# ---- seq_alu_flat ----
Figure 1. Clock nets (seq_alu_flat).
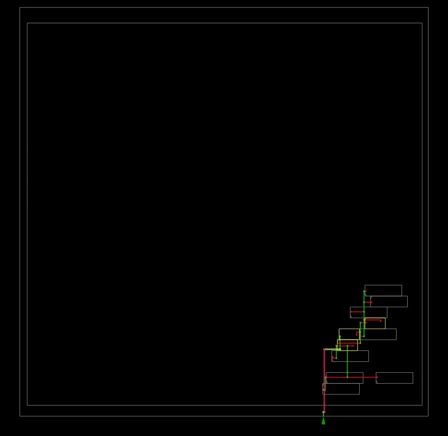
Figure 2. Cell sizes after repair (seq_alu_flat).
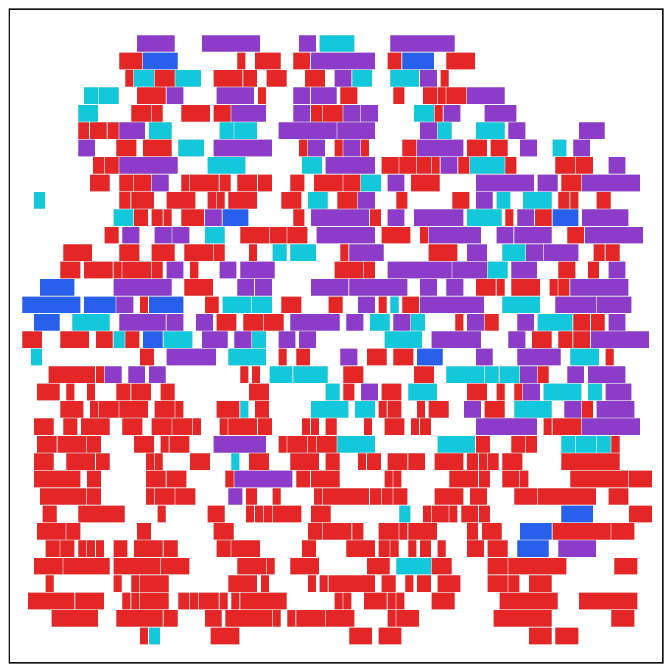
<file path="src/rtl/seq_alu_pkg.sv">
// Shared types and constants for the registered signed ALU.
// Optional status outputs (ovf, dz) are enabled by defining SEQ_ALU_STATUS_EN.
package seq_alu_pkg;

    localparam int DEFAULT_WIDTH = 8;

    typedef enum logic [1:0] {
        ADD  = 2'd0,
        SUB  = 2'd1,
        MULT = 2'd2,
        DIV  = 2'd3
    } opcode_e;

endpackage

</file>
<file path="src/rtl/seq_alu_if.sv">
// Operand/result bundle of seq_alu; the master issues one operation per cycle.
// ovf/dz exist only when SEQ_ALU_STATUS_EN is defined.
interface seq_alu_if #(
    parameter int WIDTH = seq_alu_pkg::DEFAULT_WIDTH
);
    import seq_alu_pkg::*;

    opcode_e                 opcode;
    logic signed [WIDTH-1:0] operand1;
    logic signed [WIDTH-1:0] operand2;
    logic signed [WIDTH-1:0] out;
`ifdef SEQ_ALU_STATUS_EN
    logic                    ovf;
    logic                    dz;

    modport master (output opcode, operand1, operand2, input  out, ovf, dz);
    modport slave  (input  opcode, operand1, operand2, output out, ovf, dz);
`else
    modport master (output opcode, operand1, operand2, input  out);
    modport slave  (input  opcode, operand1, operand2, output out);
`endif

endinterface

</file>
<file path="src/rtl/seq_alu_div.sv">
// Combinational signed divider: quotient truncates toward zero, and a zero
// divisor yields a quotient of 0 with div_by_zero flagged.
module seq_alu_div #(
    parameter int WIDTH = seq_alu_pkg::DEFAULT_WIDTH
) (
    input  logic signed [WIDTH-1:0] dividend,
    input  logic signed [WIDTH-1:0] divisor,
    output logic signed [WIDTH-1:0] quotient,
    output logic                    div_by_zero
);

    assign div_by_zero = (divisor == '0);

    // NOTE: assign the default first so every path through the block drives quotient; no latch.
    always_comb begin
        quotient = '0;
        if (!div_by_zero) begin
            quotient = dividend / divisor;
        end
    end

endmodule

</file>
<file path="src/rtl/seq_alu.sv">
// Registered signed ALU (ADD/SUB/MULT/DIV), one-cycle latency, wrap-around results.
// Define SEQ_ALU_STATUS_EN to add registered ovf/dz status outputs.
module seq_alu
    import seq_alu_pkg::*;
#(
    parameter int WIDTH = DEFAULT_WIDTH
) (
    input  logic     clk,
    input  logic     rst,
    seq_alu_if.slave bus
);

    logic signed [WIDTH-1:0]   a, b;
    logic signed [WIDTH-1:0]   sum, diff, quotient;
    logic signed [2*WIDTH-1:0] product;
    logic                      div_by_zero;
    logic signed [WIDTH-1:0]   out_d, out_q;

    assign a       = bus.operand1;
    assign b       = bus.operand2;
    assign sum     = a + b;
    assign diff    = a - b;
    assign product = a * b;

    seq_alu_div #(.WIDTH(WIDTH)) u_div (
        .dividend    (a),
        .divisor     (b),
        .quotient    (quotient),
        .div_by_zero (div_by_zero)
    );

    // Unknown opcodes fall into default and produce 0.
    always_comb begin
        out_d = '0;
        case (bus.opcode)
            ADD:     out_d = sum;
            SUB:     out_d = diff;
            MULT:    out_d = product[WIDTH-1:0];
            DIV:     out_d = div_by_zero ? '0 : quotient;
            default: out_d = '0;
        endcase
    end

    // NOTE: registers take non-blocking assignments so every flop samples pre-edge values.
    always_ff @(posedge clk or negedge rst) begin
        if (!rst) begin
            out_q <= '0;
        end else begin
            out_q <= out_d;
        end
    end

    assign bus.out = out_q;

`ifdef SEQ_ALU_STATUS_EN
    logic ovf_d, dz_d;
    logic ovf_q, dz_q;

    // Product fits only if its upper half is a sign extension of bit WIDTH-1.
    always_comb begin
        ovf_d = 1'b0;
        dz_d  = 1'b0;
        case (bus.opcode)
            ADD:     ovf_d = (a[WIDTH-1] == b[WIDTH-1]) && (sum[WIDTH-1] != a[WIDTH-1]);
            SUB:     ovf_d = (a[WIDTH-1] != b[WIDTH-1]) && (diff[WIDTH-1] != a[WIDTH-1]);
            MULT:    ovf_d = (product[2*WIDTH-1:WIDTH-1] != '0) &&
                             (product[2*WIDTH-1:WIDTH-1] != '1);
            DIV: begin
                dz_d  = div_by_zero;
                ovf_d = (a == {1'b1, {(WIDTH-1){1'b0}}}) && (b == '1);
            end
            default: ;
        endcase
    end

    always_ff @(posedge clk or negedge rst) begin
        if (!rst) begin
            ovf_q <= 1'b0;
            dz_q  <= 1'b0;
        end else begin
            ovf_q <= ovf_d;
            dz_q  <= dz_d;
        end
    end

    assign bus.ovf = ovf_q;
    assign bus.dz  = dz_q;
`endif

endmodule

</file>
<file path="src/flat_wrapper.sv">
// flat-port wrapper written by rule: the top's interface ports become plain ports
module seq_alu_flat import seq_alu_pkg::*;
#(
    parameter int WIDTH = DEFAULT_WIDTH
)
  (clk, rst, bus_opcode, bus_operand1, bus_operand2, bus_out);
  seq_alu_if #(.WIDTH(WIDTH)) bus_i ();
  input  logic clk;
  input  logic rst;
  input wire logic [$bits(bus_i.opcode)-1:0] bus_opcode;
  input wire logic [$bits(bus_i.operand1)-1:0] bus_operand1;
  input wire logic [$bits(bus_i.operand2)-1:0] bus_operand2;
  output wire logic [$bits(bus_i.out)-1:0] bus_out;
  assign bus_i.opcode = bus_opcode;
  assign bus_i.operand1 = bus_operand1;
  assign bus_i.operand2 = bus_operand2;
  assign bus_out = bus_i.out;
  seq_alu #(.WIDTH(WIDTH)) u_core (.clk(clk), .rst(rst), .bus(bus_i));
endmodule
</file>
<file path="config.mk">
export PLATFORM = sky130hd
export DESIGN_NAME = seq_alu_flat
export DESIGN_NICKNAME = d
export VERILOG_FILES = /design/src/rtl/seq_alu_pkg.sv /design/src/rtl/seq_alu_if.sv /design/src/rtl/seq_alu_div.sv /design/src/rtl/seq_alu.sv /design/src/flat_wrapper.sv
export SDC_FILE = /design/constraint.sdc
export NUM_CORES = 1
export LEC_CHECK = 0
export CAP_MARGIN = 20
export CORE_MARGIN = 1.5
export CORE_UTILIZATION = 40
export CTS_CLUSTER_DIAMETER = 60
export DETAILED_ROUTE_END_ITERATION = 16
export GPL_TIMING_DRIVEN = 0
export PLACE_DENSITY = 0.56
export SLEW_MARGIN = 20
export SYNTH_ARGS = -nofsm -noshare
export SYNTH_HDL_FRONTEND = slang
export SYNTH_SLANG_ARGS = --single-unit
</file>
<file path="constraint.sdc">
create_clock -name clk -period 1.37 [get_ports clk]
set_clock_uncertainty 0.2 [all_clocks]
set_input_delay 0.274 -clock clk [delete_from_list [all_inputs] [get_ports clk]]
set_output_delay 0.274 -clock clk [all_outputs]
set_load 0.02 [all_outputs]
</file>
==> impl_metrics.env <==
# implementation run metrics
export IMPL_cts_hold_buf=0
export IMPL_setup_viol=8
export IMPL_grt_pass1_wl_mm=19.7
export IMPL_rsz0062_at_grt="yes"
export IMPL_drc=0
export IMPL_synth_seq_share_pct=5.13
export IMPL_status="complete, but fails checks"
export IMPL_gp_congestion=0.872
export IMPL_synth_most_common_cell="ha_1"
export IMPL_top_cell_area_share_pct=21.5
export IMPL_worst_slack_ns=-10.56
export IMPL_endpoint_kind="flip-flop"
export IMPL_yosys_stat_area_sq_um=3900
export IMPL_yosysTopAreaCell="ha_1"
export IMPL_row_count=35
export IMPL_antenna_found_initial=0
export IMPL_cts_resized=57
export IMPL_clkSlewWorstSetupHoldPaths_ns=0.04
export IMPL_period_needed_ns=11.93
export IMPL_violations="setup timing"
export IMPL_fill_cells=885
export IMPL_cp_endpoint="u_core.bus.out[6]"
export IMPL_maxCapViolCount=0
export IMPL_holdWs_ns=0.125
export IMPL_warnings=31
export IMPL_avgRoutedWirePerCell_um=17.5
export IMPL_postSynthAreaPerCell_sq_um=8.00
export IMPL_synth_cell_types=78
About Figure 1:
flop count: 8
cts bufs inserted: 3
layout clock buffer count: 3
Power Clock: 0.000265 W
CTS sink count: 8

About Figure 2:
- purple: x3 and x4 (cells 118)
- blue: x6 and larger (cells 14)
- red: x1 and smaller (cells 372)
- cyan: x2 (cells 68)
Design Area, Final: 5570 sq um
Signal buffers: 100
area grow syn2layout: 42.7%

-- metal layers --
layer / global-route usage [%] / wire length [um]
met5: 0 / 0
met4: 4.06 / 192
met3: 1.31 / 375
met2: 41.7 / 5870
met1: 34.1 / 5820
-- report_power, final --
group / internal (W) / leakage [nW] / switching (W) / total [W]
Combinational: 0.00302 / 2.33 / 0.00315 / 0.00617
Clock: 0.000189 / 0.0216 / 0.0000761 / 0.000265
Sequential: 0.000332 / 0.0975 / 0.0000214 / 0.000353
-- layout make-up --
cell class / count / area (sq um) / share of cell area [%]
multi-input combinational: 417 / 4150 / 74.4
sequential: 8 / 200 / 3.59
buffer: 17 / 154 / 2.76
clock buffer: 3 / 41.3 / 0.741
timing repair buffer: 83 / 683 / 12.3
inverter: 44 / 184 / 3.30
tap: 129 / 161 / 2.90
-- metrics by stage --
| stage | total power, W | setup slack [ns] | cell area (sq um) |
|---|---|---|---|
| 2_1_floorplan | 0.00405 | -10.30 | 4230 |
| 3_3_place_gp | 0.00514 | -12.38 | 4640 |
| 3_5_place_dp | 0.00522 | -12.43 | 4650 |
| 4_1_cts | 0.00634 | -10.62 | 5180 |
| 5_1_grt | 0.00737 | -11.01 | 5570 |
| 6_report | 0.00679 | -10.56 | 5570 |

# ---- wave_pkt_router ----
<file path="src/rtl/wave_pkt_router.sv">
// Routes UDP wave packets (2-byte frequency header + samples) to per-channel sample FIFOs,
// rejecting packets that would overflow, and publishes per-channel frequency and play enables.
module wave_pkt_router #(
    parameter int CH_NUM    = 2,
    parameter int DW        = 8,
    parameter int CNT_W     = 13,
    parameter int HDR_BYTES = 2,
    parameter int START_LVL = 4096,
    parameter int STOP_LVL  = 0,
    parameter int MARGIN    = 16
) (
    input  logic                    clk,
    input  logic                    rst_n,
    input  logic                    rec_en,
    input  logic [7:0]              rec_data,
    input  logic                    rec_pkt_done,
    input  logic [15:0]             rec_byte_num,
    input  logic [CH_NUM-1:0]       wave_source,
    input  logic [CH_NUM*CNT_W-1:0] wr_data_count,
    output logic [CH_NUM-1:0]       wr_en,
    output logic [DW-1:0]           fifo_din,
    output logic [CH_NUM-1:0]       play_en,
    output logic [CH_NUM*16-1:0]    freq,
    output logic [15:0]             drop_cnt
);

    localparam int EXT_W = (CNT_W > 16) ? CNT_W + 2 : 18;
    localparam int SH    = (DW < 8) ? 8 - DW : 0;
    localparam logic [EXT_W-1:0] DEPTH    = EXT_W'(1) << CNT_W;
    localparam logic [EXT_W-1:0] NEED_ADJ = EXT_W'(MARGIN) - EXT_W'(HDR_BYTES);
    localparam logic [CNT_W:0]   START_V  = (CNT_W+1)'(START_LVL);
    localparam logic [CNT_W:0]   STOP_V   = (CNT_W+1)'(STOP_LVL);
    localparam logic             HDR_ONE  = (HDR_BYTES <= 1);

    typedef enum logic [1:0] {S_IDLE, S_HDR, S_DATA, S_DROP} state_t;

    state_t              r_state;
    state_t              w_state_byte;
    state_t              w_state_nxt;
    logic                r_skip;
    logic [CH_NUM-1:0]   r_ch;
    logic [15:0]         r_len;
    logic [15:0]         r_hcnt;
    logic [15:0]         r_dcnt;
    logic [15:0]         r_hdr;
    logic [CNT_W-1:0]    w_cnt_sel;
    logic [EXT_W-1:0]    w_free;
    logic [EXT_W-1:0]    w_need;
    logic                w_accept;
    logic [15:0]         w_dlen;
    logic [15:0]         w_hdr_next;
    logic [CH_NUM-1:0]   w_ch_cur;
    logic                w_first;
    logic                w_hdr_shift;
    logic                w_wr;
    logic                w_commit;
    logic                w_drop_inc;
    logic                w_skip_clr;

    function automatic logic f_onehot(input logic [CH_NUM-1:0] v);
        return (v != '0) && ((v & (v - CH_NUM'(1))) == '0);
    endfunction

    function automatic logic [DW-1:0] f_sample(input logic [7:0] b);
        return DW'(b >> SH);
    endfunction

    // Admission check for the packet whose first byte is on the bus.
    always_comb begin
        w_cnt_sel = '0;
        for (int i = 0; i < CH_NUM; i++) begin
            w_cnt_sel = w_cnt_sel | (wave_source[i] ? wr_data_count[i*CNT_W +: CNT_W] : '0);
        end
        w_free   = DEPTH - EXT_W'(w_cnt_sel);
        w_need   = EXT_W'(rec_byte_num) + NEED_ADJ;
        w_accept = f_onehot(wave_source) && (rec_byte_num > 16'(HDR_BYTES)) && (w_free >= w_need);
        w_dlen   = r_len - 16'(HDR_BYTES);
        w_ch_cur = w_first ? wave_source : r_ch;
    end

    // Next-state and control: the byte is processed first, then end-of-packet rules apply.
    always_comb begin
        w_state_byte = r_state;
        w_first      = 1'b0;
        w_hdr_shift  = 1'b0;
        w_wr         = 1'b0;
        w_commit     = 1'b0;
        w_drop_inc   = 1'b0;
        w_skip_clr   = 1'b0;
        w_hdr_next   = r_hdr;
        case (r_state)
            S_IDLE: begin
                if (rec_en && !r_skip) begin
                    w_first    = 1'b1;
                    w_hdr_next = {8'h00, rec_data};
                    if (!w_accept) begin
                        w_state_byte = S_DROP;
                    end else if (HDR_ONE) begin
                        w_state_byte = S_DATA;
                    end else begin
                        w_state_byte = S_HDR;
                    end
                end else begin
                    w_state_byte = S_IDLE;
                end
            end
            S_HDR: begin
                if (rec_en) begin
                    w_hdr_shift = 1'b1;
                    w_hdr_next  = {r_hdr[7:0], rec_data};
                    if ((r_hcnt + 16'd1) >= 16'(HDR_BYTES)) begin
                        w_state_byte = S_DATA;
                    end else begin
                        w_state_byte = S_HDR;
                    end
                end else begin
                    w_state_byte = S_HDR;
                end
            end
            S_DATA: begin
                if (rec_en && (r_dcnt < w_dlen)) begin
                    w_wr = 1'b1;
                end else begin
                    w_wr = 1'b0;
                end
            end
            S_DROP: begin
                w_state_byte = S_DROP;
            end
            default: begin
                w_state_byte = S_IDLE;
            end
        endcase

        if (rec_pkt_done) begin
            w_state_nxt = S_IDLE;
            if (r_skip) begin
                w_skip_clr = 1'b1;
            end else if (w_state_byte == S_DATA) begin
                w_commit = 1'b1;
            end else if (w_state_byte != S_IDLE) begin
                w_drop_inc = 1'b1;
            end else begin
                w_drop_inc = 1'b0;
            end
        end else begin
            w_state_nxt = w_state_byte;
        end
    end

    // State register.
    always_ff @(posedge clk or negedge rst_n) begin
        if (!rst_n) begin
            r_state <= S_IDLE;
        end else begin
            r_state <= w_state_nxt;
        end
    end

    // Packet context, FIFO write port and published frequency/drop count.
    // After reset the bytes of a packet already in flight are ignored until its end pulse.
    always_ff @(posedge clk or negedge rst_n) begin
        if (!rst_n) begin
            r_skip   <= 1'b1;
            r_ch     <= '0;
            r_len    <= 16'd0;
            r_hcnt   <= 16'd0;
            r_dcnt   <= 16'd0;
            r_hdr    <= 16'd0;
            wr_en    <= '0;
            fifo_din <= '0;
            freq     <= '0;
            drop_cnt <= 16'd0;
        end else begin
            wr_en <= w_wr ? r_ch : '0;
            if (w_first) begin
                r_ch   <= wave_source;
                r_len  <= rec_byte_num;
                r_hcnt <= 16'd1;
                r_dcnt <= 16'd0;
            end
            if (w_hdr_shift) begin
                r_hcnt <= r_hcnt + 16'd1;
            end
            r_hdr <= w_hdr_next;
            if (w_wr) begin
                fifo_din <= f_sample(rec_data);
                r_dcnt   <= r_dcnt + 16'd1;
            end
            if (w_commit) begin
                for (int i = 0; i < CH_NUM; i++) begin
                    if (w_ch_cur[i]) begin
                        freq[i*16 +: 16] <= w_hdr_next;
                    end
                end
            end
            if (w_drop_inc && (drop_cnt != 16'hFFFF)) begin
                drop_cnt <= drop_cnt + 16'd1;
            end
            if (w_skip_clr) begin
                r_skip <= 1'b0;
            end
        end
    end

    // Hysteretic play enable per channel.
    always_ff @(posedge clk or negedge rst_n) begin
        if (!rst_n) begin
            play_en <= '0;
        end else begin
            for (int i = 0; i < CH_NUM; i++) begin
                if ({1'b0, wr_data_count[i*CNT_W +: CNT_W]} >= START_V) begin
                    play_en[i] <= 1'b1;
                end else if ({1'b0, wr_data_count[i*CNT_W +: CNT_W]} <= STOP_V) begin
                    play_en[i] <= 1'b0;
                end
            end
        end
    end

endmodule

</file>
<file path="config.mk">
export PLATFORM = sky130hd
export DESIGN_NAME = wave_pkt_router
export DESIGN_NICKNAME = d
export VERILOG_FILES = /design/src/rtl/wave_pkt_router.sv
export SDC_FILE = /design/constraint.sdc
export NUM_CORES = 1
export LEC_CHECK = 0
export CORE_MARGIN = 2
export CORE_UTILIZATION = 39
export DETAILED_ROUTE_END_ITERATION = 16
export SYNTH_ARGS = -nofsm -noshare
export SYNTH_HDL_FRONTEND = slang
export SYNTH_SLANG_ARGS = --single-unit
</file>
<file path="constraint.sdc">
create_clock -name clk -period 6.1 [get_ports clk]
set_input_delay 0.915 -clock clk [delete_from_list [all_inputs] [get_ports clk]]
set_output_delay 0.915 -clock clk [all_outputs]
set_load 0.005 [all_outputs]
</file>
==> impl_metrics.env <==
# implementation run metrics
export IMPL_status="completed"
export IMPL_drt_total_wl_mm=18.4
export IMPL_synth_most_common_cell="dfrtp_1"
export IMPL_tightest_slew_ns=0.982
export IMPL_register_area_sq_um=3230
export IMPL_yosysCellCount=720
export IMPL_hold_violations=0
export IMPL_fin_nets=921
export IMPL_synth_cell_types=63
export IMPL_wl_met3_um=913
export IMPL_chip_area_sq_um=20100
export IMPL_p_leak_nw=4.07
export IMPL_period_needed_ns=5.11
export IMPL_cts_setup_buffers=0
export IMPL_clkSlewWorstSetupHoldPaths_ns=0.07
export IMPL_first_global_vias=6054
export IMPL_synthTopCellsByCount="dfrtp_1 (128), nand2_1 (100), ha_1 (36)"
export IMPL_synth_edff_count=0
export IMPL_avgRoutedWirePerCell_um=17.1
export IMPL_ys_async_sr_fraction_pct=100
export IMPL_cts_path_max_buffers=2
export IMPL_syn_num_nets=812
export IMPL_n_all_inverters=9
export IMPL_antenna_left=0
export IMPL_dp_final_hpwl_mm=13.1
export IMPL_mostFrequentLayoutCells="dfrtp_1 (128), clkdlybuf4s50_1 (114), nand2_1 (100), ha_1 (36)"
export IMPL_ys_sh_xor_pct=6.51
==> final timing paths <==
check | start | end | cells past startpoint
max in group asynchronous | rst_n | freq[26] | 2
hold reg to reg | r_ch[1] | wr_en[1] | 1
min in group asynchronous | rst_n | r_len[15] | 1
setup reg to reg | r_len[3] | r_dcnt[9] | 14
hold / removal | r_ch[1] | wr_en[1] | 1
setup / recovery | wave_source[1] | freq[3] | 19
==> power by group <==
part | switching [W] | total [W] | internal [W]
logic | 0.000349 | 0.000846 | 0.000498
clock network | 0.000435 | 0.00102 | 0.000580
registers | 0.000157 | 0.00120 | 0.00104
total | 0.000941 | 0.00306 | 0.00212
==> routing by layer <==
| layer | up-vias | track usage [%] |
|---|---|---|
| met2 | 138 | 33.1 |
| li1 | 2851 | - |
| met1 | 2940 | 24.0 |
| met3 | 11 | 5.33 |
| met4 | 0 | 3.95 |
| met5 | - | 0 |
==> per-stage QoR <==
stage	instances	hold slack, ns
after floorplan	720	0.447
after global placement	1044	0.468
after detailed placement	1044	0.469
after CTS	1076	0.483
after global routing	1076	0.491
final	1076	0.476
Figure 3. Clock wires, drivers and flops (wave_pkt_router).
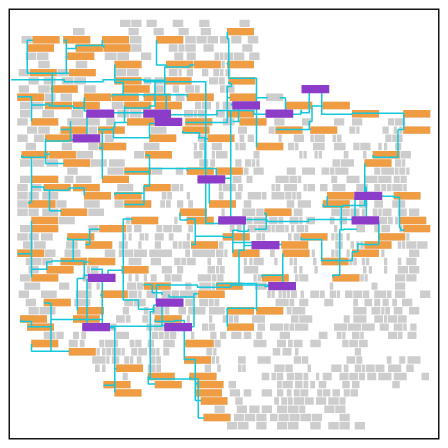
- cyan: clock wires (length 1800 um)
- purple: clock-net drivers (count 17)
- orange: flip-flops (count 129)
- routed clock nets: 18
- flops lie: spread over the die
Clk network pwr share: 33.2%
Final Skew: 0.0125 ns

Figure 4. Cell sizes after repair (wave_pkt_router).
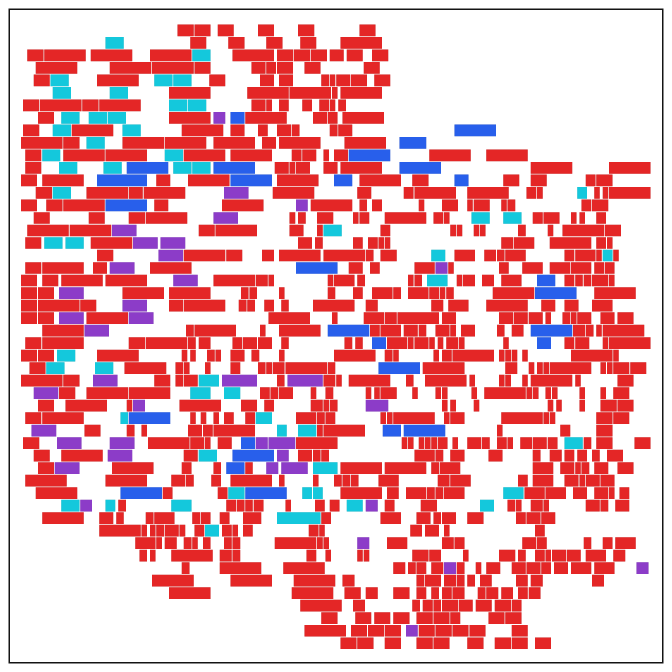
- cyan: x2 (cells 55)
- red: x1 and smaller (cells 721)
- blue: x6 and larger (cells 28)
- purple: x3 and x4 (cells 38)
fin worst setup slack: 0.994 ns
Design Area, Final: 9350 sq um
area grow syn2layout: 26.2%
Signal buffers: 124


# ---- quadrature_lo_sequencer ----
File: config.mk
export PLATFORM = sky130hd
export DESIGN_NAME = quadrature_lo_sequencer
export DESIGN_NICKNAME = d
export VERILOG_FILES = /design/src/rtl/quadrature_lo_sequencer.sv
export SDC_FILE = /design/constraint.sdc
export NUM_CORES = 1
export LEC_CHECK = 0
export CAP_MARGIN = 0
export CORE_UTILIZATION = 51
export DETAILED_ROUTE_END_ITERATION = 10
export PLACE_DENSITY_LB_ADDON = 0.05
export SLEW_MARGIN = 20
export SYNTH_ARGS = -nofsm -noshare
export SYNTH_HDL_FRONTEND = slang
export SYNTH_SLANG_ARGS = --single-unit
File: constraint.sdc
create_clock -name clk -period 2.3 [get_ports clk]
set_input_delay 0.46 -clock clk [delete_from_list [all_inputs] [get_ports clk]]
set_output_delay 0.46 -clock clk [all_outputs]
set_load 0.02 [all_outputs]
File: src/rtl/quadrature_lo_sequencer.sv
// I/Q local-oscillator sequencer: divides clk by 4*(div+1) and drives
// 50%-duty in-phase/quadrature square waves with selectable sideband.
// Ports:
//   clk, rst          clock, asynchronous active-high reset
//   cfg_valid/ready   configuration handshake (ready = no pending update)
//   cfg_div, cfg_sb   quarter length minus 1, sideband (0 USB, 1 LSB)
//   run               level request to generate the LO
//   out_i, out_q      registered LO outputs
//   running           high while generating or draining to a period end
//   phase             current quarter index 0..3
//   quarter_tick      pulse on the last clk of each quarter
module quadrature_lo_sequencer #(
    parameter int DIV_W = 8
) (
    input  logic             clk,
    input  logic             rst,
    input  logic             cfg_valid,
    output logic             cfg_ready,
    input  logic [DIV_W-1:0] cfg_div,
    input  logic             cfg_sb,
    input  logic             run,
    output logic             out_i,
    output logic             out_q,
    output logic             running,
    output logic [1:0]       phase,
    output logic             quarter_tick
);

    typedef enum logic [1:0] {
        IDLE  = 2'd0,
        RUN   = 2'd1,
        DRAIN = 2'd2
    } state_t;

    state_t           state_q, state_d;
    logic [1:0]       phase_d;
    logic [DIV_W-1:0] cnt_q, cnt_d;
    logic             out_i_d, out_q_d;
    logic [DIV_W-1:0] act_div_q, act_div_d;
    logic             act_sb_q, act_sb_d;
    logic [DIV_W-1:0] sh_div_q, sh_div_d;
    logic             sh_sb_q, sh_sb_d;
    logic             pend_q, pend_d;
    logic             accept;
    logic             cnt_zero;
    logic             boundary;

    assign cfg_ready    = !pend_q;
    assign running      = (state_q != IDLE);
    assign accept       = cfg_valid && !pend_q;
    assign cnt_zero     = (cnt_q == '0);
    assign quarter_tick = running && cnt_zero;
    assign boundary     = running && cnt_zero && (phase == 2'd3);

    always_comb begin
        state_d   = state_q;
        phase_d   = phase;
        cnt_d     = cnt_q;
        out_i_d   = out_i;
        out_q_d   = out_q;
        act_div_d = act_div_q;
        act_sb_d  = act_sb_q;
        sh_div_d  = sh_div_q;
        sh_sb_d   = sh_sb_q;
        pend_d    = pend_q;

        case (state_q)
            IDLE: begin
                // A config accepted on the start edge already
                // governs the first period, so it is never mixed.
                if (accept) begin
                    act_div_d = cfg_div;
                    act_sb_d  = cfg_sb;
                end
                if (run) begin
                    state_d = RUN;
                    phase_d = 2'd0;
                    cnt_d   = act_div_d;
                    out_i_d = 1'b1;
                    out_q_d = act_sb_d;
                end
            end
            RUN, DRAIN: begin
                state_d = run ? RUN : DRAIN;
                if (boundary && pend_q) begin
                    act_div_d = sh_div_q;
                    act_sb_d  = sh_sb_q;
                    pend_d    = 1'b0;
                end
                if (cnt_zero) begin
                    phase_d = phase + 2'd1;
                    cnt_d   = act_div_d;
                end else begin
                    cnt_d = cnt_q - 1'b1;
                end
                out_i_d = (phase_d == 2'd0) || (phase_d == 2'd1);
                if (act_sb_d) begin
                    out_q_d = (phase_d == 2'd3) || (phase_d == 2'd0);
                end else begin
                    out_q_d = (phase_d == 2'd1) || (phase_d == 2'd2);
                end
                // Stopping only on a period end keeps every pulse whole.
                if (state_q == DRAIN && boundary && !run) begin
                    state_d = IDLE;
                    phase_d = 2'd0;
                    cnt_d   = '0;
                    out_i_d = 1'b0;
                    out_q_d = 1'b0;
                end
                if (accept) begin
                    sh_div_d = cfg_div;
                    sh_sb_d  = cfg_sb;
                    pend_d   = 1'b1;
                end
            end
            default: begin
                state_d = IDLE;
                phase_d = 2'd0;
                cnt_d   = '0;
                out_i_d = 1'b0;
                out_q_d = 1'b0;
            end
        endcase
    end

    always_ff @(posedge clk or posedge rst) begin
        if (rst) begin
            state_q   <= IDLE;
            phase     <= 2'd0;
            cnt_q     <= '0;
            out_i     <= 1'b0;
            out_q     <= 1'b0;
            act_div_q <= '0;
            act_sb_q  <= 1'b0;
            sh_div_q  <= '0;
            sh_sb_q   <= 1'b0;
            pend_q    <= 1'b0;
        end else begin
            state_q   <= state_d;
            phase     <= phase_d;
            cnt_q     <= cnt_d;
            out_i     <= out_i_d;
            out_q     <= out_q_d;
            act_div_q <= act_div_d;
            act_sb_q  <= act_sb_d;
            sh_div_q  <= sh_div_d;
            sh_sb_q   <= sh_sb_d;
            pend_q    <= pend_d;
        end
    end

endmodule

Figure 5. Placed cells, one color a class (quadrature_lo_sequencer).
The bar under the picture is 20 um long.
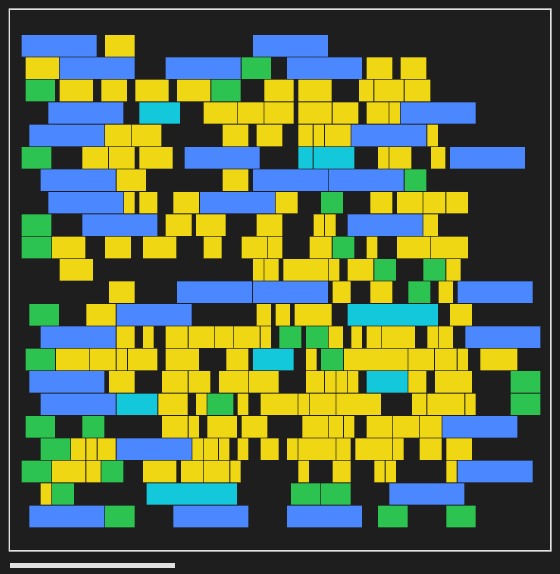
- yellow: remaining logic cells (cells 159; share of their area 49%)
- cyan: clock drivers and dummy loads (cells 8; share of their area 5.5%)
- blue: registers (cells 33; share of their area 34%)
- green: remaining buffers and delay cells (cells 31; share of their area 11%)
row count: 22
Finished Core Util: 66.3%
flop share of the area: 33.0%

Figure 6. Cell sizes after repair (quadrature_lo_sequencer).
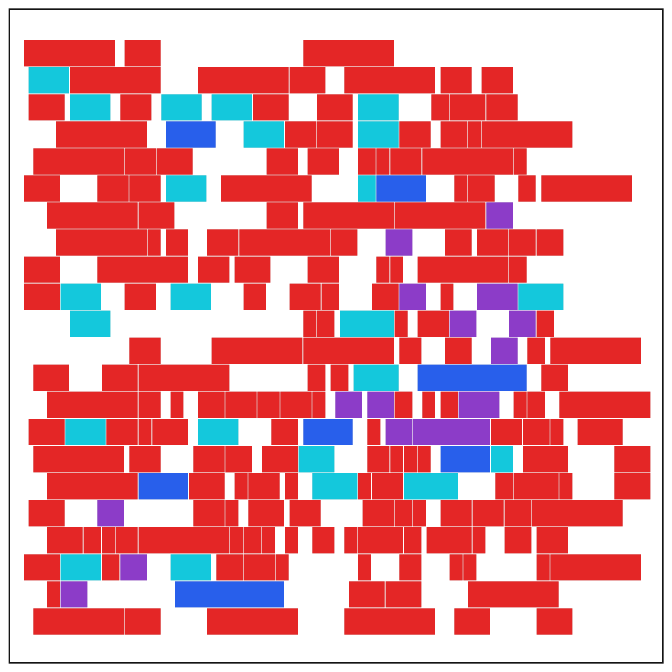
- red: x1 and smaller (cells 186)
- cyan: x2 (cells 23)
- blue: x6 and larger (cells 7)
- purple: x3 and x4 (cells 15)
fin worst setup slack: 0.108 ns
area grow syn2layout: 21.3%

Figure 7. Signal wires on met1 (quadrature_lo_sequencer).
Supply wires on this layer in gray. Cells faint in the background.
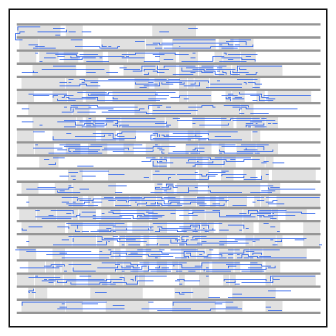
- longest straight run: 25.8 um
- wire length on this layer: 2410 um
- main direction: horizontal
- share of all routed wire: 47%
- nets with wire on the layer: 227
DR vias: 1767
Total Wirelength: 5.14 mm
met1 Use GR: 37.5%

[worst paths after layout]
kind	startpoint	end	cells past startpoint
worst max-delay path	cnt_q[0]	quarter_tick	6
worst min-delay path	state_q[0]	state_q[0]	2
worst max register to register	cnt_q[3]	out_q	7
worst min register to register	state_q[0]	state_q[0]	2
max in group asynchronous	rst	cnt_q[5]	3
min in group asynchronous	rst	state_q[1]	3
[per-stage QoR]
stage | total power, W | setup WS (ns)
6_report | 0.00378 | 0.108
5_1_grt | 0.00401 | 0.0200
4_1_cts | 0.00373 | 0.0145
3_5_place_dp | 0.00307 | 0.0626
3_3_place_gp | 0.00300 | 0.130
2_1_floorplan | 0.00242 | 0.0230
[flip-flops by register name, summed over array words and instances, names as in the netlist]
register,count
pend_q,1
cnt_q,8
out_q,1
out_i,1
phase,2
state_q,2
sh_sb_q,1
act_div_q,8
act_sb_q,1
sh_div_q,8
[cell families (layout without fill, tap and decap cells)]
family	count (synthesis)	after routing
mux	24	24
fa+ha+maj	7	7
compound gates	62	62
xor+xnor	3	3
simple gates	51	51
flops	33	33
buf+inv	21	51
==> impl_metrics.env <==
# implementation run metrics
export IMPL_status="completed"
export IMPL_comb_area_sq_um=1150
export IMPL_topCombFamilyByArea="AND-OR/OR-AND gates"
export IMPL_p_leak_nw=1.17
export IMPL_fin_skew_ns=0.00443
export IMPL_adder_share_pct=4.25
export IMPL_synth_edff_count=0
export IMPL_insertion_delay_ns=0.29
export IMPL_setup_viol=0
export IMPL_rsz0062_at_grt="no"
export IMPL_internal_power_w=0.00216
export IMPL_yosys_stat_area_sq_um=2060
export IMPL_cts_path_max_buffers=2
export IMPL_cts_resized=1
export IMPL_drive_gt1_share_pct=19.5
export IMPL_clock_fmax_ghz=0.456
export IMPL_area_leaders="dfrtp_1 (40%), mux2_2 (7.7%), mux2i_1 (4.9%), ha_1 (4.3%), a22o_1 (3.4%)"
export IMPL_synth_seq_share_pct=40.1
export IMPL_period_used_pct=95.3
export IMPL_avgViaCountPerCell=6.33
export IMPL_instances_no_fill=279
export IMPL_hp_class="flip-flop to flip-flop"
export IMPL_comb_share_pct=46.2
export IMPL_layout_top_cell="dfrtp_1"
export IMPL_fill_cells=290
export IMPL_crit_family="buffers and inverters"
export IMPL_grt_pass1_wl_mm=8.63
export IMPL_slowest_stage="dfrtp_1"
export IMPL_grt_busiest_layer="met2"
export IMPL_cts_sinks=33

# ---- psum_serial_reducer_flat ----
Figure 8. Cell sizes after repair (psum_serial_reducer_flat).
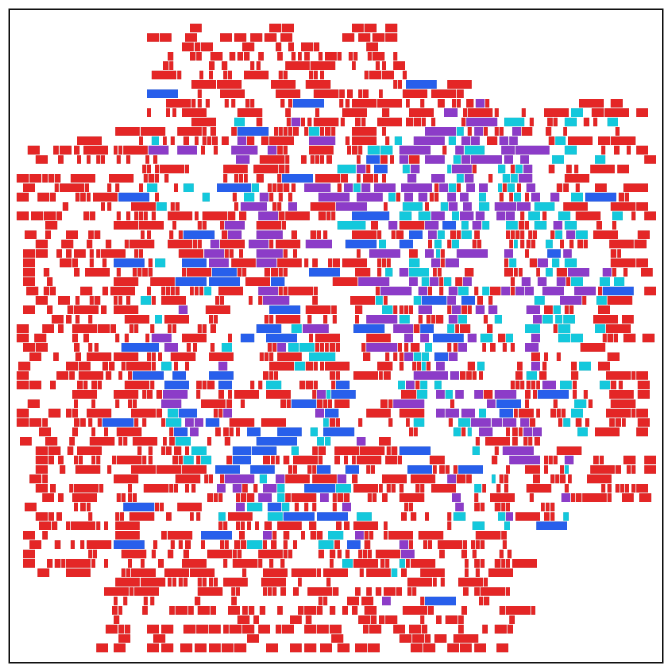
Figure 9. Signal wires on met1 (psum_serial_reducer_flat).
Supply wires on this layer in gray. Cells faint in the background.
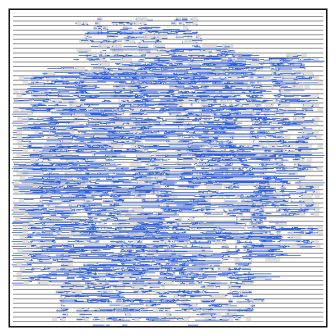
$ cat config.mk
export PLATFORM = sky130hd
export DESIGN_NAME = psum_serial_reducer_flat
export DESIGN_NICKNAME = d
export VERILOG_FILES = /design/src/rtl/psum_serial_reducer_if.sv /design/src/rtl/psum_serial_reducer.sv /design/src/flat_wrapper.sv
export SDC_FILE = /design/constraint.sdc
export NUM_CORES = 1
export LEC_CHECK = 0
export ABC_AREA = 1
export CAP_MARGIN = 40
export CORE_MARGIN = 1.5
export CORE_UTILIZATION = 30
export CTS_BUF_LIST = sky130_fd_sc_hd__clkbuf_16
export CTS_CLUSTER_SIZE = 16
export DETAILED_ROUTE_END_ITERATION = 10
export PLACE_DENSITY = 0.5
export RECOVER_POWER = 25
export SLEW_MARGIN = 20
export SYNTH_ARGS = -nofsm -noshare
export SYNTH_HDL_FRONTEND = slang
export SYNTH_SLANG_ARGS = --single-unit
$ cat constraint.sdc
create_clock -name clk -period 2.9 [get_ports clk]
set_input_delay 0.725 -clock clk [delete_from_list [all_inputs] [get_ports clk]]
set_output_delay 0.725 -clock clk [all_outputs]
set_load 0.05 [all_outputs]
$ cat src/rtl/psum_serial_reducer_if.sv
// psum_serial_reducer_if: input-vector and result handshakes of the serial psum reducer
interface psum_serial_reducer_if #(
    parameter int col     = 8,
    parameter int bw_psum = 20
);
    logic                     in_valid;
    logic                     in_ready;
    logic [bw_psum*col-1:0]   in_data;
    logic                     relu_en;
    logic                     out_valid;
    logic                     out_ready;
    logic [bw_psum+3:0]       out_sum;

    modport master (
        output in_valid, in_data, relu_en, out_ready,
        input  in_ready, out_valid, out_sum
    );

    modport slave (
        input  in_valid, in_data, relu_en, out_ready,
        output in_ready, out_valid, out_sum
    );
endinterface

$ cat src/rtl/psum_serial_reducer.sv
// psum_serial_reducer: drains one packed psum vector a column per cycle into a signed sum
module psum_serial_reducer #(
    parameter int col     = 8,
    parameter int bw      = 8,
    parameter int bw_psum = 2*bw+4,
    parameter int cw      = $clog2(col)
) (
    input  logic                 clk,
    input  logic                 reset,
    psum_serial_reducer_if.slave bus,
    output logic                 busy
);
    localparam logic [1:0] IDLE = 2'd0;
    localparam logic [1:0] SUM  = 2'd1;
    localparam logic [1:0] OUT  = 2'd2;
    localparam int aw = bw_psum + 4;

    logic [1:0]             state_q, state_d;
    logic [aw-1:0]          acc_q, acc_d;
    logic [aw-1:0]          sum_q, sum_d;
    logic [cw-1:0]          cnt_q, cnt_d;
    logic [bw_psum*col-1:0] vec_q, vec_d;
    logic                   flag_q, flag_d;
    logic [bw_psum-1:0]     col0, colk;
    logic                   last;

    assign col0 = bus.in_data[bw_psum-1:0];
    assign colk = vec_q[cnt_q*bw_psum +: bw_psum];
    assign last = cnt_q == cw'(col-1);

    assign bus.in_ready  = state_q == IDLE;
    assign bus.out_valid = state_q == OUT;
    assign bus.out_sum   = sum_q;
    assign busy          = state_q != IDLE;

    // The presented result is latched when the last column lands, so it stays put under backpressure
    always_comb begin
        state_d = state_q;
        acc_d   = acc_q;
        sum_d   = sum_q;
        cnt_d   = cnt_q;
        vec_d   = vec_q;
        flag_d  = flag_q;
        case (state_q)
            IDLE: if (bus.in_valid) begin
                vec_d   = bus.in_data;
                flag_d  = bus.relu_en;
                acc_d   = {{4{col0[bw_psum-1]}}, col0};
                cnt_d   = cw'(1);
                state_d = SUM;
            end
            SUM: begin
                acc_d = acc_q + {{4{colk[bw_psum-1]}}, colk};
                cnt_d = last ? '0 : cnt_q + 1'b1;
                if (last) begin
                    sum_d   = (flag_q && acc_d[aw-1]) ? '0 : acc_d;
                    state_d = OUT;
                end
            end
            OUT: if (bus.out_ready) state_d = IDLE;
            default: state_d = IDLE;
        endcase
    end

    always_ff @(posedge clk) begin
        if (reset) begin
            state_q <= IDLE;
            acc_q   <= '0;
            sum_q   <= '0;
            cnt_q   <= '0;
            vec_q   <= '0;
            flag_q  <= 1'b0;
        end else begin
            state_q <= state_d;
            acc_q   <= acc_d;
            sum_q   <= sum_d;
            cnt_q   <= cnt_d;
            vec_q   <= vec_d;
            flag_q  <= flag_d;
        end
    end
endmodule
$ cat src/flat_wrapper.sv
// flat-port wrapper written by rule: the top's interface ports become plain ports
module psum_serial_reducer_flat 
#(
    parameter int col     = 8,
    parameter int bw      = 8,
    parameter int bw_psum = 2*bw+4,
    parameter int cw      = $clog2(col)
)
  (clk, reset, busy, bus_in_valid, bus_in_data, bus_relu_en, bus_out_ready, bus_in_ready, bus_out_valid, bus_out_sum);
  psum_serial_reducer_if #(.col(col), .bw_psum(bw_psum)) bus_i ();
  input  logic clk;
  input  logic reset;
  output logic busy;
  input wire logic [$bits(bus_i.in_valid)-1:0] bus_in_valid;
  input wire logic [$bits(bus_i.in_data)-1:0] bus_in_data;
  input wire logic [$bits(bus_i.relu_en)-1:0] bus_relu_en;
  input wire logic [$bits(bus_i.out_ready)-1:0] bus_out_ready;
  output wire logic [$bits(bus_i.in_ready)-1:0] bus_in_ready;
  output wire logic [$bits(bus_i.out_valid)-1:0] bus_out_valid;
  output wire logic [$bits(bus_i.out_sum)-1:0] bus_out_sum;
  assign bus_i.in_valid = bus_in_valid;
  assign bus_i.in_data = bus_in_data;
  assign bus_i.relu_en = bus_relu_en;
  assign bus_i.out_ready = bus_out_ready;
  assign bus_in_ready = bus_i.in_ready;
  assign bus_out_valid = bus_i.out_valid;
  assign bus_out_sum = bus_i.out_sum;
  psum_serial_reducer #(.col(col), .bw(bw), .bw_psum(bw_psum), .cw(cw)) u_core (.clk(clk), .reset(reset), .bus(bus_i), .busy(busy));
endmodule
==> impl_metrics.env <==
# implementation run metrics
export IMPL_grt_use_met2_pct=32.3
export IMPL_synth_edff_count=0
export IMPL_wl_met2_mm=17.1
export IMPL_status="complete, but fails checks"
export IMPL_antenna_left=0
export IMPL_power_frac_seq_pct=35.6
export IMPL_violations="setup timing"
export IMPL_mostFrequentLayoutCells="nor2_1 (405), dfxtp_1 (212), nand2_1 (198), clkdlybuf4s50_1 (189), o21ai_0 (162)"
export IMPL_p_total_w=0.00943
export IMPL_yosysTopAreaCell="dfxtp_1"
export IMPL_worst_slack_ns=-0.0661
export IMPL_pwr_share_comb_pct=32.8
export IMPL_avgViaCountPerCell=4.81
export IMPL_reg2reg_from="u_core.cnt_q[0]"
export IMPL_setup_viol=22
export IMPL_rr_worst_depth=19
export IMPL_initCoreUtil_pct=30.7
export IMPL_powerComb_w=0.00310
export IMPL_buf_share_pct=21.9
export IMPL_gp_congestion=0.881
export IMPL_power_frac_clock_pct=31.6
export IMPL_grt_max_degree=78
export IMPL_rr_endpoint="u_core.bus.out_sum[22]"
export IMPL_n_all_inverters=72
export IMPL_fin_skew_ns=0.0155
Notes on Figure 8 above:
- cyan: x2 (cells 171)
- blue: x6 and larger (cells 76)
- purple: x3 and x4 (cells 192)
- red: x1 and smaller (cells 1404)
Signal buffers: 353
fin worst setup slack: -0.0661 ns
area grow syn2layout: 56.2%

Notes on Figure 9 above:
- main direction: horizontal
- nets with wire on the layer: 1870
- share of all routed wire: 48%
- wire length on this layer: 18200 um
- longest straight run: 64.9 um
met1 Use GR: 28.7%
Total Wirelength: 38.0 mm
DR vias: 11000

[logic make-up (layout without fill, tap and decap cells)]
logic type / Yosys count / count (layout) / synth area share (%)
buf+inv: 171 / 466 / 6.74
fa+ha+maj: 26 / 26 / 3.21
compound gates: 364 / 364 / 18.5
xor+xnor: 14 / 14 / 1.18
simple gates: 756 / 759 / 29.0
flops: 214 / 214 / 41.4
[state kept, by name, indices dropped and copies added (netlist names)]
| name | cells |
|---|---|
| u_core.cnt_q | 3 |
| u_core.flag_q | 1 |
| u_core.vec_q | 160 |
| u_core.bus.out_sum | 24 |
| u_core.acc_q | 24 |
| u_core.state_q | 2 |
[critical path, stage by stage (launching register included)]
cell and delay, ns:
dfxtp_4 0.43, inv_8 0.07, clkbuf_16 0.16, o21ai_1 0.18, o22ai_1 0.12, nor2_2 0.21
a31oi_1 0.09, ha_1 0.37, nand2_2 0.11, nor2_4 0.14, nand2_2 0.09, nor2_4 0.13
nand2_4 0.06, inv_2 0.05, nor2_2 0.04, nand2_2 0.10, buf_12 0.13, nand3_4 0.15
nand3_2 0.14, a21oi_2 0.05

# ---- mux_share_arbiter ----
Figure 10. Clock nets (mux_share_arbiter).
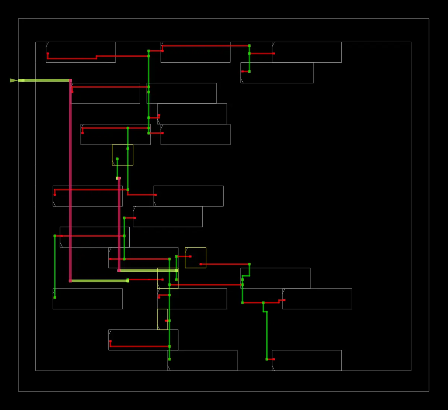
Figure 11. Placed cells, one color a class (mux_share_arbiter).
The bar under the picture is 20 um long.
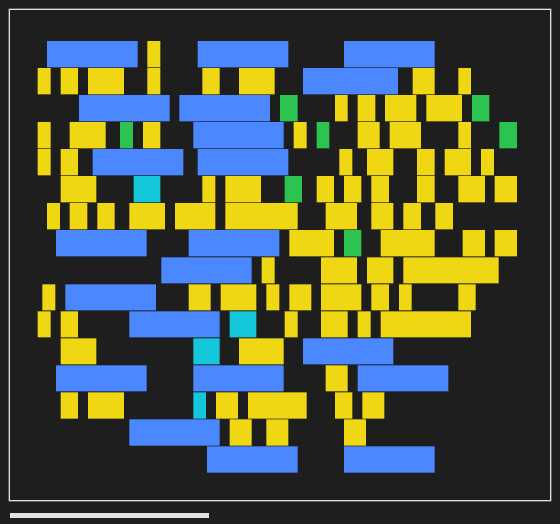
`src/rtl/mux_share_arbiter.sv`:
```
// mux_share_arbiter: round-robin time-sliced arbiter sharing one registered WIDTH-bit output between requesters A and B
module mux_share_arbiter #(
   parameter int WIDTH = 8,
   parameter int SLICE = 4
) (
   input  logic             clk,
   input  logic             resetn,
   input  logic             req_a,
   input  logic             req_b,
   input  logic [WIDTH-1:0] data_a,
   input  logic [WIDTH-1:0] data_b,
   output logic             grant_a,
   output logic             grant_b,
   output logic             sel,
   output logic [WIDTH-1:0] data_out,
   output logic             data_valid
);
   typedef enum logic [1:0] {IDLE, OWN_A, OWN_B} state_t;
   localparam logic [7:0] SLICE_C = 8'(SLICE);
   state_t state_q, state_d;
   logic [7:0] cnt_q, cnt_d;
   logic last_b_q, last_b_d, sel_q, sel_d, valid_q, valid_d;
   logic [WIDTH-1:0] data_q, data_d;
   logic owner_b, mine, other, own, go_b, entry;
   always_comb begin
      own = state_q != IDLE;
      owner_b = state_q == OWN_B;
      mine = owner_b ? req_b : req_a;
      other = owner_b ? req_a : req_b;
      go_b = req_b & (~req_a | ~last_b_q);
      state_d = !own ? ((req_a | req_b) ? (go_b ? OWN_B : OWN_A) : IDLE)
              : (other && (!mine || cnt_q == SLICE_C)) ? (owner_b ? OWN_A : OWN_B)
              : !mine ? IDLE : state_q;
      entry = state_d != state_q && state_d != IDLE;
      cnt_d = entry ? 8'd1 : state_d == IDLE ? 8'd0 : (cnt_q < SLICE_C ? cnt_q + 8'd1 : cnt_q);
      last_b_d = entry ? state_d == OWN_B : last_b_q;
      sel_d = state_d == OWN_A ? 1'b0 : state_d == OWN_B ? 1'b1 : sel_q;
      valid_d = own;
      data_d = own ? (owner_b ? data_b : data_a) : data_q;
   end
   always_ff @(posedge clk or negedge resetn) begin
      if (!resetn) begin
         state_q <= IDLE;
         cnt_q <= 8'd0;
         last_b_q <= 1'b1;
         sel_q <= 1'b0;
         valid_q <= 1'b0;
         data_q <= '0;
      end else begin
         state_q <= state_d;
         cnt_q <= cnt_d;
         last_b_q <= last_b_d;
         sel_q <= sel_d;
         valid_q <= valid_d;
         data_q <= data_d;
      end
   end
   assign grant_a = state_q == OWN_A;
   assign grant_b = state_q == OWN_B;
   assign sel = sel_q;
   assign data_valid = valid_q;
   assign data_out = data_q;
endmodule
```
`config.mk`:
```
export PLATFORM = sky130hd
export DESIGN_NAME = mux_share_arbiter
export DESIGN_NICKNAME = d
export VERILOG_FILES = /design/src/rtl/mux_share_arbiter.sv
export SDC_FILE = /design/constraint.sdc
export NUM_CORES = 1
export LEC_CHECK = 0
export CELL_PAD_IN_SITES_DETAIL_PLACEMENT = 1
export CELL_PAD_IN_SITES_GLOBAL_PLACEMENT = 1
export CORE_ASPECT_RATIO = 0.9
export CORE_MARGIN = 2
export CORE_UTILIZATION = 50
export DETAILED_ROUTE_END_ITERATION = 10
export DONT_BUFFER_PORTS = 1
export GPL_TIMING_DRIVEN = 0
export HOLD_SLACK_MARGIN = 0.15
export PLACE_DENSITY = 0.86
export SLEW_MARGIN = 20
export SYNTH_ARGS = -nofsm -noshare
export SYNTH_HDL_FRONTEND = slang
export SYNTH_SLANG_ARGS = --single-unit
```
`constraint.sdc`:
```
create_clock -name clk -period 4.4 [get_ports clk]
set_input_delay 0.88 -clock clk [delete_from_list [all_inputs] [get_ports clk]]
set_output_delay 0.88 -clock clk [all_outputs]
set_load 0.01 [all_outputs]
```
==> impl_metrics.env <==
# implementation run metrics
export IMPL_status="completed"
export IMPL_ir_drop_mv=0.321
export IMPL_topCombFamilyByArea="simple AND/OR/NAND/NOR gates"
export IMPL_layout_top_cell="dfrtp_1"
export IMPL_ys_async_sr_fraction_pct=100
export IMPL_yosysCellCount=109
export IMPL_cts_tree="yes"
export IMPL_p_leak_nw=0.551
export IMPL_area_growth_pct=5.26
export IMPL_p_per_area_nw_per_um2=588
export IMPL_synthTopCellsByCount="dfrtp_1 (20), nand2_1 (10), o21ai_0 (10)"
export IMPL_period_used_pct=50.7
export IMPL_rr_endpoint="cnt_q[2]"
export IMPL_top_cell_area_share_pct=43.9
export IMPL_adder_share_pct=3.18
export IMPL_slew_headroom_pct=73.3
export IMPL_top_level_ports=32
export IMPL_crit_path_start="state_q[1]"
export IMPL_aoi_share_pct=18.0
export IMPL_internal_power_w=0.000425
export IMPL_cts_resized=0
export IMPL_drt_iter0_drc=9
export IMPL_grt_pass1_wl_mm=3.84
## Picture notes: Figure 10
cts bufs inserted: 3
flop count: 21
layout clock buffer count: 4
CTS sink count: 21
worst skew pair latency: 0.30 ns

## Picture notes: Figure 11
- blue: registers (cells 21; share of their area 45%)
- cyan: clock drivers and dummy loads (cells 4; share of their area 2.3%)
- green: remaining buffers and delay cells (cells 7; share of their area 2.8%)
- yellow: remaining logic cells (cells 81; share of their area 50%)
row count: 16
Core Footprint: 2160 sq um
Finished Core Util: 55.6%

-- flip-flops by register name, indices dropped and copies added (netlist names) --
| signal | count |
|---|---|
| cnt_q | 8 |
| data_out | 8 |
| state_q | 2 |
| data_valid | 1 |
| last_b_q | 1 |
| sel | 1 |
-- metal layers --
metal  routed length (um)  GRT usage, %  vias up
met1                 1140          28.7      397
met4                   74          8.75        0
met2                 1070          28.7       26
li1                     -             -      393
met3                  116          4.91        8
met5                    0             0        -
-- per-stage QoR --
| stage | instance area, sq um | power [W] | hold slack [ns] | utilization (%) |
|---|---|---|---|---|
| after floorplan | 1140 | 0.000550 | 0.515 | - |
| after global placement | 1170 | 0.000598 | 0.531 | 54.3 |
| after detailed placement | 1170 | 0.000619 | 0.538 | 54.3 |
| after CTS | 1200 | 0.000709 | 0.251 | 55.6 |
| after global routing | 1200 | 0.000759 | 0.230 | 55.6 |
| final | 1200 | 0.000707 | 0.255 | 55.6 |
-- area by class of cell --
class | count | area, sq um | share of cell area, %
plain buffers | 7 | 32.5 | 2.71
multi-input cells | 74 | 556 | 46.3
flip-flops and latches | 21 | 527 | 43.9
well taps | 27 | 33.8 | 2.81
clock buffers | 4 | 26.3 | 2.19
inverters | 7 | 26.3 | 2.19

# ---- pipeline_hazard_unit ----
## src/rtl/pipeline_hazard_unit_pkg.sv

```systemverilog
`default_nettype none
// Shared architectural defines for the in-order pipeline: stage sizing, the
// per-stage tuple layout and the hard-wired zero register.
package pipeline_hazard_unit_pkg;

  localparam int STAGES_DEFAULT = 3;
  localparam int STAGES_MIN     = 2;
  localparam int STAGES_MAX     = 8;
  localparam int STAGE_IDX_W    = 3;
  localparam int INFLIGHT_W     = 4;

  localparam int REG_ZERO       = 0;

  // Tuple layout, MSB first: {valid, we, is_jump, dst[REG_AW-1:0]}
  localparam int TUPLE_CTRL_W   = 3;

  function automatic int tuple_width(input int reg_aw);
    return reg_aw + TUPLE_CTRL_W;
  endfunction

endpackage
`default_nettype wire

```

## src/rtl/pipeline_hazard_unit_compare.sv

```systemverilog
`default_nettype none
// hazard_compare: one in-flight stage tuple against both issue sources.
// Reports a RAW match only for a live write to a non-zero register.
module hazard_compare
  import pipeline_hazard_unit_pkg::*;
#(
  parameter int REG_AW = 5
) (
  input  logic              check_en,
  input  logic              stage_valid,
  input  logic              stage_we,
  input  logic [REG_AW-1:0] stage_dst,
  input  logic [REG_AW-1:0] src0,
  input  logic              src0_used,
  input  logic [REG_AW-1:0] src1,
  input  logic              src1_used,
  output logic              match
);

  logic dst_live;
  logic src_hit;

  assign dst_live = check_en & stage_valid & stage_we
                  & (stage_dst != REG_AW'(REG_ZERO));
  assign src_hit  = (src0_used & (src0 == stage_dst))
                  | (src1_used & (src1 == stage_dst));
  assign match    = dst_live & src_hit;

endmodule
`default_nettype wire

```

## src/rtl/pipeline_hazard_unit.sv

```systemverilog
`default_nettype none
// pipeline_hazard_unit: tracks in-flight instructions as a fixed shift of
// {valid, we, is_jump, dst} tuples and stalls issue on RAW or jump hazards.
module pipeline_hazard_unit
  import pipeline_hazard_unit_pkg::*;
#(
  parameter int STAGES    = STAGES_DEFAULT,
  parameter int REG_AW    = 5,
  parameter int WB_BYPASS = 1
) (
  input  logic              clk,
  input  logic              rst,
  input  logic              issue_valid,
  input  logic [REG_AW-1:0] issue_src0,
  input  logic [REG_AW-1:0] issue_src1,
  input  logic              issue_src0_used,
  input  logic              issue_src1_used,
  input  logic [REG_AW-1:0] issue_dst,
  input  logic              issue_dst_we,
  input  logic              issue_is_jump,
  output logic              stall,
  output logic              issue_fire,
  output logic [STAGES-1:0] stage_valid,
  output logic              wb_valid,
  output logic              wb_we,
  output logic [REG_AW-1:0] wb_dst,
  output logic [3:0]        inflight
);

  localparam int TUPLE_W = tuple_width(REG_AW);
  localparam int V_BIT   = TUPLE_W - 1;
  localparam int WE_BIT  = TUPLE_W - 2;
  localparam int J_BIT   = TUPLE_W - 3;

  logic [TUPLE_W-1:0]    tuple_q [STAGES];
  logic [TUPLE_W-1:0]    tuple_d [STAGES];
  logic [INFLIGHT_W-1:0] inflight_q;
  logic [INFLIGHT_W-1:0] inflight_d;

  logic [STAGES-1:0] valid_vec;
  logic [STAGES-1:0] jmp_vec;
  logic [STAGES-1:0] match_vec;
  logic              raw_hazard;
  logic              ctrl_hazard;

  for (genvar k = 0; k < STAGES; k++) begin : g_stage
    assign valid_vec[k] = tuple_q[k][V_BIT];
    assign jmp_vec[k]   = tuple_q[k][J_BIT];

    // With a write-through register file the final stage is already visible.
    hazard_compare #(
      .REG_AW (REG_AW)
    ) u_cmp (
      .check_en    ((WB_BYPASS == 0) || (k != STAGES - 1)),
      .stage_valid (tuple_q[k][V_BIT]),
      .stage_we    (tuple_q[k][WE_BIT]),
      .stage_dst   (tuple_q[k][REG_AW-1:0]),
      .src0        (issue_src0),
      .src0_used   (issue_src0_used),
      .src1        (issue_src1),
      .src1_used   (issue_src1_used),
      .match       (match_vec[k])
    );
  end

  assign raw_hazard  = |match_vec;
  assign ctrl_hazard = |(valid_vec & jmp_vec);
  assign stall       = issue_valid & (raw_hazard | ctrl_hazard);
  assign issue_fire  = issue_valid & ~stall;

  always_comb begin
    tuple_d[0] = {issue_fire,
                  issue_fire & issue_dst_we,
                  issue_fire & issue_is_jump,
                  issue_fire ? issue_dst : '0};
    for (int k = 1; k < STAGES; k++) begin
      tuple_d[k] = tuple_q[k-1];
    end
    inflight_d = '0;
    for (int k = 0; k < STAGES; k++) begin
      inflight_d = inflight_d + INFLIGHT_W'(tuple_d[k][V_BIT]);
    end
  end

  always_ff @(posedge clk or negedge rst) begin
    if (!rst) begin
      for (int k = 0; k < STAGES; k++) begin
        tuple_q[k] <= '0;
      end
      inflight_q <= '0;
    end else begin
      for (int k = 0; k < STAGES; k++) begin
        tuple_q[k] <= tuple_d[k];
      end
      inflight_q <= inflight_d;
    end
  end

  assign stage_valid = valid_vec;
  assign wb_valid    = tuple_q[STAGES-1][V_BIT];
  assign wb_we       = tuple_q[STAGES-1][V_BIT] & tuple_q[STAGES-1][WE_BIT];
  assign wb_dst      = tuple_q[STAGES-1][REG_AW-1:0];
  assign inflight    = inflight_q;

endmodule
`default_nettype wire

```

## config.mk

```make
export PLATFORM = sky130hd
export DESIGN_NAME = pipeline_hazard_unit
export DESIGN_NICKNAME = d
export VERILOG_FILES = /design/src/rtl/pipeline_hazard_unit_pkg.sv /design/src/rtl/pipeline_hazard_unit_compare.sv /design/src/rtl/pipeline_hazard_unit.sv
export SDC_FILE = /design/constraint.sdc
export NUM_CORES = 1
export LEC_CHECK = 0
export ABC_CLOCK_PERIOD_IN_PS = 2750
export CORE_MARGIN = 3
export CORE_UTILIZATION = 44
export DETAILED_ROUTE_END_ITERATION = 10
export GPL_ROUTABILITY_DRIVEN = 0
export PLACE_DENSITY = 0.78
export SYNTH_ARGS = -nofsm -noshare
export SYNTH_HDL_FRONTEND = slang
export SYNTH_SLANG_ARGS = --single-unit
```

## constraint.sdc

```tcl
create_clock -name clk -period 2.75 [get_ports clk]
set_clock_uncertainty 0.1 [all_clocks]
set_input_delay 0.4125 -clock clk [delete_from_list [all_inputs] [get_ports clk]]
set_output_delay 0.4125 -clock clk [all_outputs]
set_load 0.005 [all_outputs]
```

==> impl_metrics.env <==
# implementation run metrics
export IMPL_avgRoutedWirePerCell_um=13.8
export IMPL_chip_area_sq_um=3170
export IMPL_grt_use_met2_pct=25.9
export IMPL_crit_buf_inv=2
export IMPL_period_used_pct=96.1
export IMPL_ctsHtreeMaxLevel=1
export IMPL_crit_path_start="issue_src0[1]"
export IMPL_period_needed_ns=2.64
export IMPL_holdWs_ns=0.299
export IMPL_synthTopCellsByCount="dfrtp_1 (26), xnor2_1 (12), xor2_1 (8)"
export IMPL_dp_cells=152
export IMPL_hp_class="flip-flop to flip-flop"
export IMPL_setup_viol=0
export IMPL_whs_path_depth=0
export IMPL_diodes=0
export IMPL_status="completed"
export IMPL_synth_edff_count=0
export IMPL_syn_inst=89
export IMPL_startpoint_type="input port"
export IMPL_drt_iter0_drc=8
export IMPL_path_depth=7
==> timing repair <==
action / CTS / global route
pin swaps: 4 / 8
endpoints found under the setup margin: 2 / 2
gates resized: 5 / 9
hold buffers: 0 / 0
==> where the power goes <==
group | switching (W) | total (W) | internal [W] | leakage (nW)
clock | 0.000106 | 0.000187 | 0.0000809 | 0.0210
sequential | 0.0000268 | 0.000442 | 0.000415 | 0.332
combinational | 0.0000661 | 0.000170 | 0.000104 | 0.393
==> cells by family after synthesis <==
group           share of synthesized area, %
simple gates                            12.1
buf+inv                                 4.72
flops                                   58.4
compound gates                          6.85
xor+xnor                                15.7
fa+ha+maj                               1.80
other cells                            0.337
==> area by class of cell <==
| class | count | area (sq um) | area share [%] |
|---|---|---|---|
| flip-flops and latches | 26 | 654 | 41.8 |
| multi-input cells | 55 | 440 | 28.2 |
| repair buffers | 39 | 383 | 24.5 |
| clock buffers | 4 | 36.3 | 2.32 |
| well taps | 28 | 35.0 | 2.24 |
| inverters | 4 | 15.0 | 0.960 |
==> sequential cells by signal, indices dropped and copies added, names as in the netlist <==
name         flops
inflight         2
jmp_vec          3
stage_valid      3
tuple_d         12
tuple_q          1
wb_dst           5
Figure 12. Signal wires on met1 (pipeline_hazard_unit).
Supply wires on this layer in gray. Cells faint in the background.
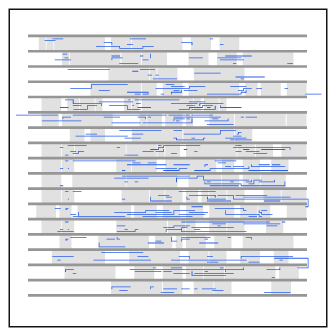
- longest straight run: 20.2 um
- nets with wire on the layer: 126
- main direction: horizontal
- wire length on this layer: 882 um
- share of all routed wire: 41%
Total Wirelength: 2.16 mm
met1 Use GR: 17.4%

Figure 13. Cell sizes after repair (pipeline_hazard_unit).
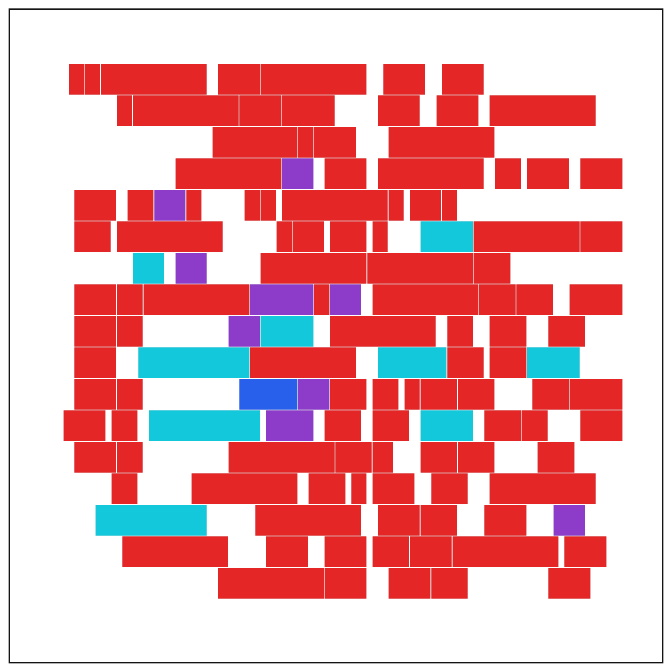
- purple: x3 and x4 (cells 9)
- blue: x6 and larger (cells 1)
- red: x1 and smaller (cells 109)
- cyan: x2 (cells 9)
fin worst setup slack: 0.108 ns
Design Area, Final: 1560 sq um
area grow syn2layout: 40.4%


# ---- instruction_fetch ----
Figure 14. Cell sizes after repair (instruction_fetch).
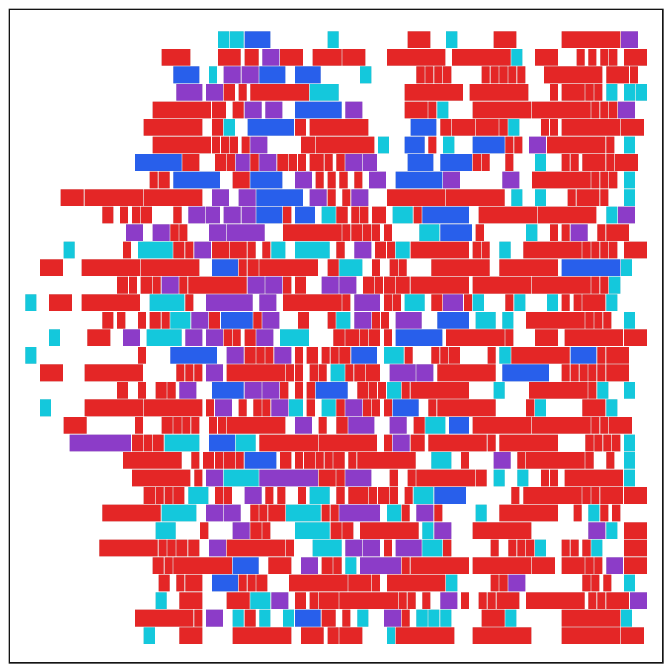
<file path="src/rtl/fetch_pkg.sv">
// rtl/fetch_pkg.sv - shared types and constants for the instruction fetch stage
//
// Purpose: state encoding, NOP constant and default geometry shared by the
// fetch stage, the instruction memory model and the top level.
package fetch_pkg;

  // Default word-address width and first fetch address after reset.
  localparam int unsigned DEFAULT_ADDR_WIDTH = 16;
  localparam int unsigned DEFAULT_RESET_PC   = 0;

  // All-zero word decodes as NOP downstream.
  localparam logic [31:0] NOP_INSTR = 32'h0000_0000;

  // Fetch FSM states.
  //   ST_IDLE    : out of reset, no request yet
  //   ST_FETCH   : request outstanding on the correct path
  //   ST_HOLD    : instruction register valid, waiting for consumption
  //   ST_DISCARD : request outstanding on a wrong path, data will be dropped
  typedef enum logic [1:0] {
    ST_IDLE    = 2'd0,
    ST_FETCH   = 2'd1,
    ST_HOLD    = 2'd2,
    ST_DISCARD = 2'd3
  } fetch_state_e;

endpackage

</file>
<file path="src/rtl/instruction_fetch.sv">
// rtl/instruction_fetch.sv - program counter, imem request/ack and instruction register
//
// Purpose: owns the PC, issues one instruction-memory request at a time,
// holds each fetched word until downstream consumes it, and applies branch
// redirects, discarding any wrong-path fetch already in flight.
//
// Ports:
//   clock        in   rising-edge clock
//   resetN       in   asynchronous active-low reset
//   imemReq      out  fetch request (decoded from state register)
//   imemAddr     out  fetch address, stable while a request is outstanding
//   imemAck      in   memory response, imemData valid in the same cycle
//   imemData     in   fetched 32-bit word
//   branch       in   single-cycle redirect request
//   branchTarget in   redirect address, sampled with branch
//   stall        in   downstream not ready
//   instruction  out  instruction register
//   instrValid   out  instruction holds a valid, unconsumed word
//   pc           out  address of the word in instruction
module instruction_fetch
  import fetch_pkg::*;
#(
  parameter int unsigned           ADDR_WIDTH = DEFAULT_ADDR_WIDTH,
  parameter logic [ADDR_WIDTH-1:0] RESET_PC   = ADDR_WIDTH'(DEFAULT_RESET_PC),
  parameter logic [ADDR_WIDTH-1:0] PC_STEP    = ADDR_WIDTH'(1)
) (
  input  logic                  clock,
  input  logic                  resetN,
  output logic                  imemReq,
  output logic [ADDR_WIDTH-1:0] imemAddr,
  input  logic                  imemAck,
  input  logic [31:0]           imemData,
  input  logic                  branch,
  input  logic [ADDR_WIDTH-1:0] branchTarget,
  input  logic                  stall,
  output logic [31:0]           instruction,
  output logic                  instrValid,
  output logic [ADDR_WIDTH-1:0] pc
);

  fetch_state_e          state_q, state_d;
  logic [ADDR_WIDTH-1:0] fetch_addr_q, fetch_addr_d;
  logic [ADDR_WIDTH-1:0] redirect_addr_q, redirect_addr_d;
  logic [ADDR_WIDTH-1:0] pc_q, pc_d;
  logic [31:0]           instr_q, instr_d;

  // State register.
  always_ff @(posedge clock or negedge resetN) begin
    if (!resetN) begin
      state_q <= ST_IDLE;
    end else begin
      state_q <= state_d;
    end
  end

  // Datapath registers.
  always_ff @(posedge clock or negedge resetN) begin
    if (!resetN) begin
      fetch_addr_q    <= RESET_PC;
      redirect_addr_q <= RESET_PC;
      pc_q            <= RESET_PC;
      instr_q         <= NOP_INSTR;
    end else begin
      fetch_addr_q    <= fetch_addr_d;
      redirect_addr_q <= redirect_addr_d;
      pc_q            <= pc_d;
      instr_q         <= instr_d;
    end
  end

  // Next-state and datapath update. Branch is evaluated first in every
  // state because it overrides consumption and ack handling.
  always_comb begin
    state_d         = state_q;
    fetch_addr_d    = fetch_addr_q;
    redirect_addr_d = redirect_addr_q;
    pc_d            = pc_q;
    instr_d         = instr_q;

    case (state_q)
      ST_IDLE: begin
        state_d = ST_FETCH;
        if (branch) begin
          fetch_addr_d = branchTarget;
        end
      end

      ST_FETCH: begin
        if (imemAck) begin
          if (branch) begin
            // Acked word is on the old path: drop it and re-request at the
            // target straight away, the memory is already free.
            fetch_addr_d = branchTarget;
          end else begin
            instr_d      = imemData;
            pc_d         = fetch_addr_q;
            fetch_addr_d = fetch_addr_q + PC_STEP;
            state_d      = ST_HOLD;
          end
        end else if (branch) begin
          // Transaction cannot be aborted; park the target until the ack.
          redirect_addr_d = branchTarget;
          state_d         = ST_DISCARD;
        end
      end

      ST_HOLD: begin
        if (branch) begin
          // Held word is dropped even if consumed this cycle.
          fetch_addr_d = branchTarget;
          state_d      = ST_FETCH;
        end else if (!stall) begin
          state_d = ST_FETCH;
        end
      end

      ST_DISCARD: begin
        if (imemAck) begin
          fetch_addr_d = branch ? branchTarget : redirect_addr_q;
          state_d      = ST_FETCH;
        end else if (branch) begin
          redirect_addr_d = branchTarget;
        end
      end

      default: begin
        state_d = ST_IDLE;
      end
    endcase
  end

  // Outputs come only from registers or the state register.
  always_comb begin
    imemReq     = (state_q == ST_FETCH) || (state_q == ST_DISCARD);
    instrValid  = (state_q == ST_HOLD);
    imemAddr    = fetch_addr_q;
    instruction = instr_q;
    pc          = pc_q;
  end

endmodule

</file>
<file path="config.mk">
export PLATFORM = sky130hd
export DESIGN_NAME = instruction_fetch
export DESIGN_NICKNAME = d
export VERILOG_FILES = /design/src/rtl/fetch_pkg.sv /design/src/rtl/instruction_fetch.sv
export SDC_FILE = /design/constraint.sdc
export NUM_CORES = 1
export LEC_CHECK = 0
export ABC_AREA = 1
export CAP_MARGIN = 40
export CORE_MARGIN = 2
export CORE_UTILIZATION = 43
export DETAILED_ROUTE_END_ITERATION = 6
export HOLD_SLACK_MARGIN = 0.02
export PLACE_DENSITY = 0.77
export REMOVE_ABC_BUFFERS = 1
export SETUP_SLACK_MARGIN = 0.05
export SYNTH_ARGS = -nofsm -noshare
export SYNTH_HDL_FRONTEND = slang
export SYNTH_SLANG_ARGS = --single-unit
</file>
<file path="constraint.sdc">
create_clock -name clock -period 1.65 [get_ports clock]
set_clock_uncertainty 0.15 [all_clocks]
set_input_delay 0.495 -clock clock [delete_from_list [all_inputs] [get_ports clock]]
set_output_delay 0.495 -clock clock [all_outputs]
set_load 0.01 [all_outputs]
</file>
==> impl_metrics.env <==
# implementation run metrics
export IMPL_whs_path_depth=2
export IMPL_drc=0
export IMPL_grt_total_usage_pct=23.8
export IMPL_ir_drop_mv=0.590
export IMPL_setup_viol=12
export IMPL_maxCapViolCount=0
export IMPL_nMultiInputCombCells=365
export IMPL_worst_slack_ns=-0.0824
export IMPL_status="complete, but fails checks"
export IMPL_top_cell_area_share_pct=50.5
export IMPL_syn_inst=509
export IMPL_grt_pass1_wl_mm=19.2
export IMPL_place_ws_ns=-0.593
export IMPL_violations="setup timing"
export IMPL_synth_edff_count=0
export IMPL_reg2reg_from="state_q[0]"
export IMPL_rr_endpoint="imemAddr[11]"
export IMPL_register_area_sq_um=2050
export IMPL_fin_nets=763
export IMPL_startpoint_type="flip-flop"
export IMPL_warnings=27
export IMPL_ys_warn_count=0
export IMPL_route_vias_total=4248
## Picture notes: Figure 14
- blue: x6 and larger (cells 39)
- red: x1 and smaller (cells 475)
- purple: x3 and x4 (cells 94)
- cyan: x2 (cells 106)
area grow syn2layout: 52.9%
Design Area, Final: 6210 sq um
fin worst setup slack: -0.0824 ns
Signal buffers: 210

## routing by layer
| layer | vias up | global-route usage, % | part of all wire, % |
|---|---|---|---|
| li1 | 2049 | - | - |
| met2 | 191 | 40.5 | 48 |
| met4 | 0 | 6.96 | 2.3 |
| met3 | 32 | 4.90 | 7.1 |
| met5 | - | 0 | 0 |
| met1 | 1976 | 30.8 | 43 |
## sequential cells by signal, summed over array words and instances, names as in the netlist
register         count
imemAddr            16
instruction         32
pc                  16
redirect_addr_q     16
state_q              2
## repair_timing
action                                  CTS  global route
buffers inserted                         26             5
gates cloned                              1             2
endpoints found under the hold margin    23             0
gates resized                           321            32
endpoints found under the setup margin  144            66
hold buffers                              1             0
pin swaps                                24            17
## power breakdown
group | internal [W] | leakage (nW) | switching (W)
Clock | 0.000622 | 0.0973 | 0.000816
Sequential | 0.00289 | 1.01 | 0.000448
Combinational | 0.00261 | 2.07 | 0.00330
Total | 0.00612 | 3.17 | 0.00457
## worst max-delay path, cell delays in order (launching register included)
cell and delay (ns):
dfrtp_1 0.41, buf_6 0.14, buf_6 0.13, nand2_8 0.09, clkinvlp_4 0.24, a221oi_4 0.34
a21oi_2 0.10

# ---- pipe_stage_skid ----
$ cat config.mk
export PLATFORM = sky130hd
export DESIGN_NAME = pipe_stage_skid
export DESIGN_NICKNAME = d
export VERILOG_FILES = /design/src/rtl/pipe_stage_skid_pkg.sv /design/src/rtl/pipe_stage_skid_sat_counter.sv /design/src/rtl/pipe_stage_skid.sv
export SDC_FILE = /design/constraint.sdc
export NUM_CORES = 1
export LEC_CHECK = 0
export CORE_ASPECT_RATIO = 1.25
export CORE_MARGIN = 4
export CORE_UTILIZATION = 40
export CTS_CLUSTER_SIZE = 16
export DETAILED_ROUTE_END_ITERATION = 8
export PLACE_DENSITY = 0.66
export SLEW_MARGIN = 20
export SYNTH_ARGS = -nofsm -noshare
export SYNTH_HDL_FRONTEND = slang
export SYNTH_SLANG_ARGS = --single-unit
export TNS_END_PERCENT = 50
$ cat constraint.sdc
create_clock -name clk -period 2.3 [get_ports clk]
set_input_delay 0.23 -clock clk [delete_from_list [all_inputs] [get_ports clk]]
set_output_delay 0.23 -clock clk [all_outputs]
set_load 0.005 [all_outputs]
$ cat src/rtl/pipe_stage_skid_pkg.sv
// Shared pipeline definitions: stage occupancy state and the default NOP payload.
package pipe_stage_skid_pkg;

    typedef enum logic [1:0] {
        EMPTY = 2'd0,
        ONE   = 2'd1,
        TWO   = 2'd2
    } state_e;

    localparam logic [31:0] NOP_DEFAULT = 32'h0000_0000;

endpackage

$ cat src/rtl/pipe_stage_skid_sat_counter.sv
// Saturating up-counter used for the stage's stall and flush debug counters.
module sat_counter #(
    parameter int W = 16
) (
    input  logic         clk,
    input  logic         reset,
    input  logic         inc,
    output logic [W-1:0] count
);

    logic [W-1:0] count_q;
    logic [W-1:0] count_d;

    // Next count: step by one unless already pinned at all-ones
    always_comb begin
        count_d = count_q;
        if (inc && (count_q != {W{1'b1}})) begin
            count_d = count_q + W'(1);
        end else begin
            count_d = count_q;
        end
    end

    // Count register
    always_ff @(posedge clk) begin
        if (reset) begin
            count_q <= {W{1'b0}};
        end else begin
            count_q <= count_d;
        end
    end

    assign count = count_q;

endmodule

$ cat src/rtl/pipe_stage_skid.sv
// Valid/ready pipeline stage with a two-entry skid buffer, flush-to-NOP,
// hazard hold and saturating stall/flush debug counters.
module pipe_stage_skid
    import pipe_stage_skid_pkg::*;
#(
    parameter int               WIDTH     = 32,
    parameter logic [WIDTH-1:0] NOP_VALUE = WIDTH'(NOP_DEFAULT),
    parameter int               CNT_W     = 16
) (
    input  logic             clk,
    input  logic             reset,
    input  logic             in_valid,
    output logic             in_ready,
    input  logic [WIDTH-1:0] in_data,
    output logic             out_valid,
    input  logic             out_ready,
    output logic [WIDTH-1:0] out_data,
    input  logic             hold,
    input  logic             flush,
    output logic [1:0]       occupancy,
    output logic [CNT_W-1:0] stall_count,
    output logic [CNT_W-1:0] flush_count
);

    state_e           state_q;
    state_e           state_d;
    logic [WIDTH-1:0] main_q;
    logic [WIDTH-1:0] main_d;
    logic [WIDTH-1:0] skid_q;
    logic [WIDTH-1:0] skid_d;
    logic             in_fire;
    logic             out_fire;
    logic             stall_inc;
    logic             flush_inc;

    // State and entry registers
    always_ff @(posedge clk) begin
        if (reset) begin
            state_q <= EMPTY;
            main_q  <= NOP_VALUE;
            skid_q  <= NOP_VALUE;
        end else begin
            state_q <= state_d;
            main_q  <= main_d;
            skid_q  <= skid_d;
        end
    end

    // Handshake outputs; reset also blocks any transfer in its own cycle
    always_comb begin
        in_ready  = (state_q != TWO) && !hold && !flush && !reset;
        out_valid = (state_q != EMPTY) && !hold && !flush && !reset;
        in_fire   = in_valid && in_ready;
        out_fire  = out_valid && out_ready;
        out_data  = out_valid ? main_q : NOP_VALUE;
        occupancy = state_q;
        stall_inc = (state_q != EMPTY) && !flush && (hold || !out_ready);
        flush_inc = flush && (state_q != EMPTY);
    end

    // Next state and entry contents; vacated entries return to NOP
    always_comb begin
        state_d = state_q;
        main_d  = main_q;
        skid_d  = skid_q;
        if (flush) begin
            state_d = EMPTY;
            main_d  = NOP_VALUE;
            skid_d  = NOP_VALUE;
        end else begin
            case (state_q)
                EMPTY: begin
                    if (in_fire) begin
                        state_d = ONE;
                        main_d  = in_data;
                    end else begin
                        state_d = EMPTY;
                    end
                end
                ONE: begin
                    if (in_fire && out_fire) begin
                        main_d = in_data;
                    end else if (in_fire) begin
                        state_d = TWO;
                        skid_d  = in_data;
                    end else if (out_fire) begin
                        state_d = EMPTY;
                        main_d  = NOP_VALUE;
                    end else begin
                        state_d = ONE;
                    end
                end
                TWO: begin
                    if (out_fire) begin
                        state_d = ONE;
                        main_d  = skid_q;
                        skid_d  = NOP_VALUE;
                    end else begin
                        state_d = TWO;
                    end
                end
                default: begin
                    state_d = EMPTY;
                    main_d  = NOP_VALUE;
                    skid_d  = NOP_VALUE;
                end
            endcase
        end
    end

    sat_counter #(.W(CNT_W)) u_stall_cnt (
        .clk   (clk),
        .reset (reset),
        .inc   (stall_inc),
        .count (stall_count)
    );

    sat_counter #(.W(CNT_W)) u_flush_cnt (
        .clk   (clk),
        .reset (reset),
        .inc   (flush_inc),
        .count (flush_count)
    );

endmodule

Figure 15. Cell sizes after repair (pipe_stage_skid).
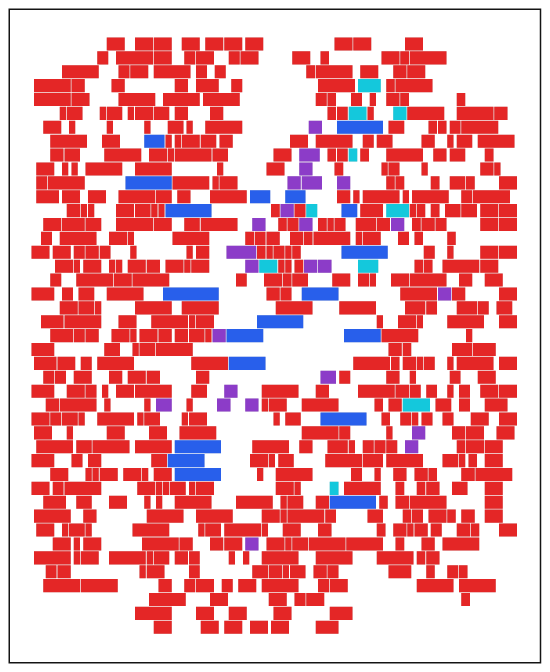
- cyan: x2 (cells 10)
- red: x1 and smaller (cells 570)
- blue: x6 and larger (cells 19)
- purple: x3 and x4 (cells 24)
Design Area, Final: 6260 sq um
Signal buffers: 132

Figure 16. Clock wires, drivers and flops (pipe_stage_skid).
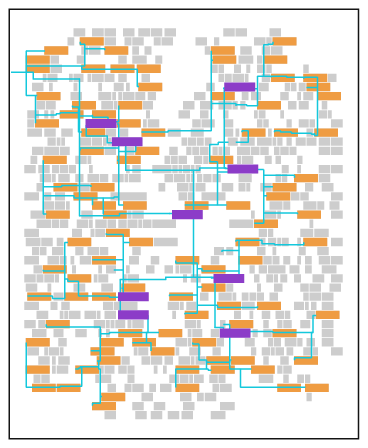
- cyan: clock wires (length 1200 um)
- orange: flip-flops (count 98)
- purple: clock-net drivers (count 9)
- flops lie: spread over the die
Clk network pwr share: 44.0%
Final Skew: 0.00469 ns

==> impl_metrics.env <==
# implementation run metrics
export IMPL_status="completed"
export IMPL_finish_utilization_pct=56.3
export IMPL_yosys_stat_area_sq_um=4580
export IMPL_n_all_inverters=7
export IMPL_gp_congestion=0.801
export IMPL_synth_seq_share_pct=42.8
export IMPL_insertion_delay_ns=0.34
export IMPL_ys_warn_count=0
export IMPL_period_needed_ns=2.26
export IMPL_cts_tree="yes"
export IMPL_startpoint_type="input port"
export IMPL_portBuffers=105
export IMPL_fin_nets=658
export IMPL_instances_no_fill=758
export IMPL_crit_path_start="hold"
export IMPL_worst_slack_ns=0.0444
export IMPL_cts_setup_buffers=0
export IMPL_avgViaCountPerCell=5.56
export IMPL_fill_cells=1013
export IMPL_holdWs_ns=0.443
export IMPL_drt_total_wl_mm=11.9
export IMPL_cts_resized=2
export IMPL_dp_final_hpwl_mm=8.36
export IMPL_syn_num_nets=551
export IMPL_top_cell_area_share_pct=42.8
export IMPL_whs_path_depth=1
export IMPL_p_leak_nw=2.67
export IMPL_mostFrequentLayoutCells="dfxtp_1 (98), clkdlybuf4s50_1 (89), nand2_1 (78), mux2i_1 (33)"
Figure 17. Clock nets (pipe_stage_skid).
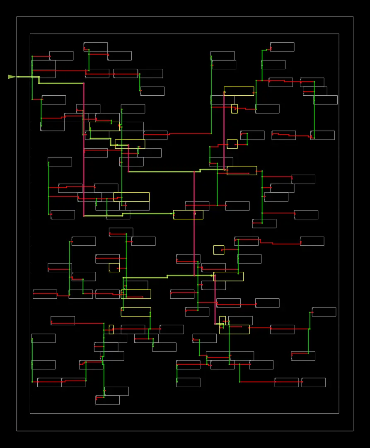
Power Clock: 0.00151 W
CTS sink count: 98
layout clock buffer count: 10

[per-layer routing]
layer / vias up / wire (um) / track usage (%)
met2: 103 / 5840 / 31.2
li1: 2077 / - / -
met4: 0 / 150 / 5.01
met5: - / 0 / 0
met3: 15 / 696 / 5.14
met1: 2019 / 5220 / 21.9
[power breakdown]
part,internal (W),switching (W)
registers,0.00171,0.00000864
logic,0.000102,0.0000918
clock network,0.000848,0.000658
total,0.00266,0.000758
[state kept, by name (all words and copies together) (netlist names)]
| signal | count |
|---|---|
| main_q | 32 |
| u_stall_cnt.count | 16 |
| skid_q | 32 |
| occupancy | 2 |
| u_flush_cnt.count | 16 |
[worst max-delay path, cell delays in order]
cell	delay, ns
clkdlybuf4s50_1	0.42
or3_4	0.41
nor2_4	0.16
buf_6	0.17
and2_1	0.13
clkdlybuf4s50_1	0.50
[cells by family after synthesis]
family | Yosys count | share of synthesized area (%)
AOI/OAI and AO/OA | 126 | 19.9
muxes | 39 | 8.68
DFF | 98 | 42.8
and+or+nand+nor | 203 | 23.4
adders and majority gates | 2 | 0.546
buffers and inverters | 43 | 4.61

# ---- rev_stream_flat ----
[src/rtl/rev_pkg.sv]
// rev_pkg: shared mode encoding and sizing helpers for the rev_stream block.
//   rev_mode_t  : per-word transform select (2 bits)
//   group_count : number of groups in a word
//   ptr_width   : FIFO pointer width for a given depth
//   level_width : occupancy counter width for a given depth
package rev_pkg;

    typedef enum logic [1:0] {
        REV_PASS     = 2'd0,
        REV_BIT      = 2'd1,
        REV_GROUP    = 2'd2,
        REV_IN_GROUP = 2'd3
    } rev_mode_t;

    localparam int REV_MODE_W = 2;

    function automatic int group_count(input int data_width, input int group_width);
        return data_width / group_width;
    endfunction

    function automatic int ptr_width(input int depth);
        return $clog2(depth);
    endfunction

    function automatic int level_width(input int depth);
        return $clog2(depth + 1);
    endfunction

endpackage

[src/rtl/rev_stream_if.sv]
// rev_stream_if: producer/consumer handshake bundle for rev_stream.
//   in_valid/in_ready/in_data/in_mode     : upstream word and its transform select
//   out_valid/out_ready/out_data/out_mode : head-of-FIFO word and its mode
//   level                                 : FIFO occupancy
//   modport slave  : the rev_stream side
//   modport master : the producer/consumer side
interface rev_stream_if #(
    parameter int DATA_WIDTH = 8,
    parameter int DEPTH      = 2
);
    import rev_pkg::*;

    logic                          in_valid;
    logic                          in_ready;
    logic [DATA_WIDTH-1:0]         in_data;
    logic [REV_MODE_W-1:0]         in_mode;
    logic                          out_valid;
    logic                          out_ready;
    logic [DATA_WIDTH-1:0]         out_data;
    logic [REV_MODE_W-1:0]         out_mode;
    logic [level_width(DEPTH)-1:0] level;

    modport slave (
        input  in_valid, in_data, in_mode, out_ready,
        output in_ready, out_valid, out_data, out_mode, level
    );

    modport master (
        output in_valid, in_data, in_mode, out_ready,
        input  in_ready, out_valid, out_data, out_mode, level
    );

endinterface

[src/rtl/rev_xform.sv]
// rev_xform: combinational bit-reorder of one word.
//   din  : input word
//   mode : PASS, full bit reverse, group-order reverse, or bit reverse within groups
//   dout : transformed word
module rev_xform
    import rev_pkg::*;
#(
    parameter int DATA_WIDTH  = 8,
    parameter int GROUP_WIDTH = 4
) (
    input  logic [DATA_WIDTH-1:0] din,
    input  rev_mode_t             mode,
    output logic [DATA_WIDTH-1:0] dout
);

    localparam int G = group_count(DATA_WIDTH, GROUP_WIDTH);

    logic [DATA_WIDTH-1:0] bit_rev;
    logic [DATA_WIDTH-1:0] grp_rev;
    logic [DATA_WIDTH-1:0] ing_rev;

    // Output bit i sits in group gi at offset bi; each mode picks its source bit.
    for (genvar i = 0; i < DATA_WIDTH; i++) begin : g_bit
        localparam int GI = i / GROUP_WIDTH;
        localparam int BI = i % GROUP_WIDTH;
        assign bit_rev[i] = din[DATA_WIDTH-1-i];
        assign grp_rev[i] = din[(G-1-GI)*GROUP_WIDTH + BI];
        assign ing_rev[i] = din[GI*GROUP_WIDTH + GROUP_WIDTH-1-BI];
    end

    always_comb begin
        dout = mode == REV_BIT      ? bit_rev :
               mode == REV_GROUP    ? grp_rev :
               mode == REV_IN_GROUP ? ing_rev : din;
    end

`ifdef FORMAL
    always_comb begin
        if (mode == REV_BIT) assert (dout[0] == din[DATA_WIDTH-1]);
    end
`endif

endmodule

[src/rtl/rev_stream.sv]
// rev_stream: streaming bit-reorder unit with an output FIFO.
//   clk    : clock, rising edge
//   resetn : asynchronous active-low reset, clears FIFO contents and pointers
//   bus    : rev_stream_if slave (input handshake, output handshake, level)
// Words are transformed on entry and stored with their mode; in_ready and
// out_valid depend only on the registered occupancy.
module rev_stream
    import rev_pkg::*;
#(
    parameter int DATA_WIDTH  = 8,
    parameter int GROUP_WIDTH = 4,
    parameter int DEPTH       = 2
) (
    input  logic          clk,
    input  logic          resetn,
    rev_stream_if.slave   bus
);

    localparam int PW = ptr_width(DEPTH);
    localparam int LW = level_width(DEPTH);

    logic [DATA_WIDTH-1:0] xdata;
    logic                  push;
    logic                  pop;

    logic [DATA_WIDTH-1:0] data_q [DEPTH];
    logic [DATA_WIDTH-1:0] data_d [DEPTH];
    logic [REV_MODE_W-1:0] mode_q [DEPTH];
    logic [REV_MODE_W-1:0] mode_d [DEPTH];
    logic [PW-1:0]         wr_ptr_q, wr_ptr_d;
    logic [PW-1:0]         rd_ptr_q, rd_ptr_d;
    logic [LW-1:0]         level_q, level_d;

    rev_xform #(
        .DATA_WIDTH  (DATA_WIDTH),
        .GROUP_WIDTH (GROUP_WIDTH)
    ) u_xform (
        .din  (bus.in_data),
        .mode (rev_mode_t'(bus.in_mode)),
        .dout (xdata)
    );

    assign bus.in_ready  = level_q < LW'(DEPTH);
    assign bus.out_valid = level_q != '0;
    assign bus.out_data  = data_q[rd_ptr_q];
    assign bus.out_mode  = mode_q[rd_ptr_q];
    assign bus.level     = level_q;

    assign push = bus.in_valid && bus.in_ready;
    assign pop  = bus.out_valid && bus.out_ready;

    always_comb begin
        data_d = data_q;
        mode_d = mode_q;
        if (push) begin
            data_d[wr_ptr_q] = xdata;
            mode_d[wr_ptr_q] = bus.in_mode;
        end
        wr_ptr_d = wr_ptr_q + PW'(push);
        rd_ptr_d = rd_ptr_q + PW'(pop);
        level_d  = level_q + LW'(push) - LW'(pop);
    end

    always_ff @(posedge clk or negedge resetn) begin
        if (!resetn) begin
            data_q   <= '{default: '0};
            mode_q   <= '{default: '0};
            wr_ptr_q <= '0;
            rd_ptr_q <= '0;
            level_q  <= '0;
        end else begin
            data_q   <= data_d;
            mode_q   <= mode_d;
            wr_ptr_q <= wr_ptr_d;
            rd_ptr_q <= rd_ptr_d;
            level_q  <= level_d;
        end
    end

`ifdef FORMAL
    always @(posedge clk) begin
        if (resetn) begin
            assert (level_q <= LW'(DEPTH));
            assert (bus.in_ready == (level_q < LW'(DEPTH)));
            cover (level_q == LW'(DEPTH));
            cover (push && pop);
        end
    end
`endif

endmodule

[src/flat_wrapper.sv]
// flat-port wrapper written by rule: the top's interface ports become plain ports
module rev_stream_flat import rev_pkg::*;
#(
    parameter int DATA_WIDTH  = 8,
    parameter int GROUP_WIDTH = 4,
    parameter int DEPTH       = 2
)
  (clk, resetn, bus_in_valid, bus_in_data, bus_in_mode, bus_out_ready, bus_in_ready, bus_out_valid, bus_out_data, bus_out_mode, bus_level);
  rev_stream_if #(.DATA_WIDTH(DATA_WIDTH), .DEPTH(DEPTH)) bus_i ();
  input  logic clk;
  input  logic resetn;
  input wire logic [$bits(bus_i.in_valid)-1:0] bus_in_valid;
  input wire logic [$bits(bus_i.in_data)-1:0] bus_in_data;
  input wire logic [$bits(bus_i.in_mode)-1:0] bus_in_mode;
  input wire logic [$bits(bus_i.out_ready)-1:0] bus_out_ready;
  output wire logic [$bits(bus_i.in_ready)-1:0] bus_in_ready;
  output wire logic [$bits(bus_i.out_valid)-1:0] bus_out_valid;
  output wire logic [$bits(bus_i.out_data)-1:0] bus_out_data;
  output wire logic [$bits(bus_i.out_mode)-1:0] bus_out_mode;
  output wire logic [$bits(bus_i.level)-1:0] bus_level;
  assign bus_i.in_valid = bus_in_valid;
  assign bus_i.in_data = bus_in_data;
  assign bus_i.in_mode = bus_in_mode;
  assign bus_i.out_ready = bus_out_ready;
  assign bus_in_ready = bus_i.in_ready;
  assign bus_out_valid = bus_i.out_valid;
  assign bus_out_data = bus_i.out_data;
  assign bus_out_mode = bus_i.out_mode;
  assign bus_level = bus_i.level;
  rev_stream #(.DATA_WIDTH(DATA_WIDTH), .GROUP_WIDTH(GROUP_WIDTH), .DEPTH(DEPTH)) u_core (.clk(clk), .resetn(resetn), .bus(bus_i));
endmodule
[config.mk]
export PLATFORM = sky130hd
export DESIGN_NAME = rev_stream_flat
export DESIGN_NICKNAME = d
export VERILOG_FILES = /design/src/rtl/rev_pkg.sv /design/src/rtl/rev_stream_if.sv /design/src/rtl/rev_xform.sv /design/src/rtl/rev_stream.sv /design/src/flat_wrapper.sv
export SDC_FILE = /design/constraint.sdc
export NUM_CORES = 1
export LEC_CHECK = 0
export ABC_AREA = 1
export CAP_MARGIN = 15
export CORE_MARGIN = 4
export CORE_UTILIZATION = 54
export DETAILED_ROUTE_END_ITERATION = 7
export PLACE_DENSITY = 0.83
export SYNTH_ARGS = -nofsm -noshare
export SYNTH_HDL_FRONTEND = slang
export SYNTH_SLANG_ARGS = --single-unit
[constraint.sdc]
create_clock -name clk -period 4.9 [get_ports clk]
set_clock_uncertainty 0.2 [all_clocks]
set_input_delay 0.49 -clock clk [delete_from_list [all_inputs] [get_ports clk]]
set_output_delay 0.49 -clock clk [all_outputs]
set_load 0.05 [all_outputs]
==> impl_metrics.env <==
# implementation run metrics
export IMPL_status="completed"
export IMPL_fin_nets=231
export IMPL_drc=0
export IMPL_die_width_um=58.9
export IMPL_whs_path_depth=2
export IMPL_overflow=0
export IMPL_clockRootBuffer="clkbuf_4"
export IMPL_synthTopCellsByCount="nand2_1 (72), nand3_1 (38), dfrtp_1 (24)"
export IMPL_route_vias_total=1336
export IMPL_tightest_slew_ns=1.03
export IMPL_synth_most_common_cell="nand2_1"
export IMPL_p_total_w=0.00111
export IMPL_place_ws_ns=2.41
export IMPL_first_global_vias=1245
export IMPL_swShare_pct=51.5
export IMPL_power_frac_clock_pct=7.4
export IMPL_met1_length_mm=1.31
-- worst max-delay path: cells and delay by family, from the launching register on --
kind | cells | cell delay (ns)
buf+inv | 2 | 1.06
flops | 1 | 0.59
simple gates | 2 | 0.20
-- registers in the layout, summed over array words and instances, names as in the netlist --
name              count
u_core.rd_ptr_q       1
u_core.bus.level      2
u_core.data_q        16
u_core.mode_q         4
u_core.wr_ptr_q       1
-- worst max-delay path by stage --
stage                   startpoint                  end  slack, ns  cells past startpoint
2_1_floorplan  u_core.bus.level[1]  u_core.bus.level[1]       2.14                      9
3_3_place_gp       u_core.rd_ptr_q      bus_out_data[7]       2.46                      4
3_5_place_dp       u_core.rd_ptr_q      bus_out_data[7]       2.41                      4
4_1_cts            u_core.rd_ptr_q      bus_out_data[7]       2.06                      4
5_1_grt            u_core.rd_ptr_q      bus_out_data[6]       1.90                      4
6_report           u_core.rd_ptr_q      bus_out_data[7]       2.06                      4
-- final cells by class --
type / count / area (sq um)
repair buffers: 27 / 270
multi-input cells: 135 / 646
flip-flops and latches: 24 / 601
clock buffers: 3 / 22.5
well taps: 30 / 37.5
inverters: 22 / 85.1
fillers: 226 / 816
Figure 18. Placed cells, one color a class (rev_stream_flat).
The bar under the picture is 20 um long.
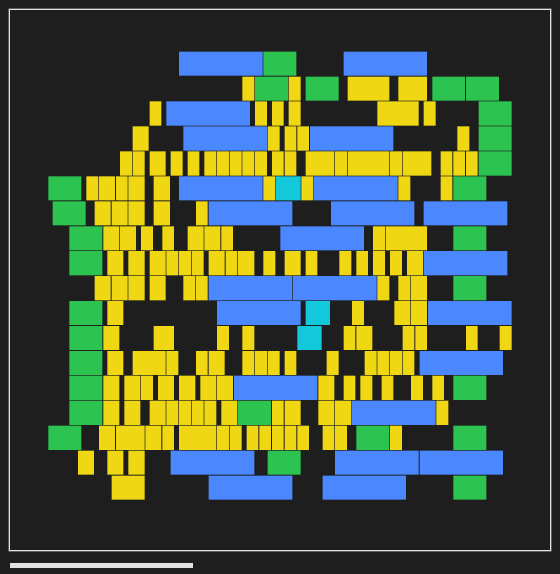
- yellow: remaining logic cells (cells 157; share of their area 45%)
- blue: registers (cells 24; share of their area 37%)
- cyan: clock-net drivers (cells 3; share of their area 1.4%)
- green: remaining buffers and delay cells (cells 27; share of their area 17%)
row count: 18
flop share of the area: 36.1%
Design Area, Final: 1660 sq um
Core Footprint: 2480 sq um
Finished Core Util: 67.1%

Figure 19. Signal wires on met1 (rev_stream_flat).
Supply wires on this layer in gray. Cells faint in the background.
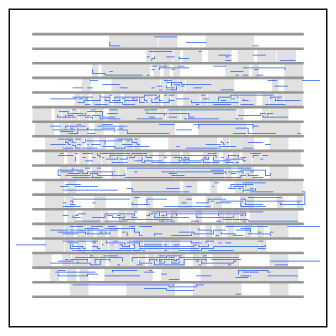
- wire length on this layer: 1310 um
- nets with wire on the layer: 198
- longest straight run: 23.0 um
- share of all routed wire: 42%
met1 Use GR: 24.7%
Total Wirelength: 3.15 mm


# ---- graycode_bist ----
==> src/rtl/graycode_bist.sv <==
// graycode_bist -- built-in self-test sequencer for the graycode converter.
//
// Drives the converter's binary input through PASSES upward sweeps with
// wrap-around, followed by one downward sweep. On every applied vector it
// checks the round-trip output and the single-bit adjacency of the gray code.
// It reports pass/fail, a saturating error count and the first failing vector.
//
// Ports:
//   clk_i             clock, rising edge
//   rst_i             synchronous active-high reset
//   start_i           start a run (sampled only while idle)
//   abort_i           stop a run (honoured only while sweeping)
//   a_o               binary stimulus to the converter input
//   b_i               gray output of the converter
//   c_i               binary round-trip output of the converter
//   busy_o            high while vectors are being applied
//   done_o            one-cycle pulse on normal completion
//   pass_o            high after a completed run with zero errors
//   err_cnt_o         saturating count of failing vectors
//   first_err_valid_o a first failing vector has been captured
//   first_err_a_o     stimulus value of the first failing vector
module graycode_bist #(
  parameter int N      = 8,
  parameter int PASSES = 2,
  parameter int ERR_W  = 16
) (
  input  logic             clk_i,
  input  logic             rst_i,
  input  logic             start_i,
  input  logic             abort_i,
  output logic [N-1:0]     a_o,
  input  logic [N-1:0]     b_i,
  input  logic [N-1:0]     c_i,
  output logic             busy_o,
  output logic             done_o,
  output logic             pass_o,
  output logic [ERR_W-1:0] err_cnt_o,
  output logic             first_err_valid_o,
  output logic [N-1:0]     first_err_a_o
);

  // The pass counter has to be able to reach PASSES.
  localparam int PW = $clog2(PASSES + 1);

  localparam logic [N-1:0]     A_ONE     = N'(1);
  localparam logic [N-1:0]     A_MAX     = {N{1'b1}};
  localparam logic [PW-1:0]    PCNT_ONE  = PW'(1);
  localparam logic [PW-1:0]    PASS_LAST = PW'(PASSES - 1);
  localparam logic [ERR_W-1:0] ERR_ONE   = ERR_W'(1);
  localparam logic [ERR_W-1:0] ERR_MAX   = {ERR_W{1'b1}};

  typedef enum logic [1:0] {
    IDLE = 2'd0,
    UP   = 2'd1,
    DOWN = 2'd2,
    DONE = 2'd3
  } state_t;

  state_t           state_r, state_s;
  logic [N-1:0]     a_r, a_s;
  logic [N-1:0]     a_prev_r, b_prev_r;
  logic [PW-1:0]    pcnt_r, pcnt_s;
  logic             busy_r, done_r, pass_r;
  logic [ERR_W-1:0] err_r, err_s;
  logic             fv_r;
  logic [N-1:0]     fa_r;

  logic             sweeping_s;
  logic             start_s;
  logic [N-1:0]     dist_s, exp_dist_s;
  logic             vec_fail_s;

  // Number of set bits; an N-bit result always has room for the count N.
  function automatic logic [N-1:0] popcount(input logic [N-1:0] v);
    logic [N-1:0] cnt;
    cnt = '0;
    for (int i = 0; i < N; i++) begin
      cnt = cnt + N'(v[i]);
    end
    return cnt;
  endfunction

  // Vector check: round trip must match, and the gray code must move by
  // exactly one bit when the stimulus changed and by none when it repeated.
  always_comb begin
    sweeping_s = (state_r == UP) || (state_r == DOWN);
    start_s    = (state_r == IDLE) && start_i;
    dist_s     = popcount(b_i ^ b_prev_r);
    exp_dist_s = (a_r != a_prev_r) ? A_ONE : '0;
    vec_fail_s = sweeping_s && ((c_i != a_r) || (dist_s != exp_dist_s));
    if (vec_fail_s && (err_r != ERR_MAX)) begin
      err_s = err_r + ERR_ONE;
    end else begin
      err_s = err_r;
    end
  end

  // Next-state and next-stimulus logic for the sweep sequencer.
  always_comb begin
    state_s = state_r;
    a_s     = a_r;
    pcnt_s  = pcnt_r;
    case (state_r)
      IDLE: begin
        if (start_i) begin
          state_s = UP;
          a_s     = '0;
          pcnt_s  = '0;
        end else begin
          state_s = IDLE;
        end
      end
      UP: begin
        if (abort_i) begin
          state_s = IDLE;
        end else if (a_r == A_MAX) begin
          pcnt_s = pcnt_r + PCNT_ONE;
          if (pcnt_r == PASS_LAST) begin
            // Hold the top value so the turn repeats it once.
            state_s = DOWN;
          end else begin
            a_s = '0;
          end
        end else begin
          a_s = a_r + A_ONE;
        end
      end
      DOWN: begin
        if (abort_i) begin
          state_s = IDLE;
        end else if (a_r == '0) begin
          state_s = DONE;
        end else begin
          a_s = a_r - A_ONE;
        end
      end
      DONE: begin
        state_s = IDLE;
      end
      default: begin
        state_s = IDLE;
      end
    endcase
  end

  // State, stimulus, history and result registers.
  always_ff @(posedge clk_i) begin
    if (rst_i) begin
      state_r  <= IDLE;
      a_r      <= '0;
      pcnt_r   <= '0;
      a_prev_r <= '0;
      b_prev_r <= '0;
      busy_r   <= 1'b0;
      done_r   <= 1'b0;
      pass_r   <= 1'b0;
      err_r    <= '0;
      fv_r     <= 1'b0;
      fa_r     <= '0;
    end else begin
      state_r <= state_s;
      a_r     <= a_s;
      pcnt_r  <= pcnt_s;
      busy_r  <= (state_s == UP) || (state_s == DOWN);
      done_r  <= (state_s == DONE);
      if (start_s) begin
        a_prev_r <= '0;
        b_prev_r <= '0;
        pass_r   <= 1'b0;
        err_r    <= '0;
        fv_r     <= 1'b0;
        fa_r     <= '0;
      end else if (sweeping_s) begin
        a_prev_r <= a_r;
        b_prev_r <= b_i;
        err_r    <= err_s;
        if (vec_fail_s && !fv_r) begin
          fv_r <= 1'b1;
          fa_r <= a_r;
        end else begin
          fv_r <= fv_r;
          fa_r <= fa_r;
        end
        // Verdict includes the final vector checked on this same edge.
        if (state_s == DONE) begin
          pass_r <= (err_s == '0);
        end else begin
          pass_r <= pass_r;
        end
      end else begin
        a_prev_r <= a_prev_r;
        b_prev_r <= b_prev_r;
        err_r    <= err_r;
        fv_r     <= fv_r;
        fa_r     <= fa_r;
        pass_r   <= pass_r;
      end
    end
  end

  assign a_o               = a_r;
  assign busy_o            = busy_r;
  assign done_o            = done_r;
  assign pass_o            = pass_r;
  assign err_cnt_o         = err_r;
  assign first_err_valid_o = fv_r;
  assign first_err_a_o     = fa_r;

endmodule
==> config.mk <==
export PLATFORM = sky130hd
export DESIGN_NAME = graycode_bist
export DESIGN_NICKNAME = d
export VERILOG_FILES = /design/src/rtl/graycode_bist.sv
export SDC_FILE = /design/constraint.sdc
export NUM_CORES = 1
export LEC_CHECK = 0
export ABC_AREA = 1
export CORE_ASPECT_RATIO = 0.5
export CORE_MARGIN = 4
export CORE_UTILIZATION = 59
export DETAILED_ROUTE_END_ITERATION = 10
export PLACE_DENSITY = 0.86
export SYNTH_ARGS = -nofsm -noshare
export SYNTH_HDL_FRONTEND = slang
export SYNTH_SLANG_ARGS = --single-unit
==> constraint.sdc <==
create_clock -name clk_i -period 12.45 [get_ports clk_i]
set_input_delay 3.1125 -clock clk_i [delete_from_list [all_inputs] [get_ports clk_i]]
set_output_delay 3.1125 -clock clk_i [all_outputs]
set_load 0.01 [all_outputs]
Figure 20. Cell sizes after repair (graycode_bist).
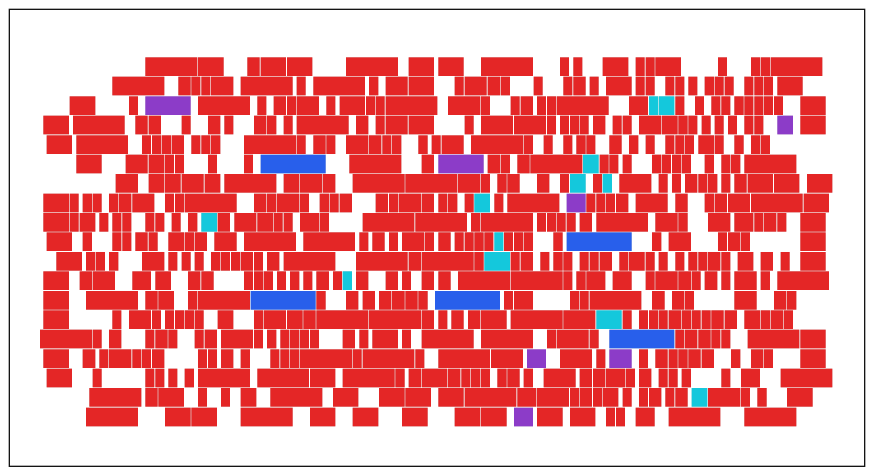
- purple: x3 and x4 (cells 7)
- blue: x6 and larger (cells 5)
- cyan: x2 (cells 12)
- red: x1 and smaller (cells 583)
Signal buffers: 57
area grow syn2layout: 19.3%
fin worst setup slack: 5.06 ns
Design Area, Final: 4360 sq um

==> impl_metrics.env <==
# implementation run metrics
export IMPL_status="completed"
export IMPL_crit_type="input port to flip-flop"
export IMPL_hold_violations=0
export IMPL_grt_pass1_wl_mm=15.5
export IMPL_whs_endpoint="first_err_a_o[7]"
export IMPL_startpoint_type="input port"
export IMPL_slowest_stage="fa_1"
export IMPL_reg2reg_from="b_prev_r[0]"
export IMPL_avgRoutedWirePerCell_um=13.5
export IMPL_crit_path_start="b_i[0]"
export IMPL_endpoint_kind="flip-flop"
export IMPL_crit_top_cell="nand2_1"
export IMPL_ir_drop_mv=0.0604
export IMPL_clkSlewWorstSetupHoldPaths_ns=0.07
export IMPL_area_leaders="dfxtp_1 (31%), nand2_1 (18%), inv_1 (6.9%), a21oi_1 (6.6%), nor2_1 (5.6%)"
export IMPL_cts_hold_buf=0
export IMPL_initCoreUtil_pct=63.9
export IMPL_antenna_found_initial=0
export IMPL_avgViaCountPerCell=5.35
export IMPL_rr_worst_depth=24
export IMPL_aoi_share_pct=11.1
export IMPL_cts_path_max_buffers=2
export IMPL_p_per_area_nw_per_um2=91.9
Figure 21. Signal wires on met1 (graycode_bist).
Supply wires on this layer in gray. Cells faint in the background.
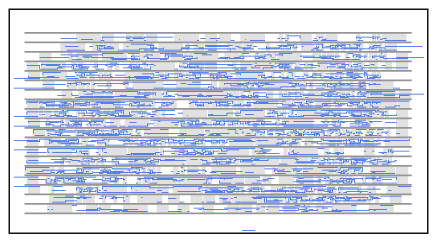
- longest straight run: 33.1 um
- nets with wire on the layer: 594
- wire length on this layer: 4260 um
Total Wirelength: 9.33 mm
DR vias: 3694
met1 Use GR: 33.8%

==> routing by layer <==
layer,global-route usage (%),wire (um)
met5,0,0
met2,39.1,4070
met3,6.08,861
met4,7.42,136
met1,33.8,4260
==> worst max-delay path, delay by kind of cell <==
family                     cells  cell delay [ns]
AOI/OAI and AO/OA              1             0.11
buffers and inverters          5             0.71
and+or+nand+nor               13             1.31
adders and majority gates      5             2.20
xor gates and xnor gates       1             0.18
==> area by class of cell <==
class	instances	area, sq um
Inverter	74	280
Multi-Input combinational cell	412	2150
Clock inverter	2	16.3
Fill cell	479	1370
Sequential cell	56	1120
Tap cell	84	105
Timing Repair Buffer	57	566
Clock buffer	6	129
==> power by group <==
group	leakage [nW]	internal [W]	total [W]	switching [W]
clock	0.0671	0.0000752	0.000142	0.0000669
sequential	0.452	0.000181	0.000183	0.00000205
combinational	1.32	0.0000304	0.0000760	0.0000456
==> through the flow <==
step                      power (W)  cells  hold WS (ns)  util [%]
after floorplan            0.000241    562         0.440         -
after global placement     0.000259    683         0.451      73.6
after detailed placement   0.000262    683         0.456      73.6
after CTS                  0.000402    691         0.469      76.2
after global routing       0.000423    691         0.490      76.2
final                      0.000401    691         0.467      76.2

# ---- rv_wb_stage ----
## config.mk

```make
export PLATFORM = sky130hd
export DESIGN_NAME = rv_wb_stage
export DESIGN_NICKNAME = d
export VERILOG_FILES = /design/src/rtl/rv_pkg.sv /design/src/rtl/rv_wb_fifo.sv /design/src/rtl/rv_wb_stage.sv
export SDC_FILE = /design/constraint.sdc
export NUM_CORES = 1
export LEC_CHECK = 0
export CORE_MARGIN = 4
export CORE_UTILIZATION = 58
export CTS_BUF_LIST = sky130_fd_sc_hd__clkbuf_4 sky130_fd_sc_hd__clkbuf_8 sky130_fd_sc_hd__clkbuf_16
export DETAILED_ROUTE_END_ITERATION = 10
export PLACE_DENSITY = 0.86
export SYNTH_ARGS = -nofsm -noshare
export SYNTH_HDL_FRONTEND = slang
export SYNTH_SLANG_ARGS = --single-unit
```

## constraint.sdc

```tcl
create_clock -name clk -period 8.9 [get_ports clk]
set_clock_uncertainty 0.2 [all_clocks]
set_input_delay 2.67 -clock clk [delete_from_list [all_inputs] [get_ports clk]]
set_output_delay 2.67 -clock clk [all_outputs]
set_load 0.01 [all_outputs]
```

## src/rtl/rv_pkg.sv

```systemverilog
// Shared writeback definitions.
// Register index/data widths, x0 constant and the writeback entry layout.
package rv_pkg;

    localparam int ADDR_WIDTH = 5;
    localparam int DATA_WIDTH = 32;
    localparam int REG_X0     = 0;

    typedef struct packed {
        logic [ADDR_WIDTH-1:0] rd;
        logic [DATA_WIDTH-1:0] data;
    } wb_entry_t;

    // One-hot decode of a register index.
    function automatic logic [2**ADDR_WIDTH-1:0] rd_onehot(
        input logic [ADDR_WIDTH-1:0] r
    );
        logic [2**ADDR_WIDTH-1:0] v;
        v    = '0;
        v[r] = 1'b1;
        return v;
    endfunction

endpackage

```

## src/rtl/rv_wb_fifo.sv

```systemverilog
// Small writeback FIFO for one result producer.
// Exposes a per-slot valid/rd view so the stage can build its pending mask.
module rv_wb_fifo #(
    parameter int AW    = rv_pkg::ADDR_WIDTH,
    parameter int DW    = rv_pkg::DATA_WIDTH,
    parameter int DEPTH = 2
) (
    input  logic                     clk,
    input  logic                     rst_n,
    input  logic                     push,
    input  logic [AW-1:0]            push_rd,
    input  logic [DW-1:0]            push_data,
    input  logic                     pop,
    output logic [AW-1:0]            head_rd,
    output logic [DW-1:0]            head_data,
    output logic                     empty,
    output logic                     full,
    output logic [DEPTH-1:0]         ent_valid,
    output logic [DEPTH-1:0][AW-1:0] ent_rd
);

    import rv_pkg::*;

    localparam int PW = $clog2(DEPTH);

    logic [AW-1:0] mem_rd   [DEPTH];
    logic [DW-1:0] mem_data [DEPTH];
    logic [PW-1:0] wr_ptr;
    logic [PW-1:0] rd_ptr;
    logic [PW:0]   count;
    logic          do_push;
    logic          do_pop;

    assign full      = (count == (PW+1)'(DEPTH));
    assign empty     = (count == '0);
    assign do_push   = push && !full;
    assign do_pop    = pop && !empty;
    assign head_rd   = mem_rd[rd_ptr];
    assign head_data = mem_data[rd_ptr];

    // Pointers wrap modulo DEPTH; the extra count bit separates full from empty.
    always_ff @(posedge clk or negedge rst_n) begin
        if (!rst_n) begin
            wr_ptr <= '0;
            rd_ptr <= '0;
            count  <= '0;
        end else begin
            if (do_push) wr_ptr <= wr_ptr + 1'b1;
            if (do_pop)  rd_ptr <= rd_ptr + 1'b1;
            unique case ({do_push, do_pop})
                2'b10:   count <= count + 1'b1;
                2'b01:   count <= count - 1'b1;
                default: count <= count;
            endcase
        end
    end

    // Entry storage; only slots covered by count are ever observed.
    always_ff @(posedge clk) begin
        if (do_push) begin
            mem_rd[wr_ptr]   <= push_rd;
            mem_data[wr_ptr] <= push_data;
        end
    end

    // A slot is live when its distance from the read pointer is below count.
    always_comb begin
        logic [PW-1:0] off;
        off       = '0;
        ent_valid = '0;
        ent_rd    = '0;
        for (int i = 0; i < DEPTH; i++) begin
            off          = PW'(i) - rd_ptr;
            ent_valid[i] = ({1'b0, off} < count);
            ent_rd[i]    = mem_rd[i];
        end
    end

endmodule

```

## src/rtl/rv_wb_stage.sv

```systemverilog
// Writeback stage: buffers ALU and LSU results and issues one
// register-file write per cycle, LSU first with an ALU anti-starvation cap.
module rv_wb_stage #(
    parameter int ADDR_WIDTH = rv_pkg::ADDR_WIDTH,
    parameter int DATA_WIDTH = rv_pkg::DATA_WIDTH,
    parameter int DEPTH      = 2,
    parameter int STARVE_MAX = 2
) (
    input  logic                     clk,
    input  logic                     rst_n,
    input  logic                     alu_valid,
    output logic                     alu_ready,
    input  logic [ADDR_WIDTH-1:0]    alu_rd,
    input  logic [DATA_WIDTH-1:0]    alu_data,
    input  logic                     lsu_valid,
    output logic                     lsu_ready,
    input  logic [ADDR_WIDTH-1:0]    lsu_rd,
    input  logic [DATA_WIDTH-1:0]    lsu_data,
    output logic [ADDR_WIDTH-1:0]    rd,
    output logic [DATA_WIDTH-1:0]    Rd_input,
    output logic                     we,
    output logic [2**ADDR_WIDTH-1:0] pending
);

    import rv_pkg::*;

    localparam int SW = $clog2(STARVE_MAX + 1);
    localparam int NR = 2**ADDR_WIDTH;

    logic                             alu_full;
    logic                             alu_empty;
    logic                             alu_push;
    logic                             alu_pop;
    logic [ADDR_WIDTH-1:0]            alu_hrd;
    logic [DATA_WIDTH-1:0]            alu_hdata;
    logic [DEPTH-1:0]                 alu_ev;
    logic [DEPTH-1:0][ADDR_WIDTH-1:0] alu_er;

    logic                             lsu_full;
    logic                             lsu_empty;
    logic                             lsu_push;
    logic                             lsu_pop;
    logic [ADDR_WIDTH-1:0]            lsu_hrd;
    logic [DATA_WIDTH-1:0]            lsu_hdata;
    logic [DEPTH-1:0]                 lsu_ev;
    logic [DEPTH-1:0][ADDR_WIDTH-1:0] lsu_er;

    logic [SW-1:0]                    starve_cnt;
    logic                             starved;
    logic                             alu_win;
    logic                             lsu_win;
    logic [NR-1:0]                    pend;

    // Readiness depends only on FIFO occupancy, never on valid.
    assign alu_ready = !alu_full;
    assign lsu_ready = !lsu_full;

    // Writes to x0 are acknowledged but never buffered.
    assign alu_push = alu_valid && alu_ready
                   && (alu_rd != ADDR_WIDTH'(REG_X0));
    assign lsu_push = lsu_valid && lsu_ready
                   && (lsu_rd != ADDR_WIDTH'(REG_X0));

    rv_wb_fifo #(
        .AW    (ADDR_WIDTH),
        .DW    (DATA_WIDTH),
        .DEPTH (DEPTH)
    ) u_alu_fifo (
        .clk       (clk),
        .rst_n     (rst_n),
        .push      (alu_push),
        .push_rd   (alu_rd),
        .push_data (alu_data),
        .pop       (alu_pop),
        .head_rd   (alu_hrd),
        .head_data (alu_hdata),
        .empty     (alu_empty),
        .full      (alu_full),
        .ent_valid (alu_ev),
        .ent_rd    (alu_er)
    );

    rv_wb_fifo #(
        .AW    (ADDR_WIDTH),
        .DW    (DATA_WIDTH),
        .DEPTH (DEPTH)
    ) u_lsu_fifo (
        .clk       (clk),
        .rst_n     (rst_n),
        .push      (lsu_push),
        .push_rd   (lsu_rd),
        .push_data (lsu_data),
        .pop       (lsu_pop),
        .head_rd   (lsu_hrd),
        .head_data (lsu_hdata),
        .empty     (lsu_empty),
        .full      (lsu_full),
        .ent_valid (lsu_ev),
        .ent_rd    (lsu_er)
    );

    // LSU has priority unless the ALU has already lost STARVE_MAX times.
    assign starved = (starve_cnt == SW'(STARVE_MAX));
    assign alu_win = !alu_empty && (lsu_empty || starved);
    assign lsu_win = !lsu_empty && !alu_win;
    assign alu_pop = alu_win;
    assign lsu_pop = lsu_win;

    // Count consecutive ALU losses, saturating at the cap.
    always_ff @(posedge clk or negedge rst_n) begin
        if (!rst_n) begin
            starve_cnt <= '0;
        end else if (alu_empty || alu_win) begin
            starve_cnt <= '0;
        end else if (!starved) begin
            starve_cnt <= starve_cnt + 1'b1;
        end
    end

    // Register the winning head onto the register-file write port.
    always_ff @(posedge clk or negedge rst_n) begin
        if (!rst_n) begin
            we       <= 1'b0;
            rd       <= '0;
            Rd_input <= '0;
        end else begin
            unique case (1'b1)
                alu_win: begin
                    we       <= 1'b1;
                    rd       <= alu_hrd;
                    Rd_input <= alu_hdata;
                end
                lsu_win: begin
                    we       <= 1'b1;
                    rd       <= lsu_hrd;
                    Rd_input <= lsu_hdata;
                end
                default: begin
                    we <= 1'b0;
                end
            endcase
        end
    end

    // Registers with a write buffered or on the port; x0 never pends.
    always_comb begin
        pend = '0;
        for (int i = 0; i < DEPTH; i++) begin
            if (alu_ev[i]) pend[alu_er[i]] = 1'b1;
            if (lsu_ev[i]) pend[lsu_er[i]] = 1'b1;
        end
        if (we) pend[rd] = 1'b1;
        pend[0] = 1'b0;
    end

    assign pending = pend;

endmodule

```

Figure 22. Clock wires, drivers and flops (rv_wb_stage).
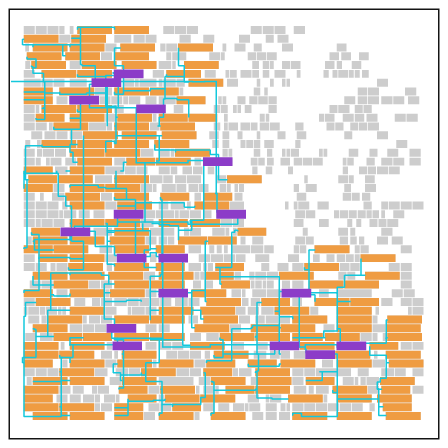
- purple: clock-net drivers (count 17)
- orange: flip-flops (count 196)
- cyan: clock wires (length 2190 um)
- flops lie: spread over the die
- routed clock nets: 18
worst skew pair latency: 0.43 ns
Power Clock: 0.000829 W
Clk network pwr share: 21.0%

==> impl_metrics.env <==
# implementation run metrics
export IMPL_status="completed"
export IMPL_crit_family="simple AND/OR/NAND/NOR gates"
export IMPL_ctsHtreeMaxLevel=4
export IMPL_comb_area_sq_um=3160
export IMPL_nMultiInputCombCells=417
export IMPL_avgRoutedWirePerCell_um=27.0
export IMPL_pwr_share_comb_pct=40.4
export IMPL_worst_slack_ns=2.99
export IMPL_drc=0
export IMPL_synthesis_area_sq_um=9020
export IMPL_cts_tree="yes"
export IMPL_switchingPower_w=0.00147
export IMPL_period_used_pct=66.4
export IMPL_routed_top_layer="met4"
export IMPL_met1_length_mm=10.3
export IMPL_finish_utilization_pct=73.8
export IMPL_first_global_vias=6945
export IMPL_syn_inst=661
export IMPL_grt_total_usage_pct=30.4
export IMPL_dp_final_hpwl_mm=16.8
export IMPL_setup_viol=0
export IMPL_antenna_found_initial=0
export IMPL_synth_cell_types=57
export IMPL_reg2reg_slack_ns=6.26
export IMPL_sh_seq_area_pct=50.4
export IMPL_drive_gt1_share_pct=13.2
export IMPL_row_count=45
export IMPL_ys_async_sr_fraction_pct=24.5
export IMPL_clkSlewWorstSetupHoldPaths_ns=0.07
export IMPL_clock_fmax_ghz=0.169
## power by group through the flow
| stage | Combinational, W | Sequential, W | Clock [W] |
|---|---|---|---|
| floorplan | 0.00101 | 0.00144 | 0 |
| global placement | 0.00152 | 0.00150 | 0 |
| detailed placement | 0.00156 | 0.00152 | 0 |
| CTS | 0.00159 | 0.00152 | 0.000830 |
| global route | 0.00170 | 0.00155 | 0.000868 |
| finish | 0.00160 | 0.00153 | 0.000829 |
## logic make-up (layout without fill, tap and decap cells)
logic type / Yosys count / count (layout) / synth area share (%)
simple gates: 172 / 172 / 10.4
xor+xnor: 10 / 10 / 0.971
buf+inv: 48 / 190 / 2.76
compound gates: 120 / 120 / 9.63
other cells: 1 / 1 / 0.0416
flops: 196 / 196 / 62.6
fa+ha+maj: 3 / 3 / 0.416
mux: 111 / 111 / 13.2
## worst min-delay path by stage
stage | from | endpoint | cells after the start
finish | starve_cnt[0] | starve_cnt[0] | 1
floorplan | starve_cnt[0] | starve_cnt[0] | 1
detailed placement | starve_cnt[0] | starve_cnt[0] | 1
global placement | starve_cnt[0] | starve_cnt[0] | 1
global route | starve_cnt[0] | starve_cnt[0] | 1
CTS | starve_cnt[0] | starve_cnt[0] | 1


==> gallery <==
Placed cells, one color a class.
Plate I
The bar under the picture is 20 um long.
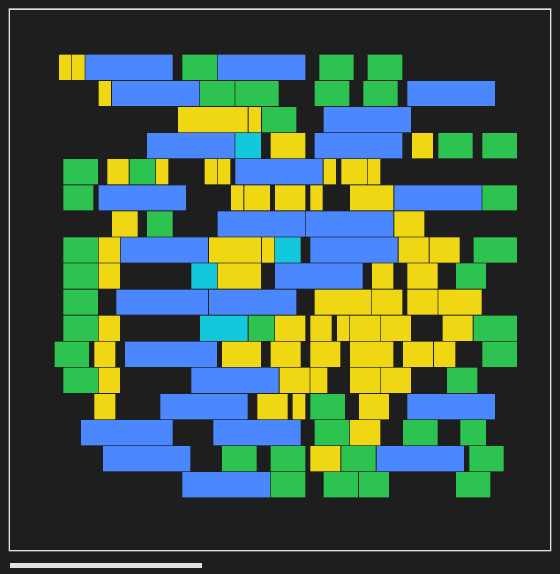
Plate II
The bar under the picture is 20 um long.
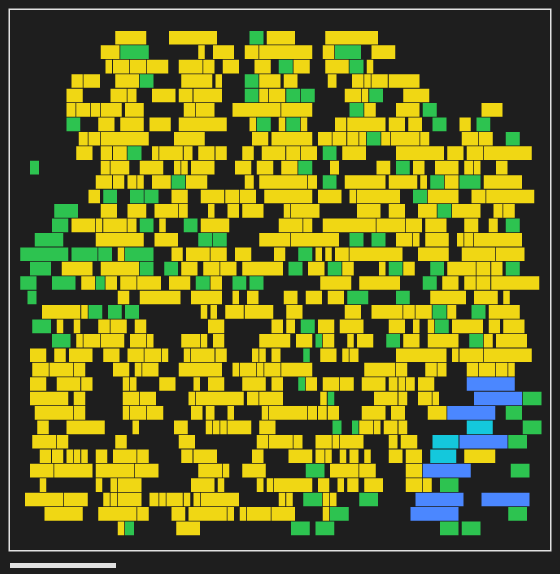
Plate III
The bar under the picture is 50 um long.
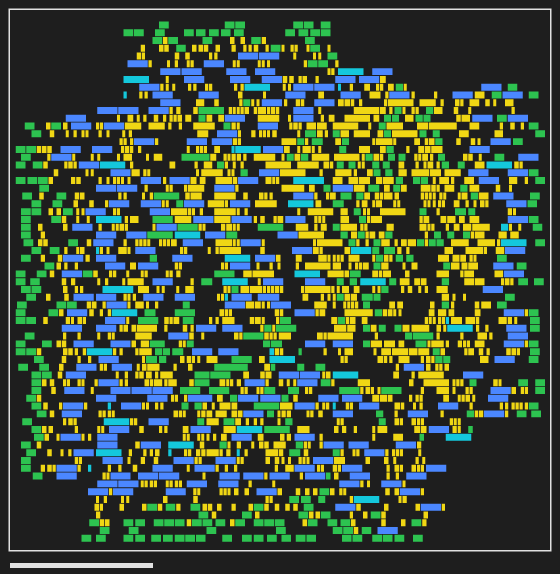
Plate IV
The bar under the picture is 20 um long.
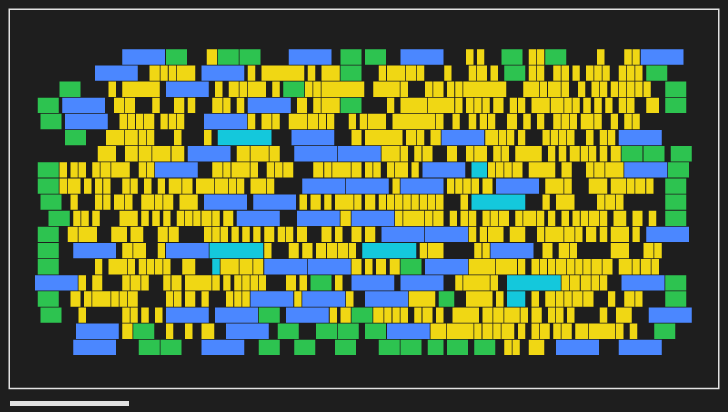
Plate V
The bar under the picture is 20 um long.
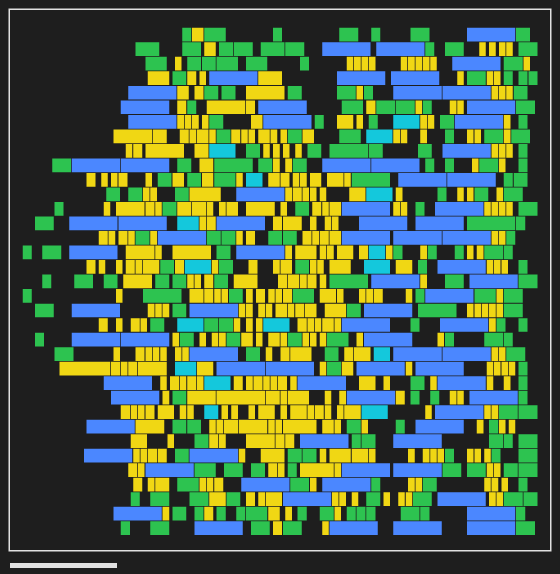
Plate VI
The bar under the picture is 50 um long.
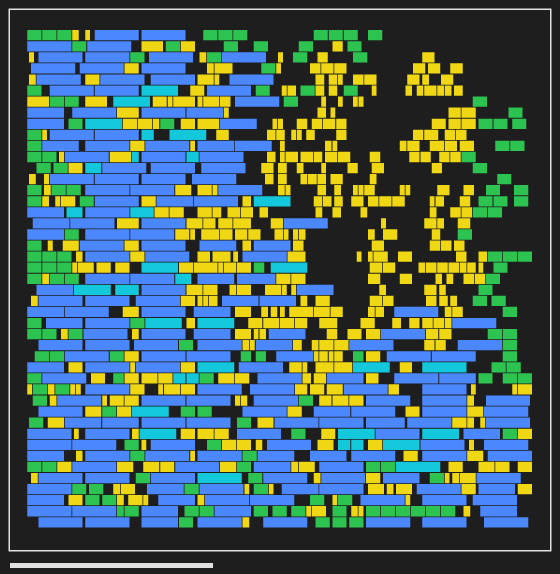
rv_wb_stage -> Plate VI
psum_serial_reducer_flat -> Plate III
graycode_bist -> Plate IV
seq_alu_flat -> Plate II
instruction_fetch -> Plate V
pipeline_hazard_unit -> Plate I
- lowest utilization: Plate III
- fewest cells: Plate I

Key to Plate IV:
- blue: registers (cells 56; share of their area 26%)
- green: remaining buffers and delay cells (cells 57; share of their area 13%)
- cyan: clock drivers and dummy loads (cells 8; share of their area 3.4%)
- yellow: remaining logic cells (cells 486; share of their area 57%)


==> gallery <==
Clock nets.
image #1
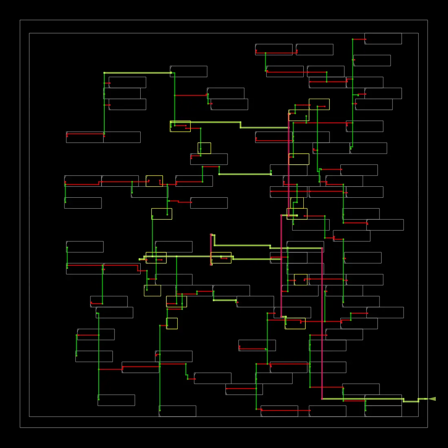
image #2
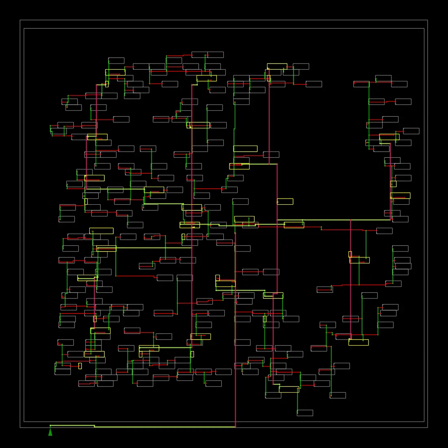
image #3
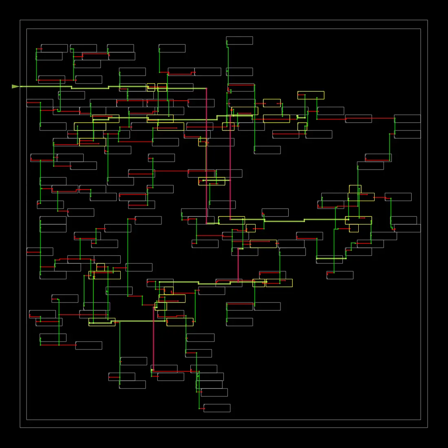
image #4
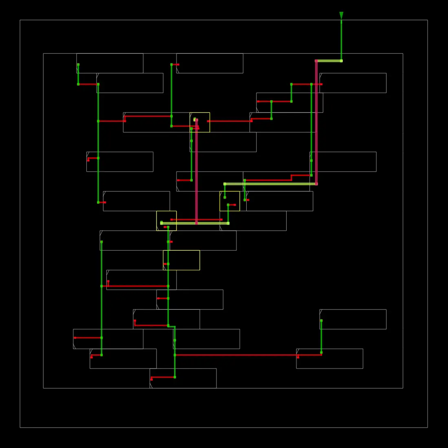
image #5
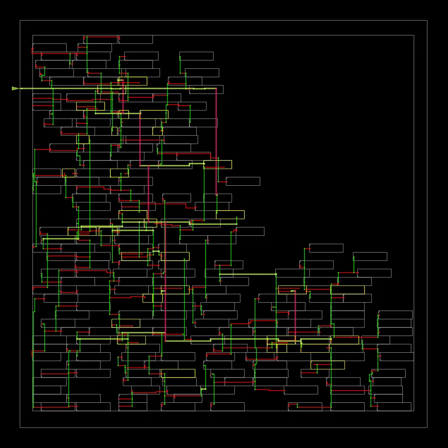
image #6
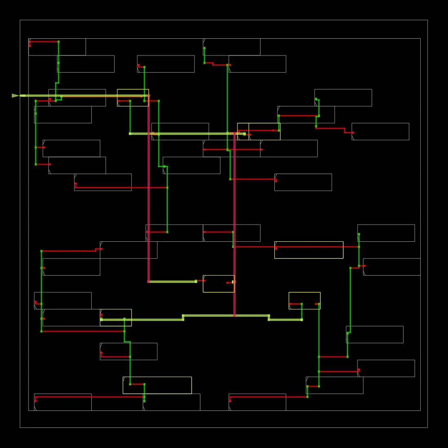
- most clock buffers: image #2
- fewest sequential cells: image #4
image #6 -> quadrature_lo_sequencer
image #3 -> wave_pkt_router
image #4 -> pipeline_hazard_unit
image #5 -> rv_wb_stage
image #1 -> instruction_fetch
image #2 -> psum_serial_reducer_flat

Power is estimated from default activity; no workload was simulated.
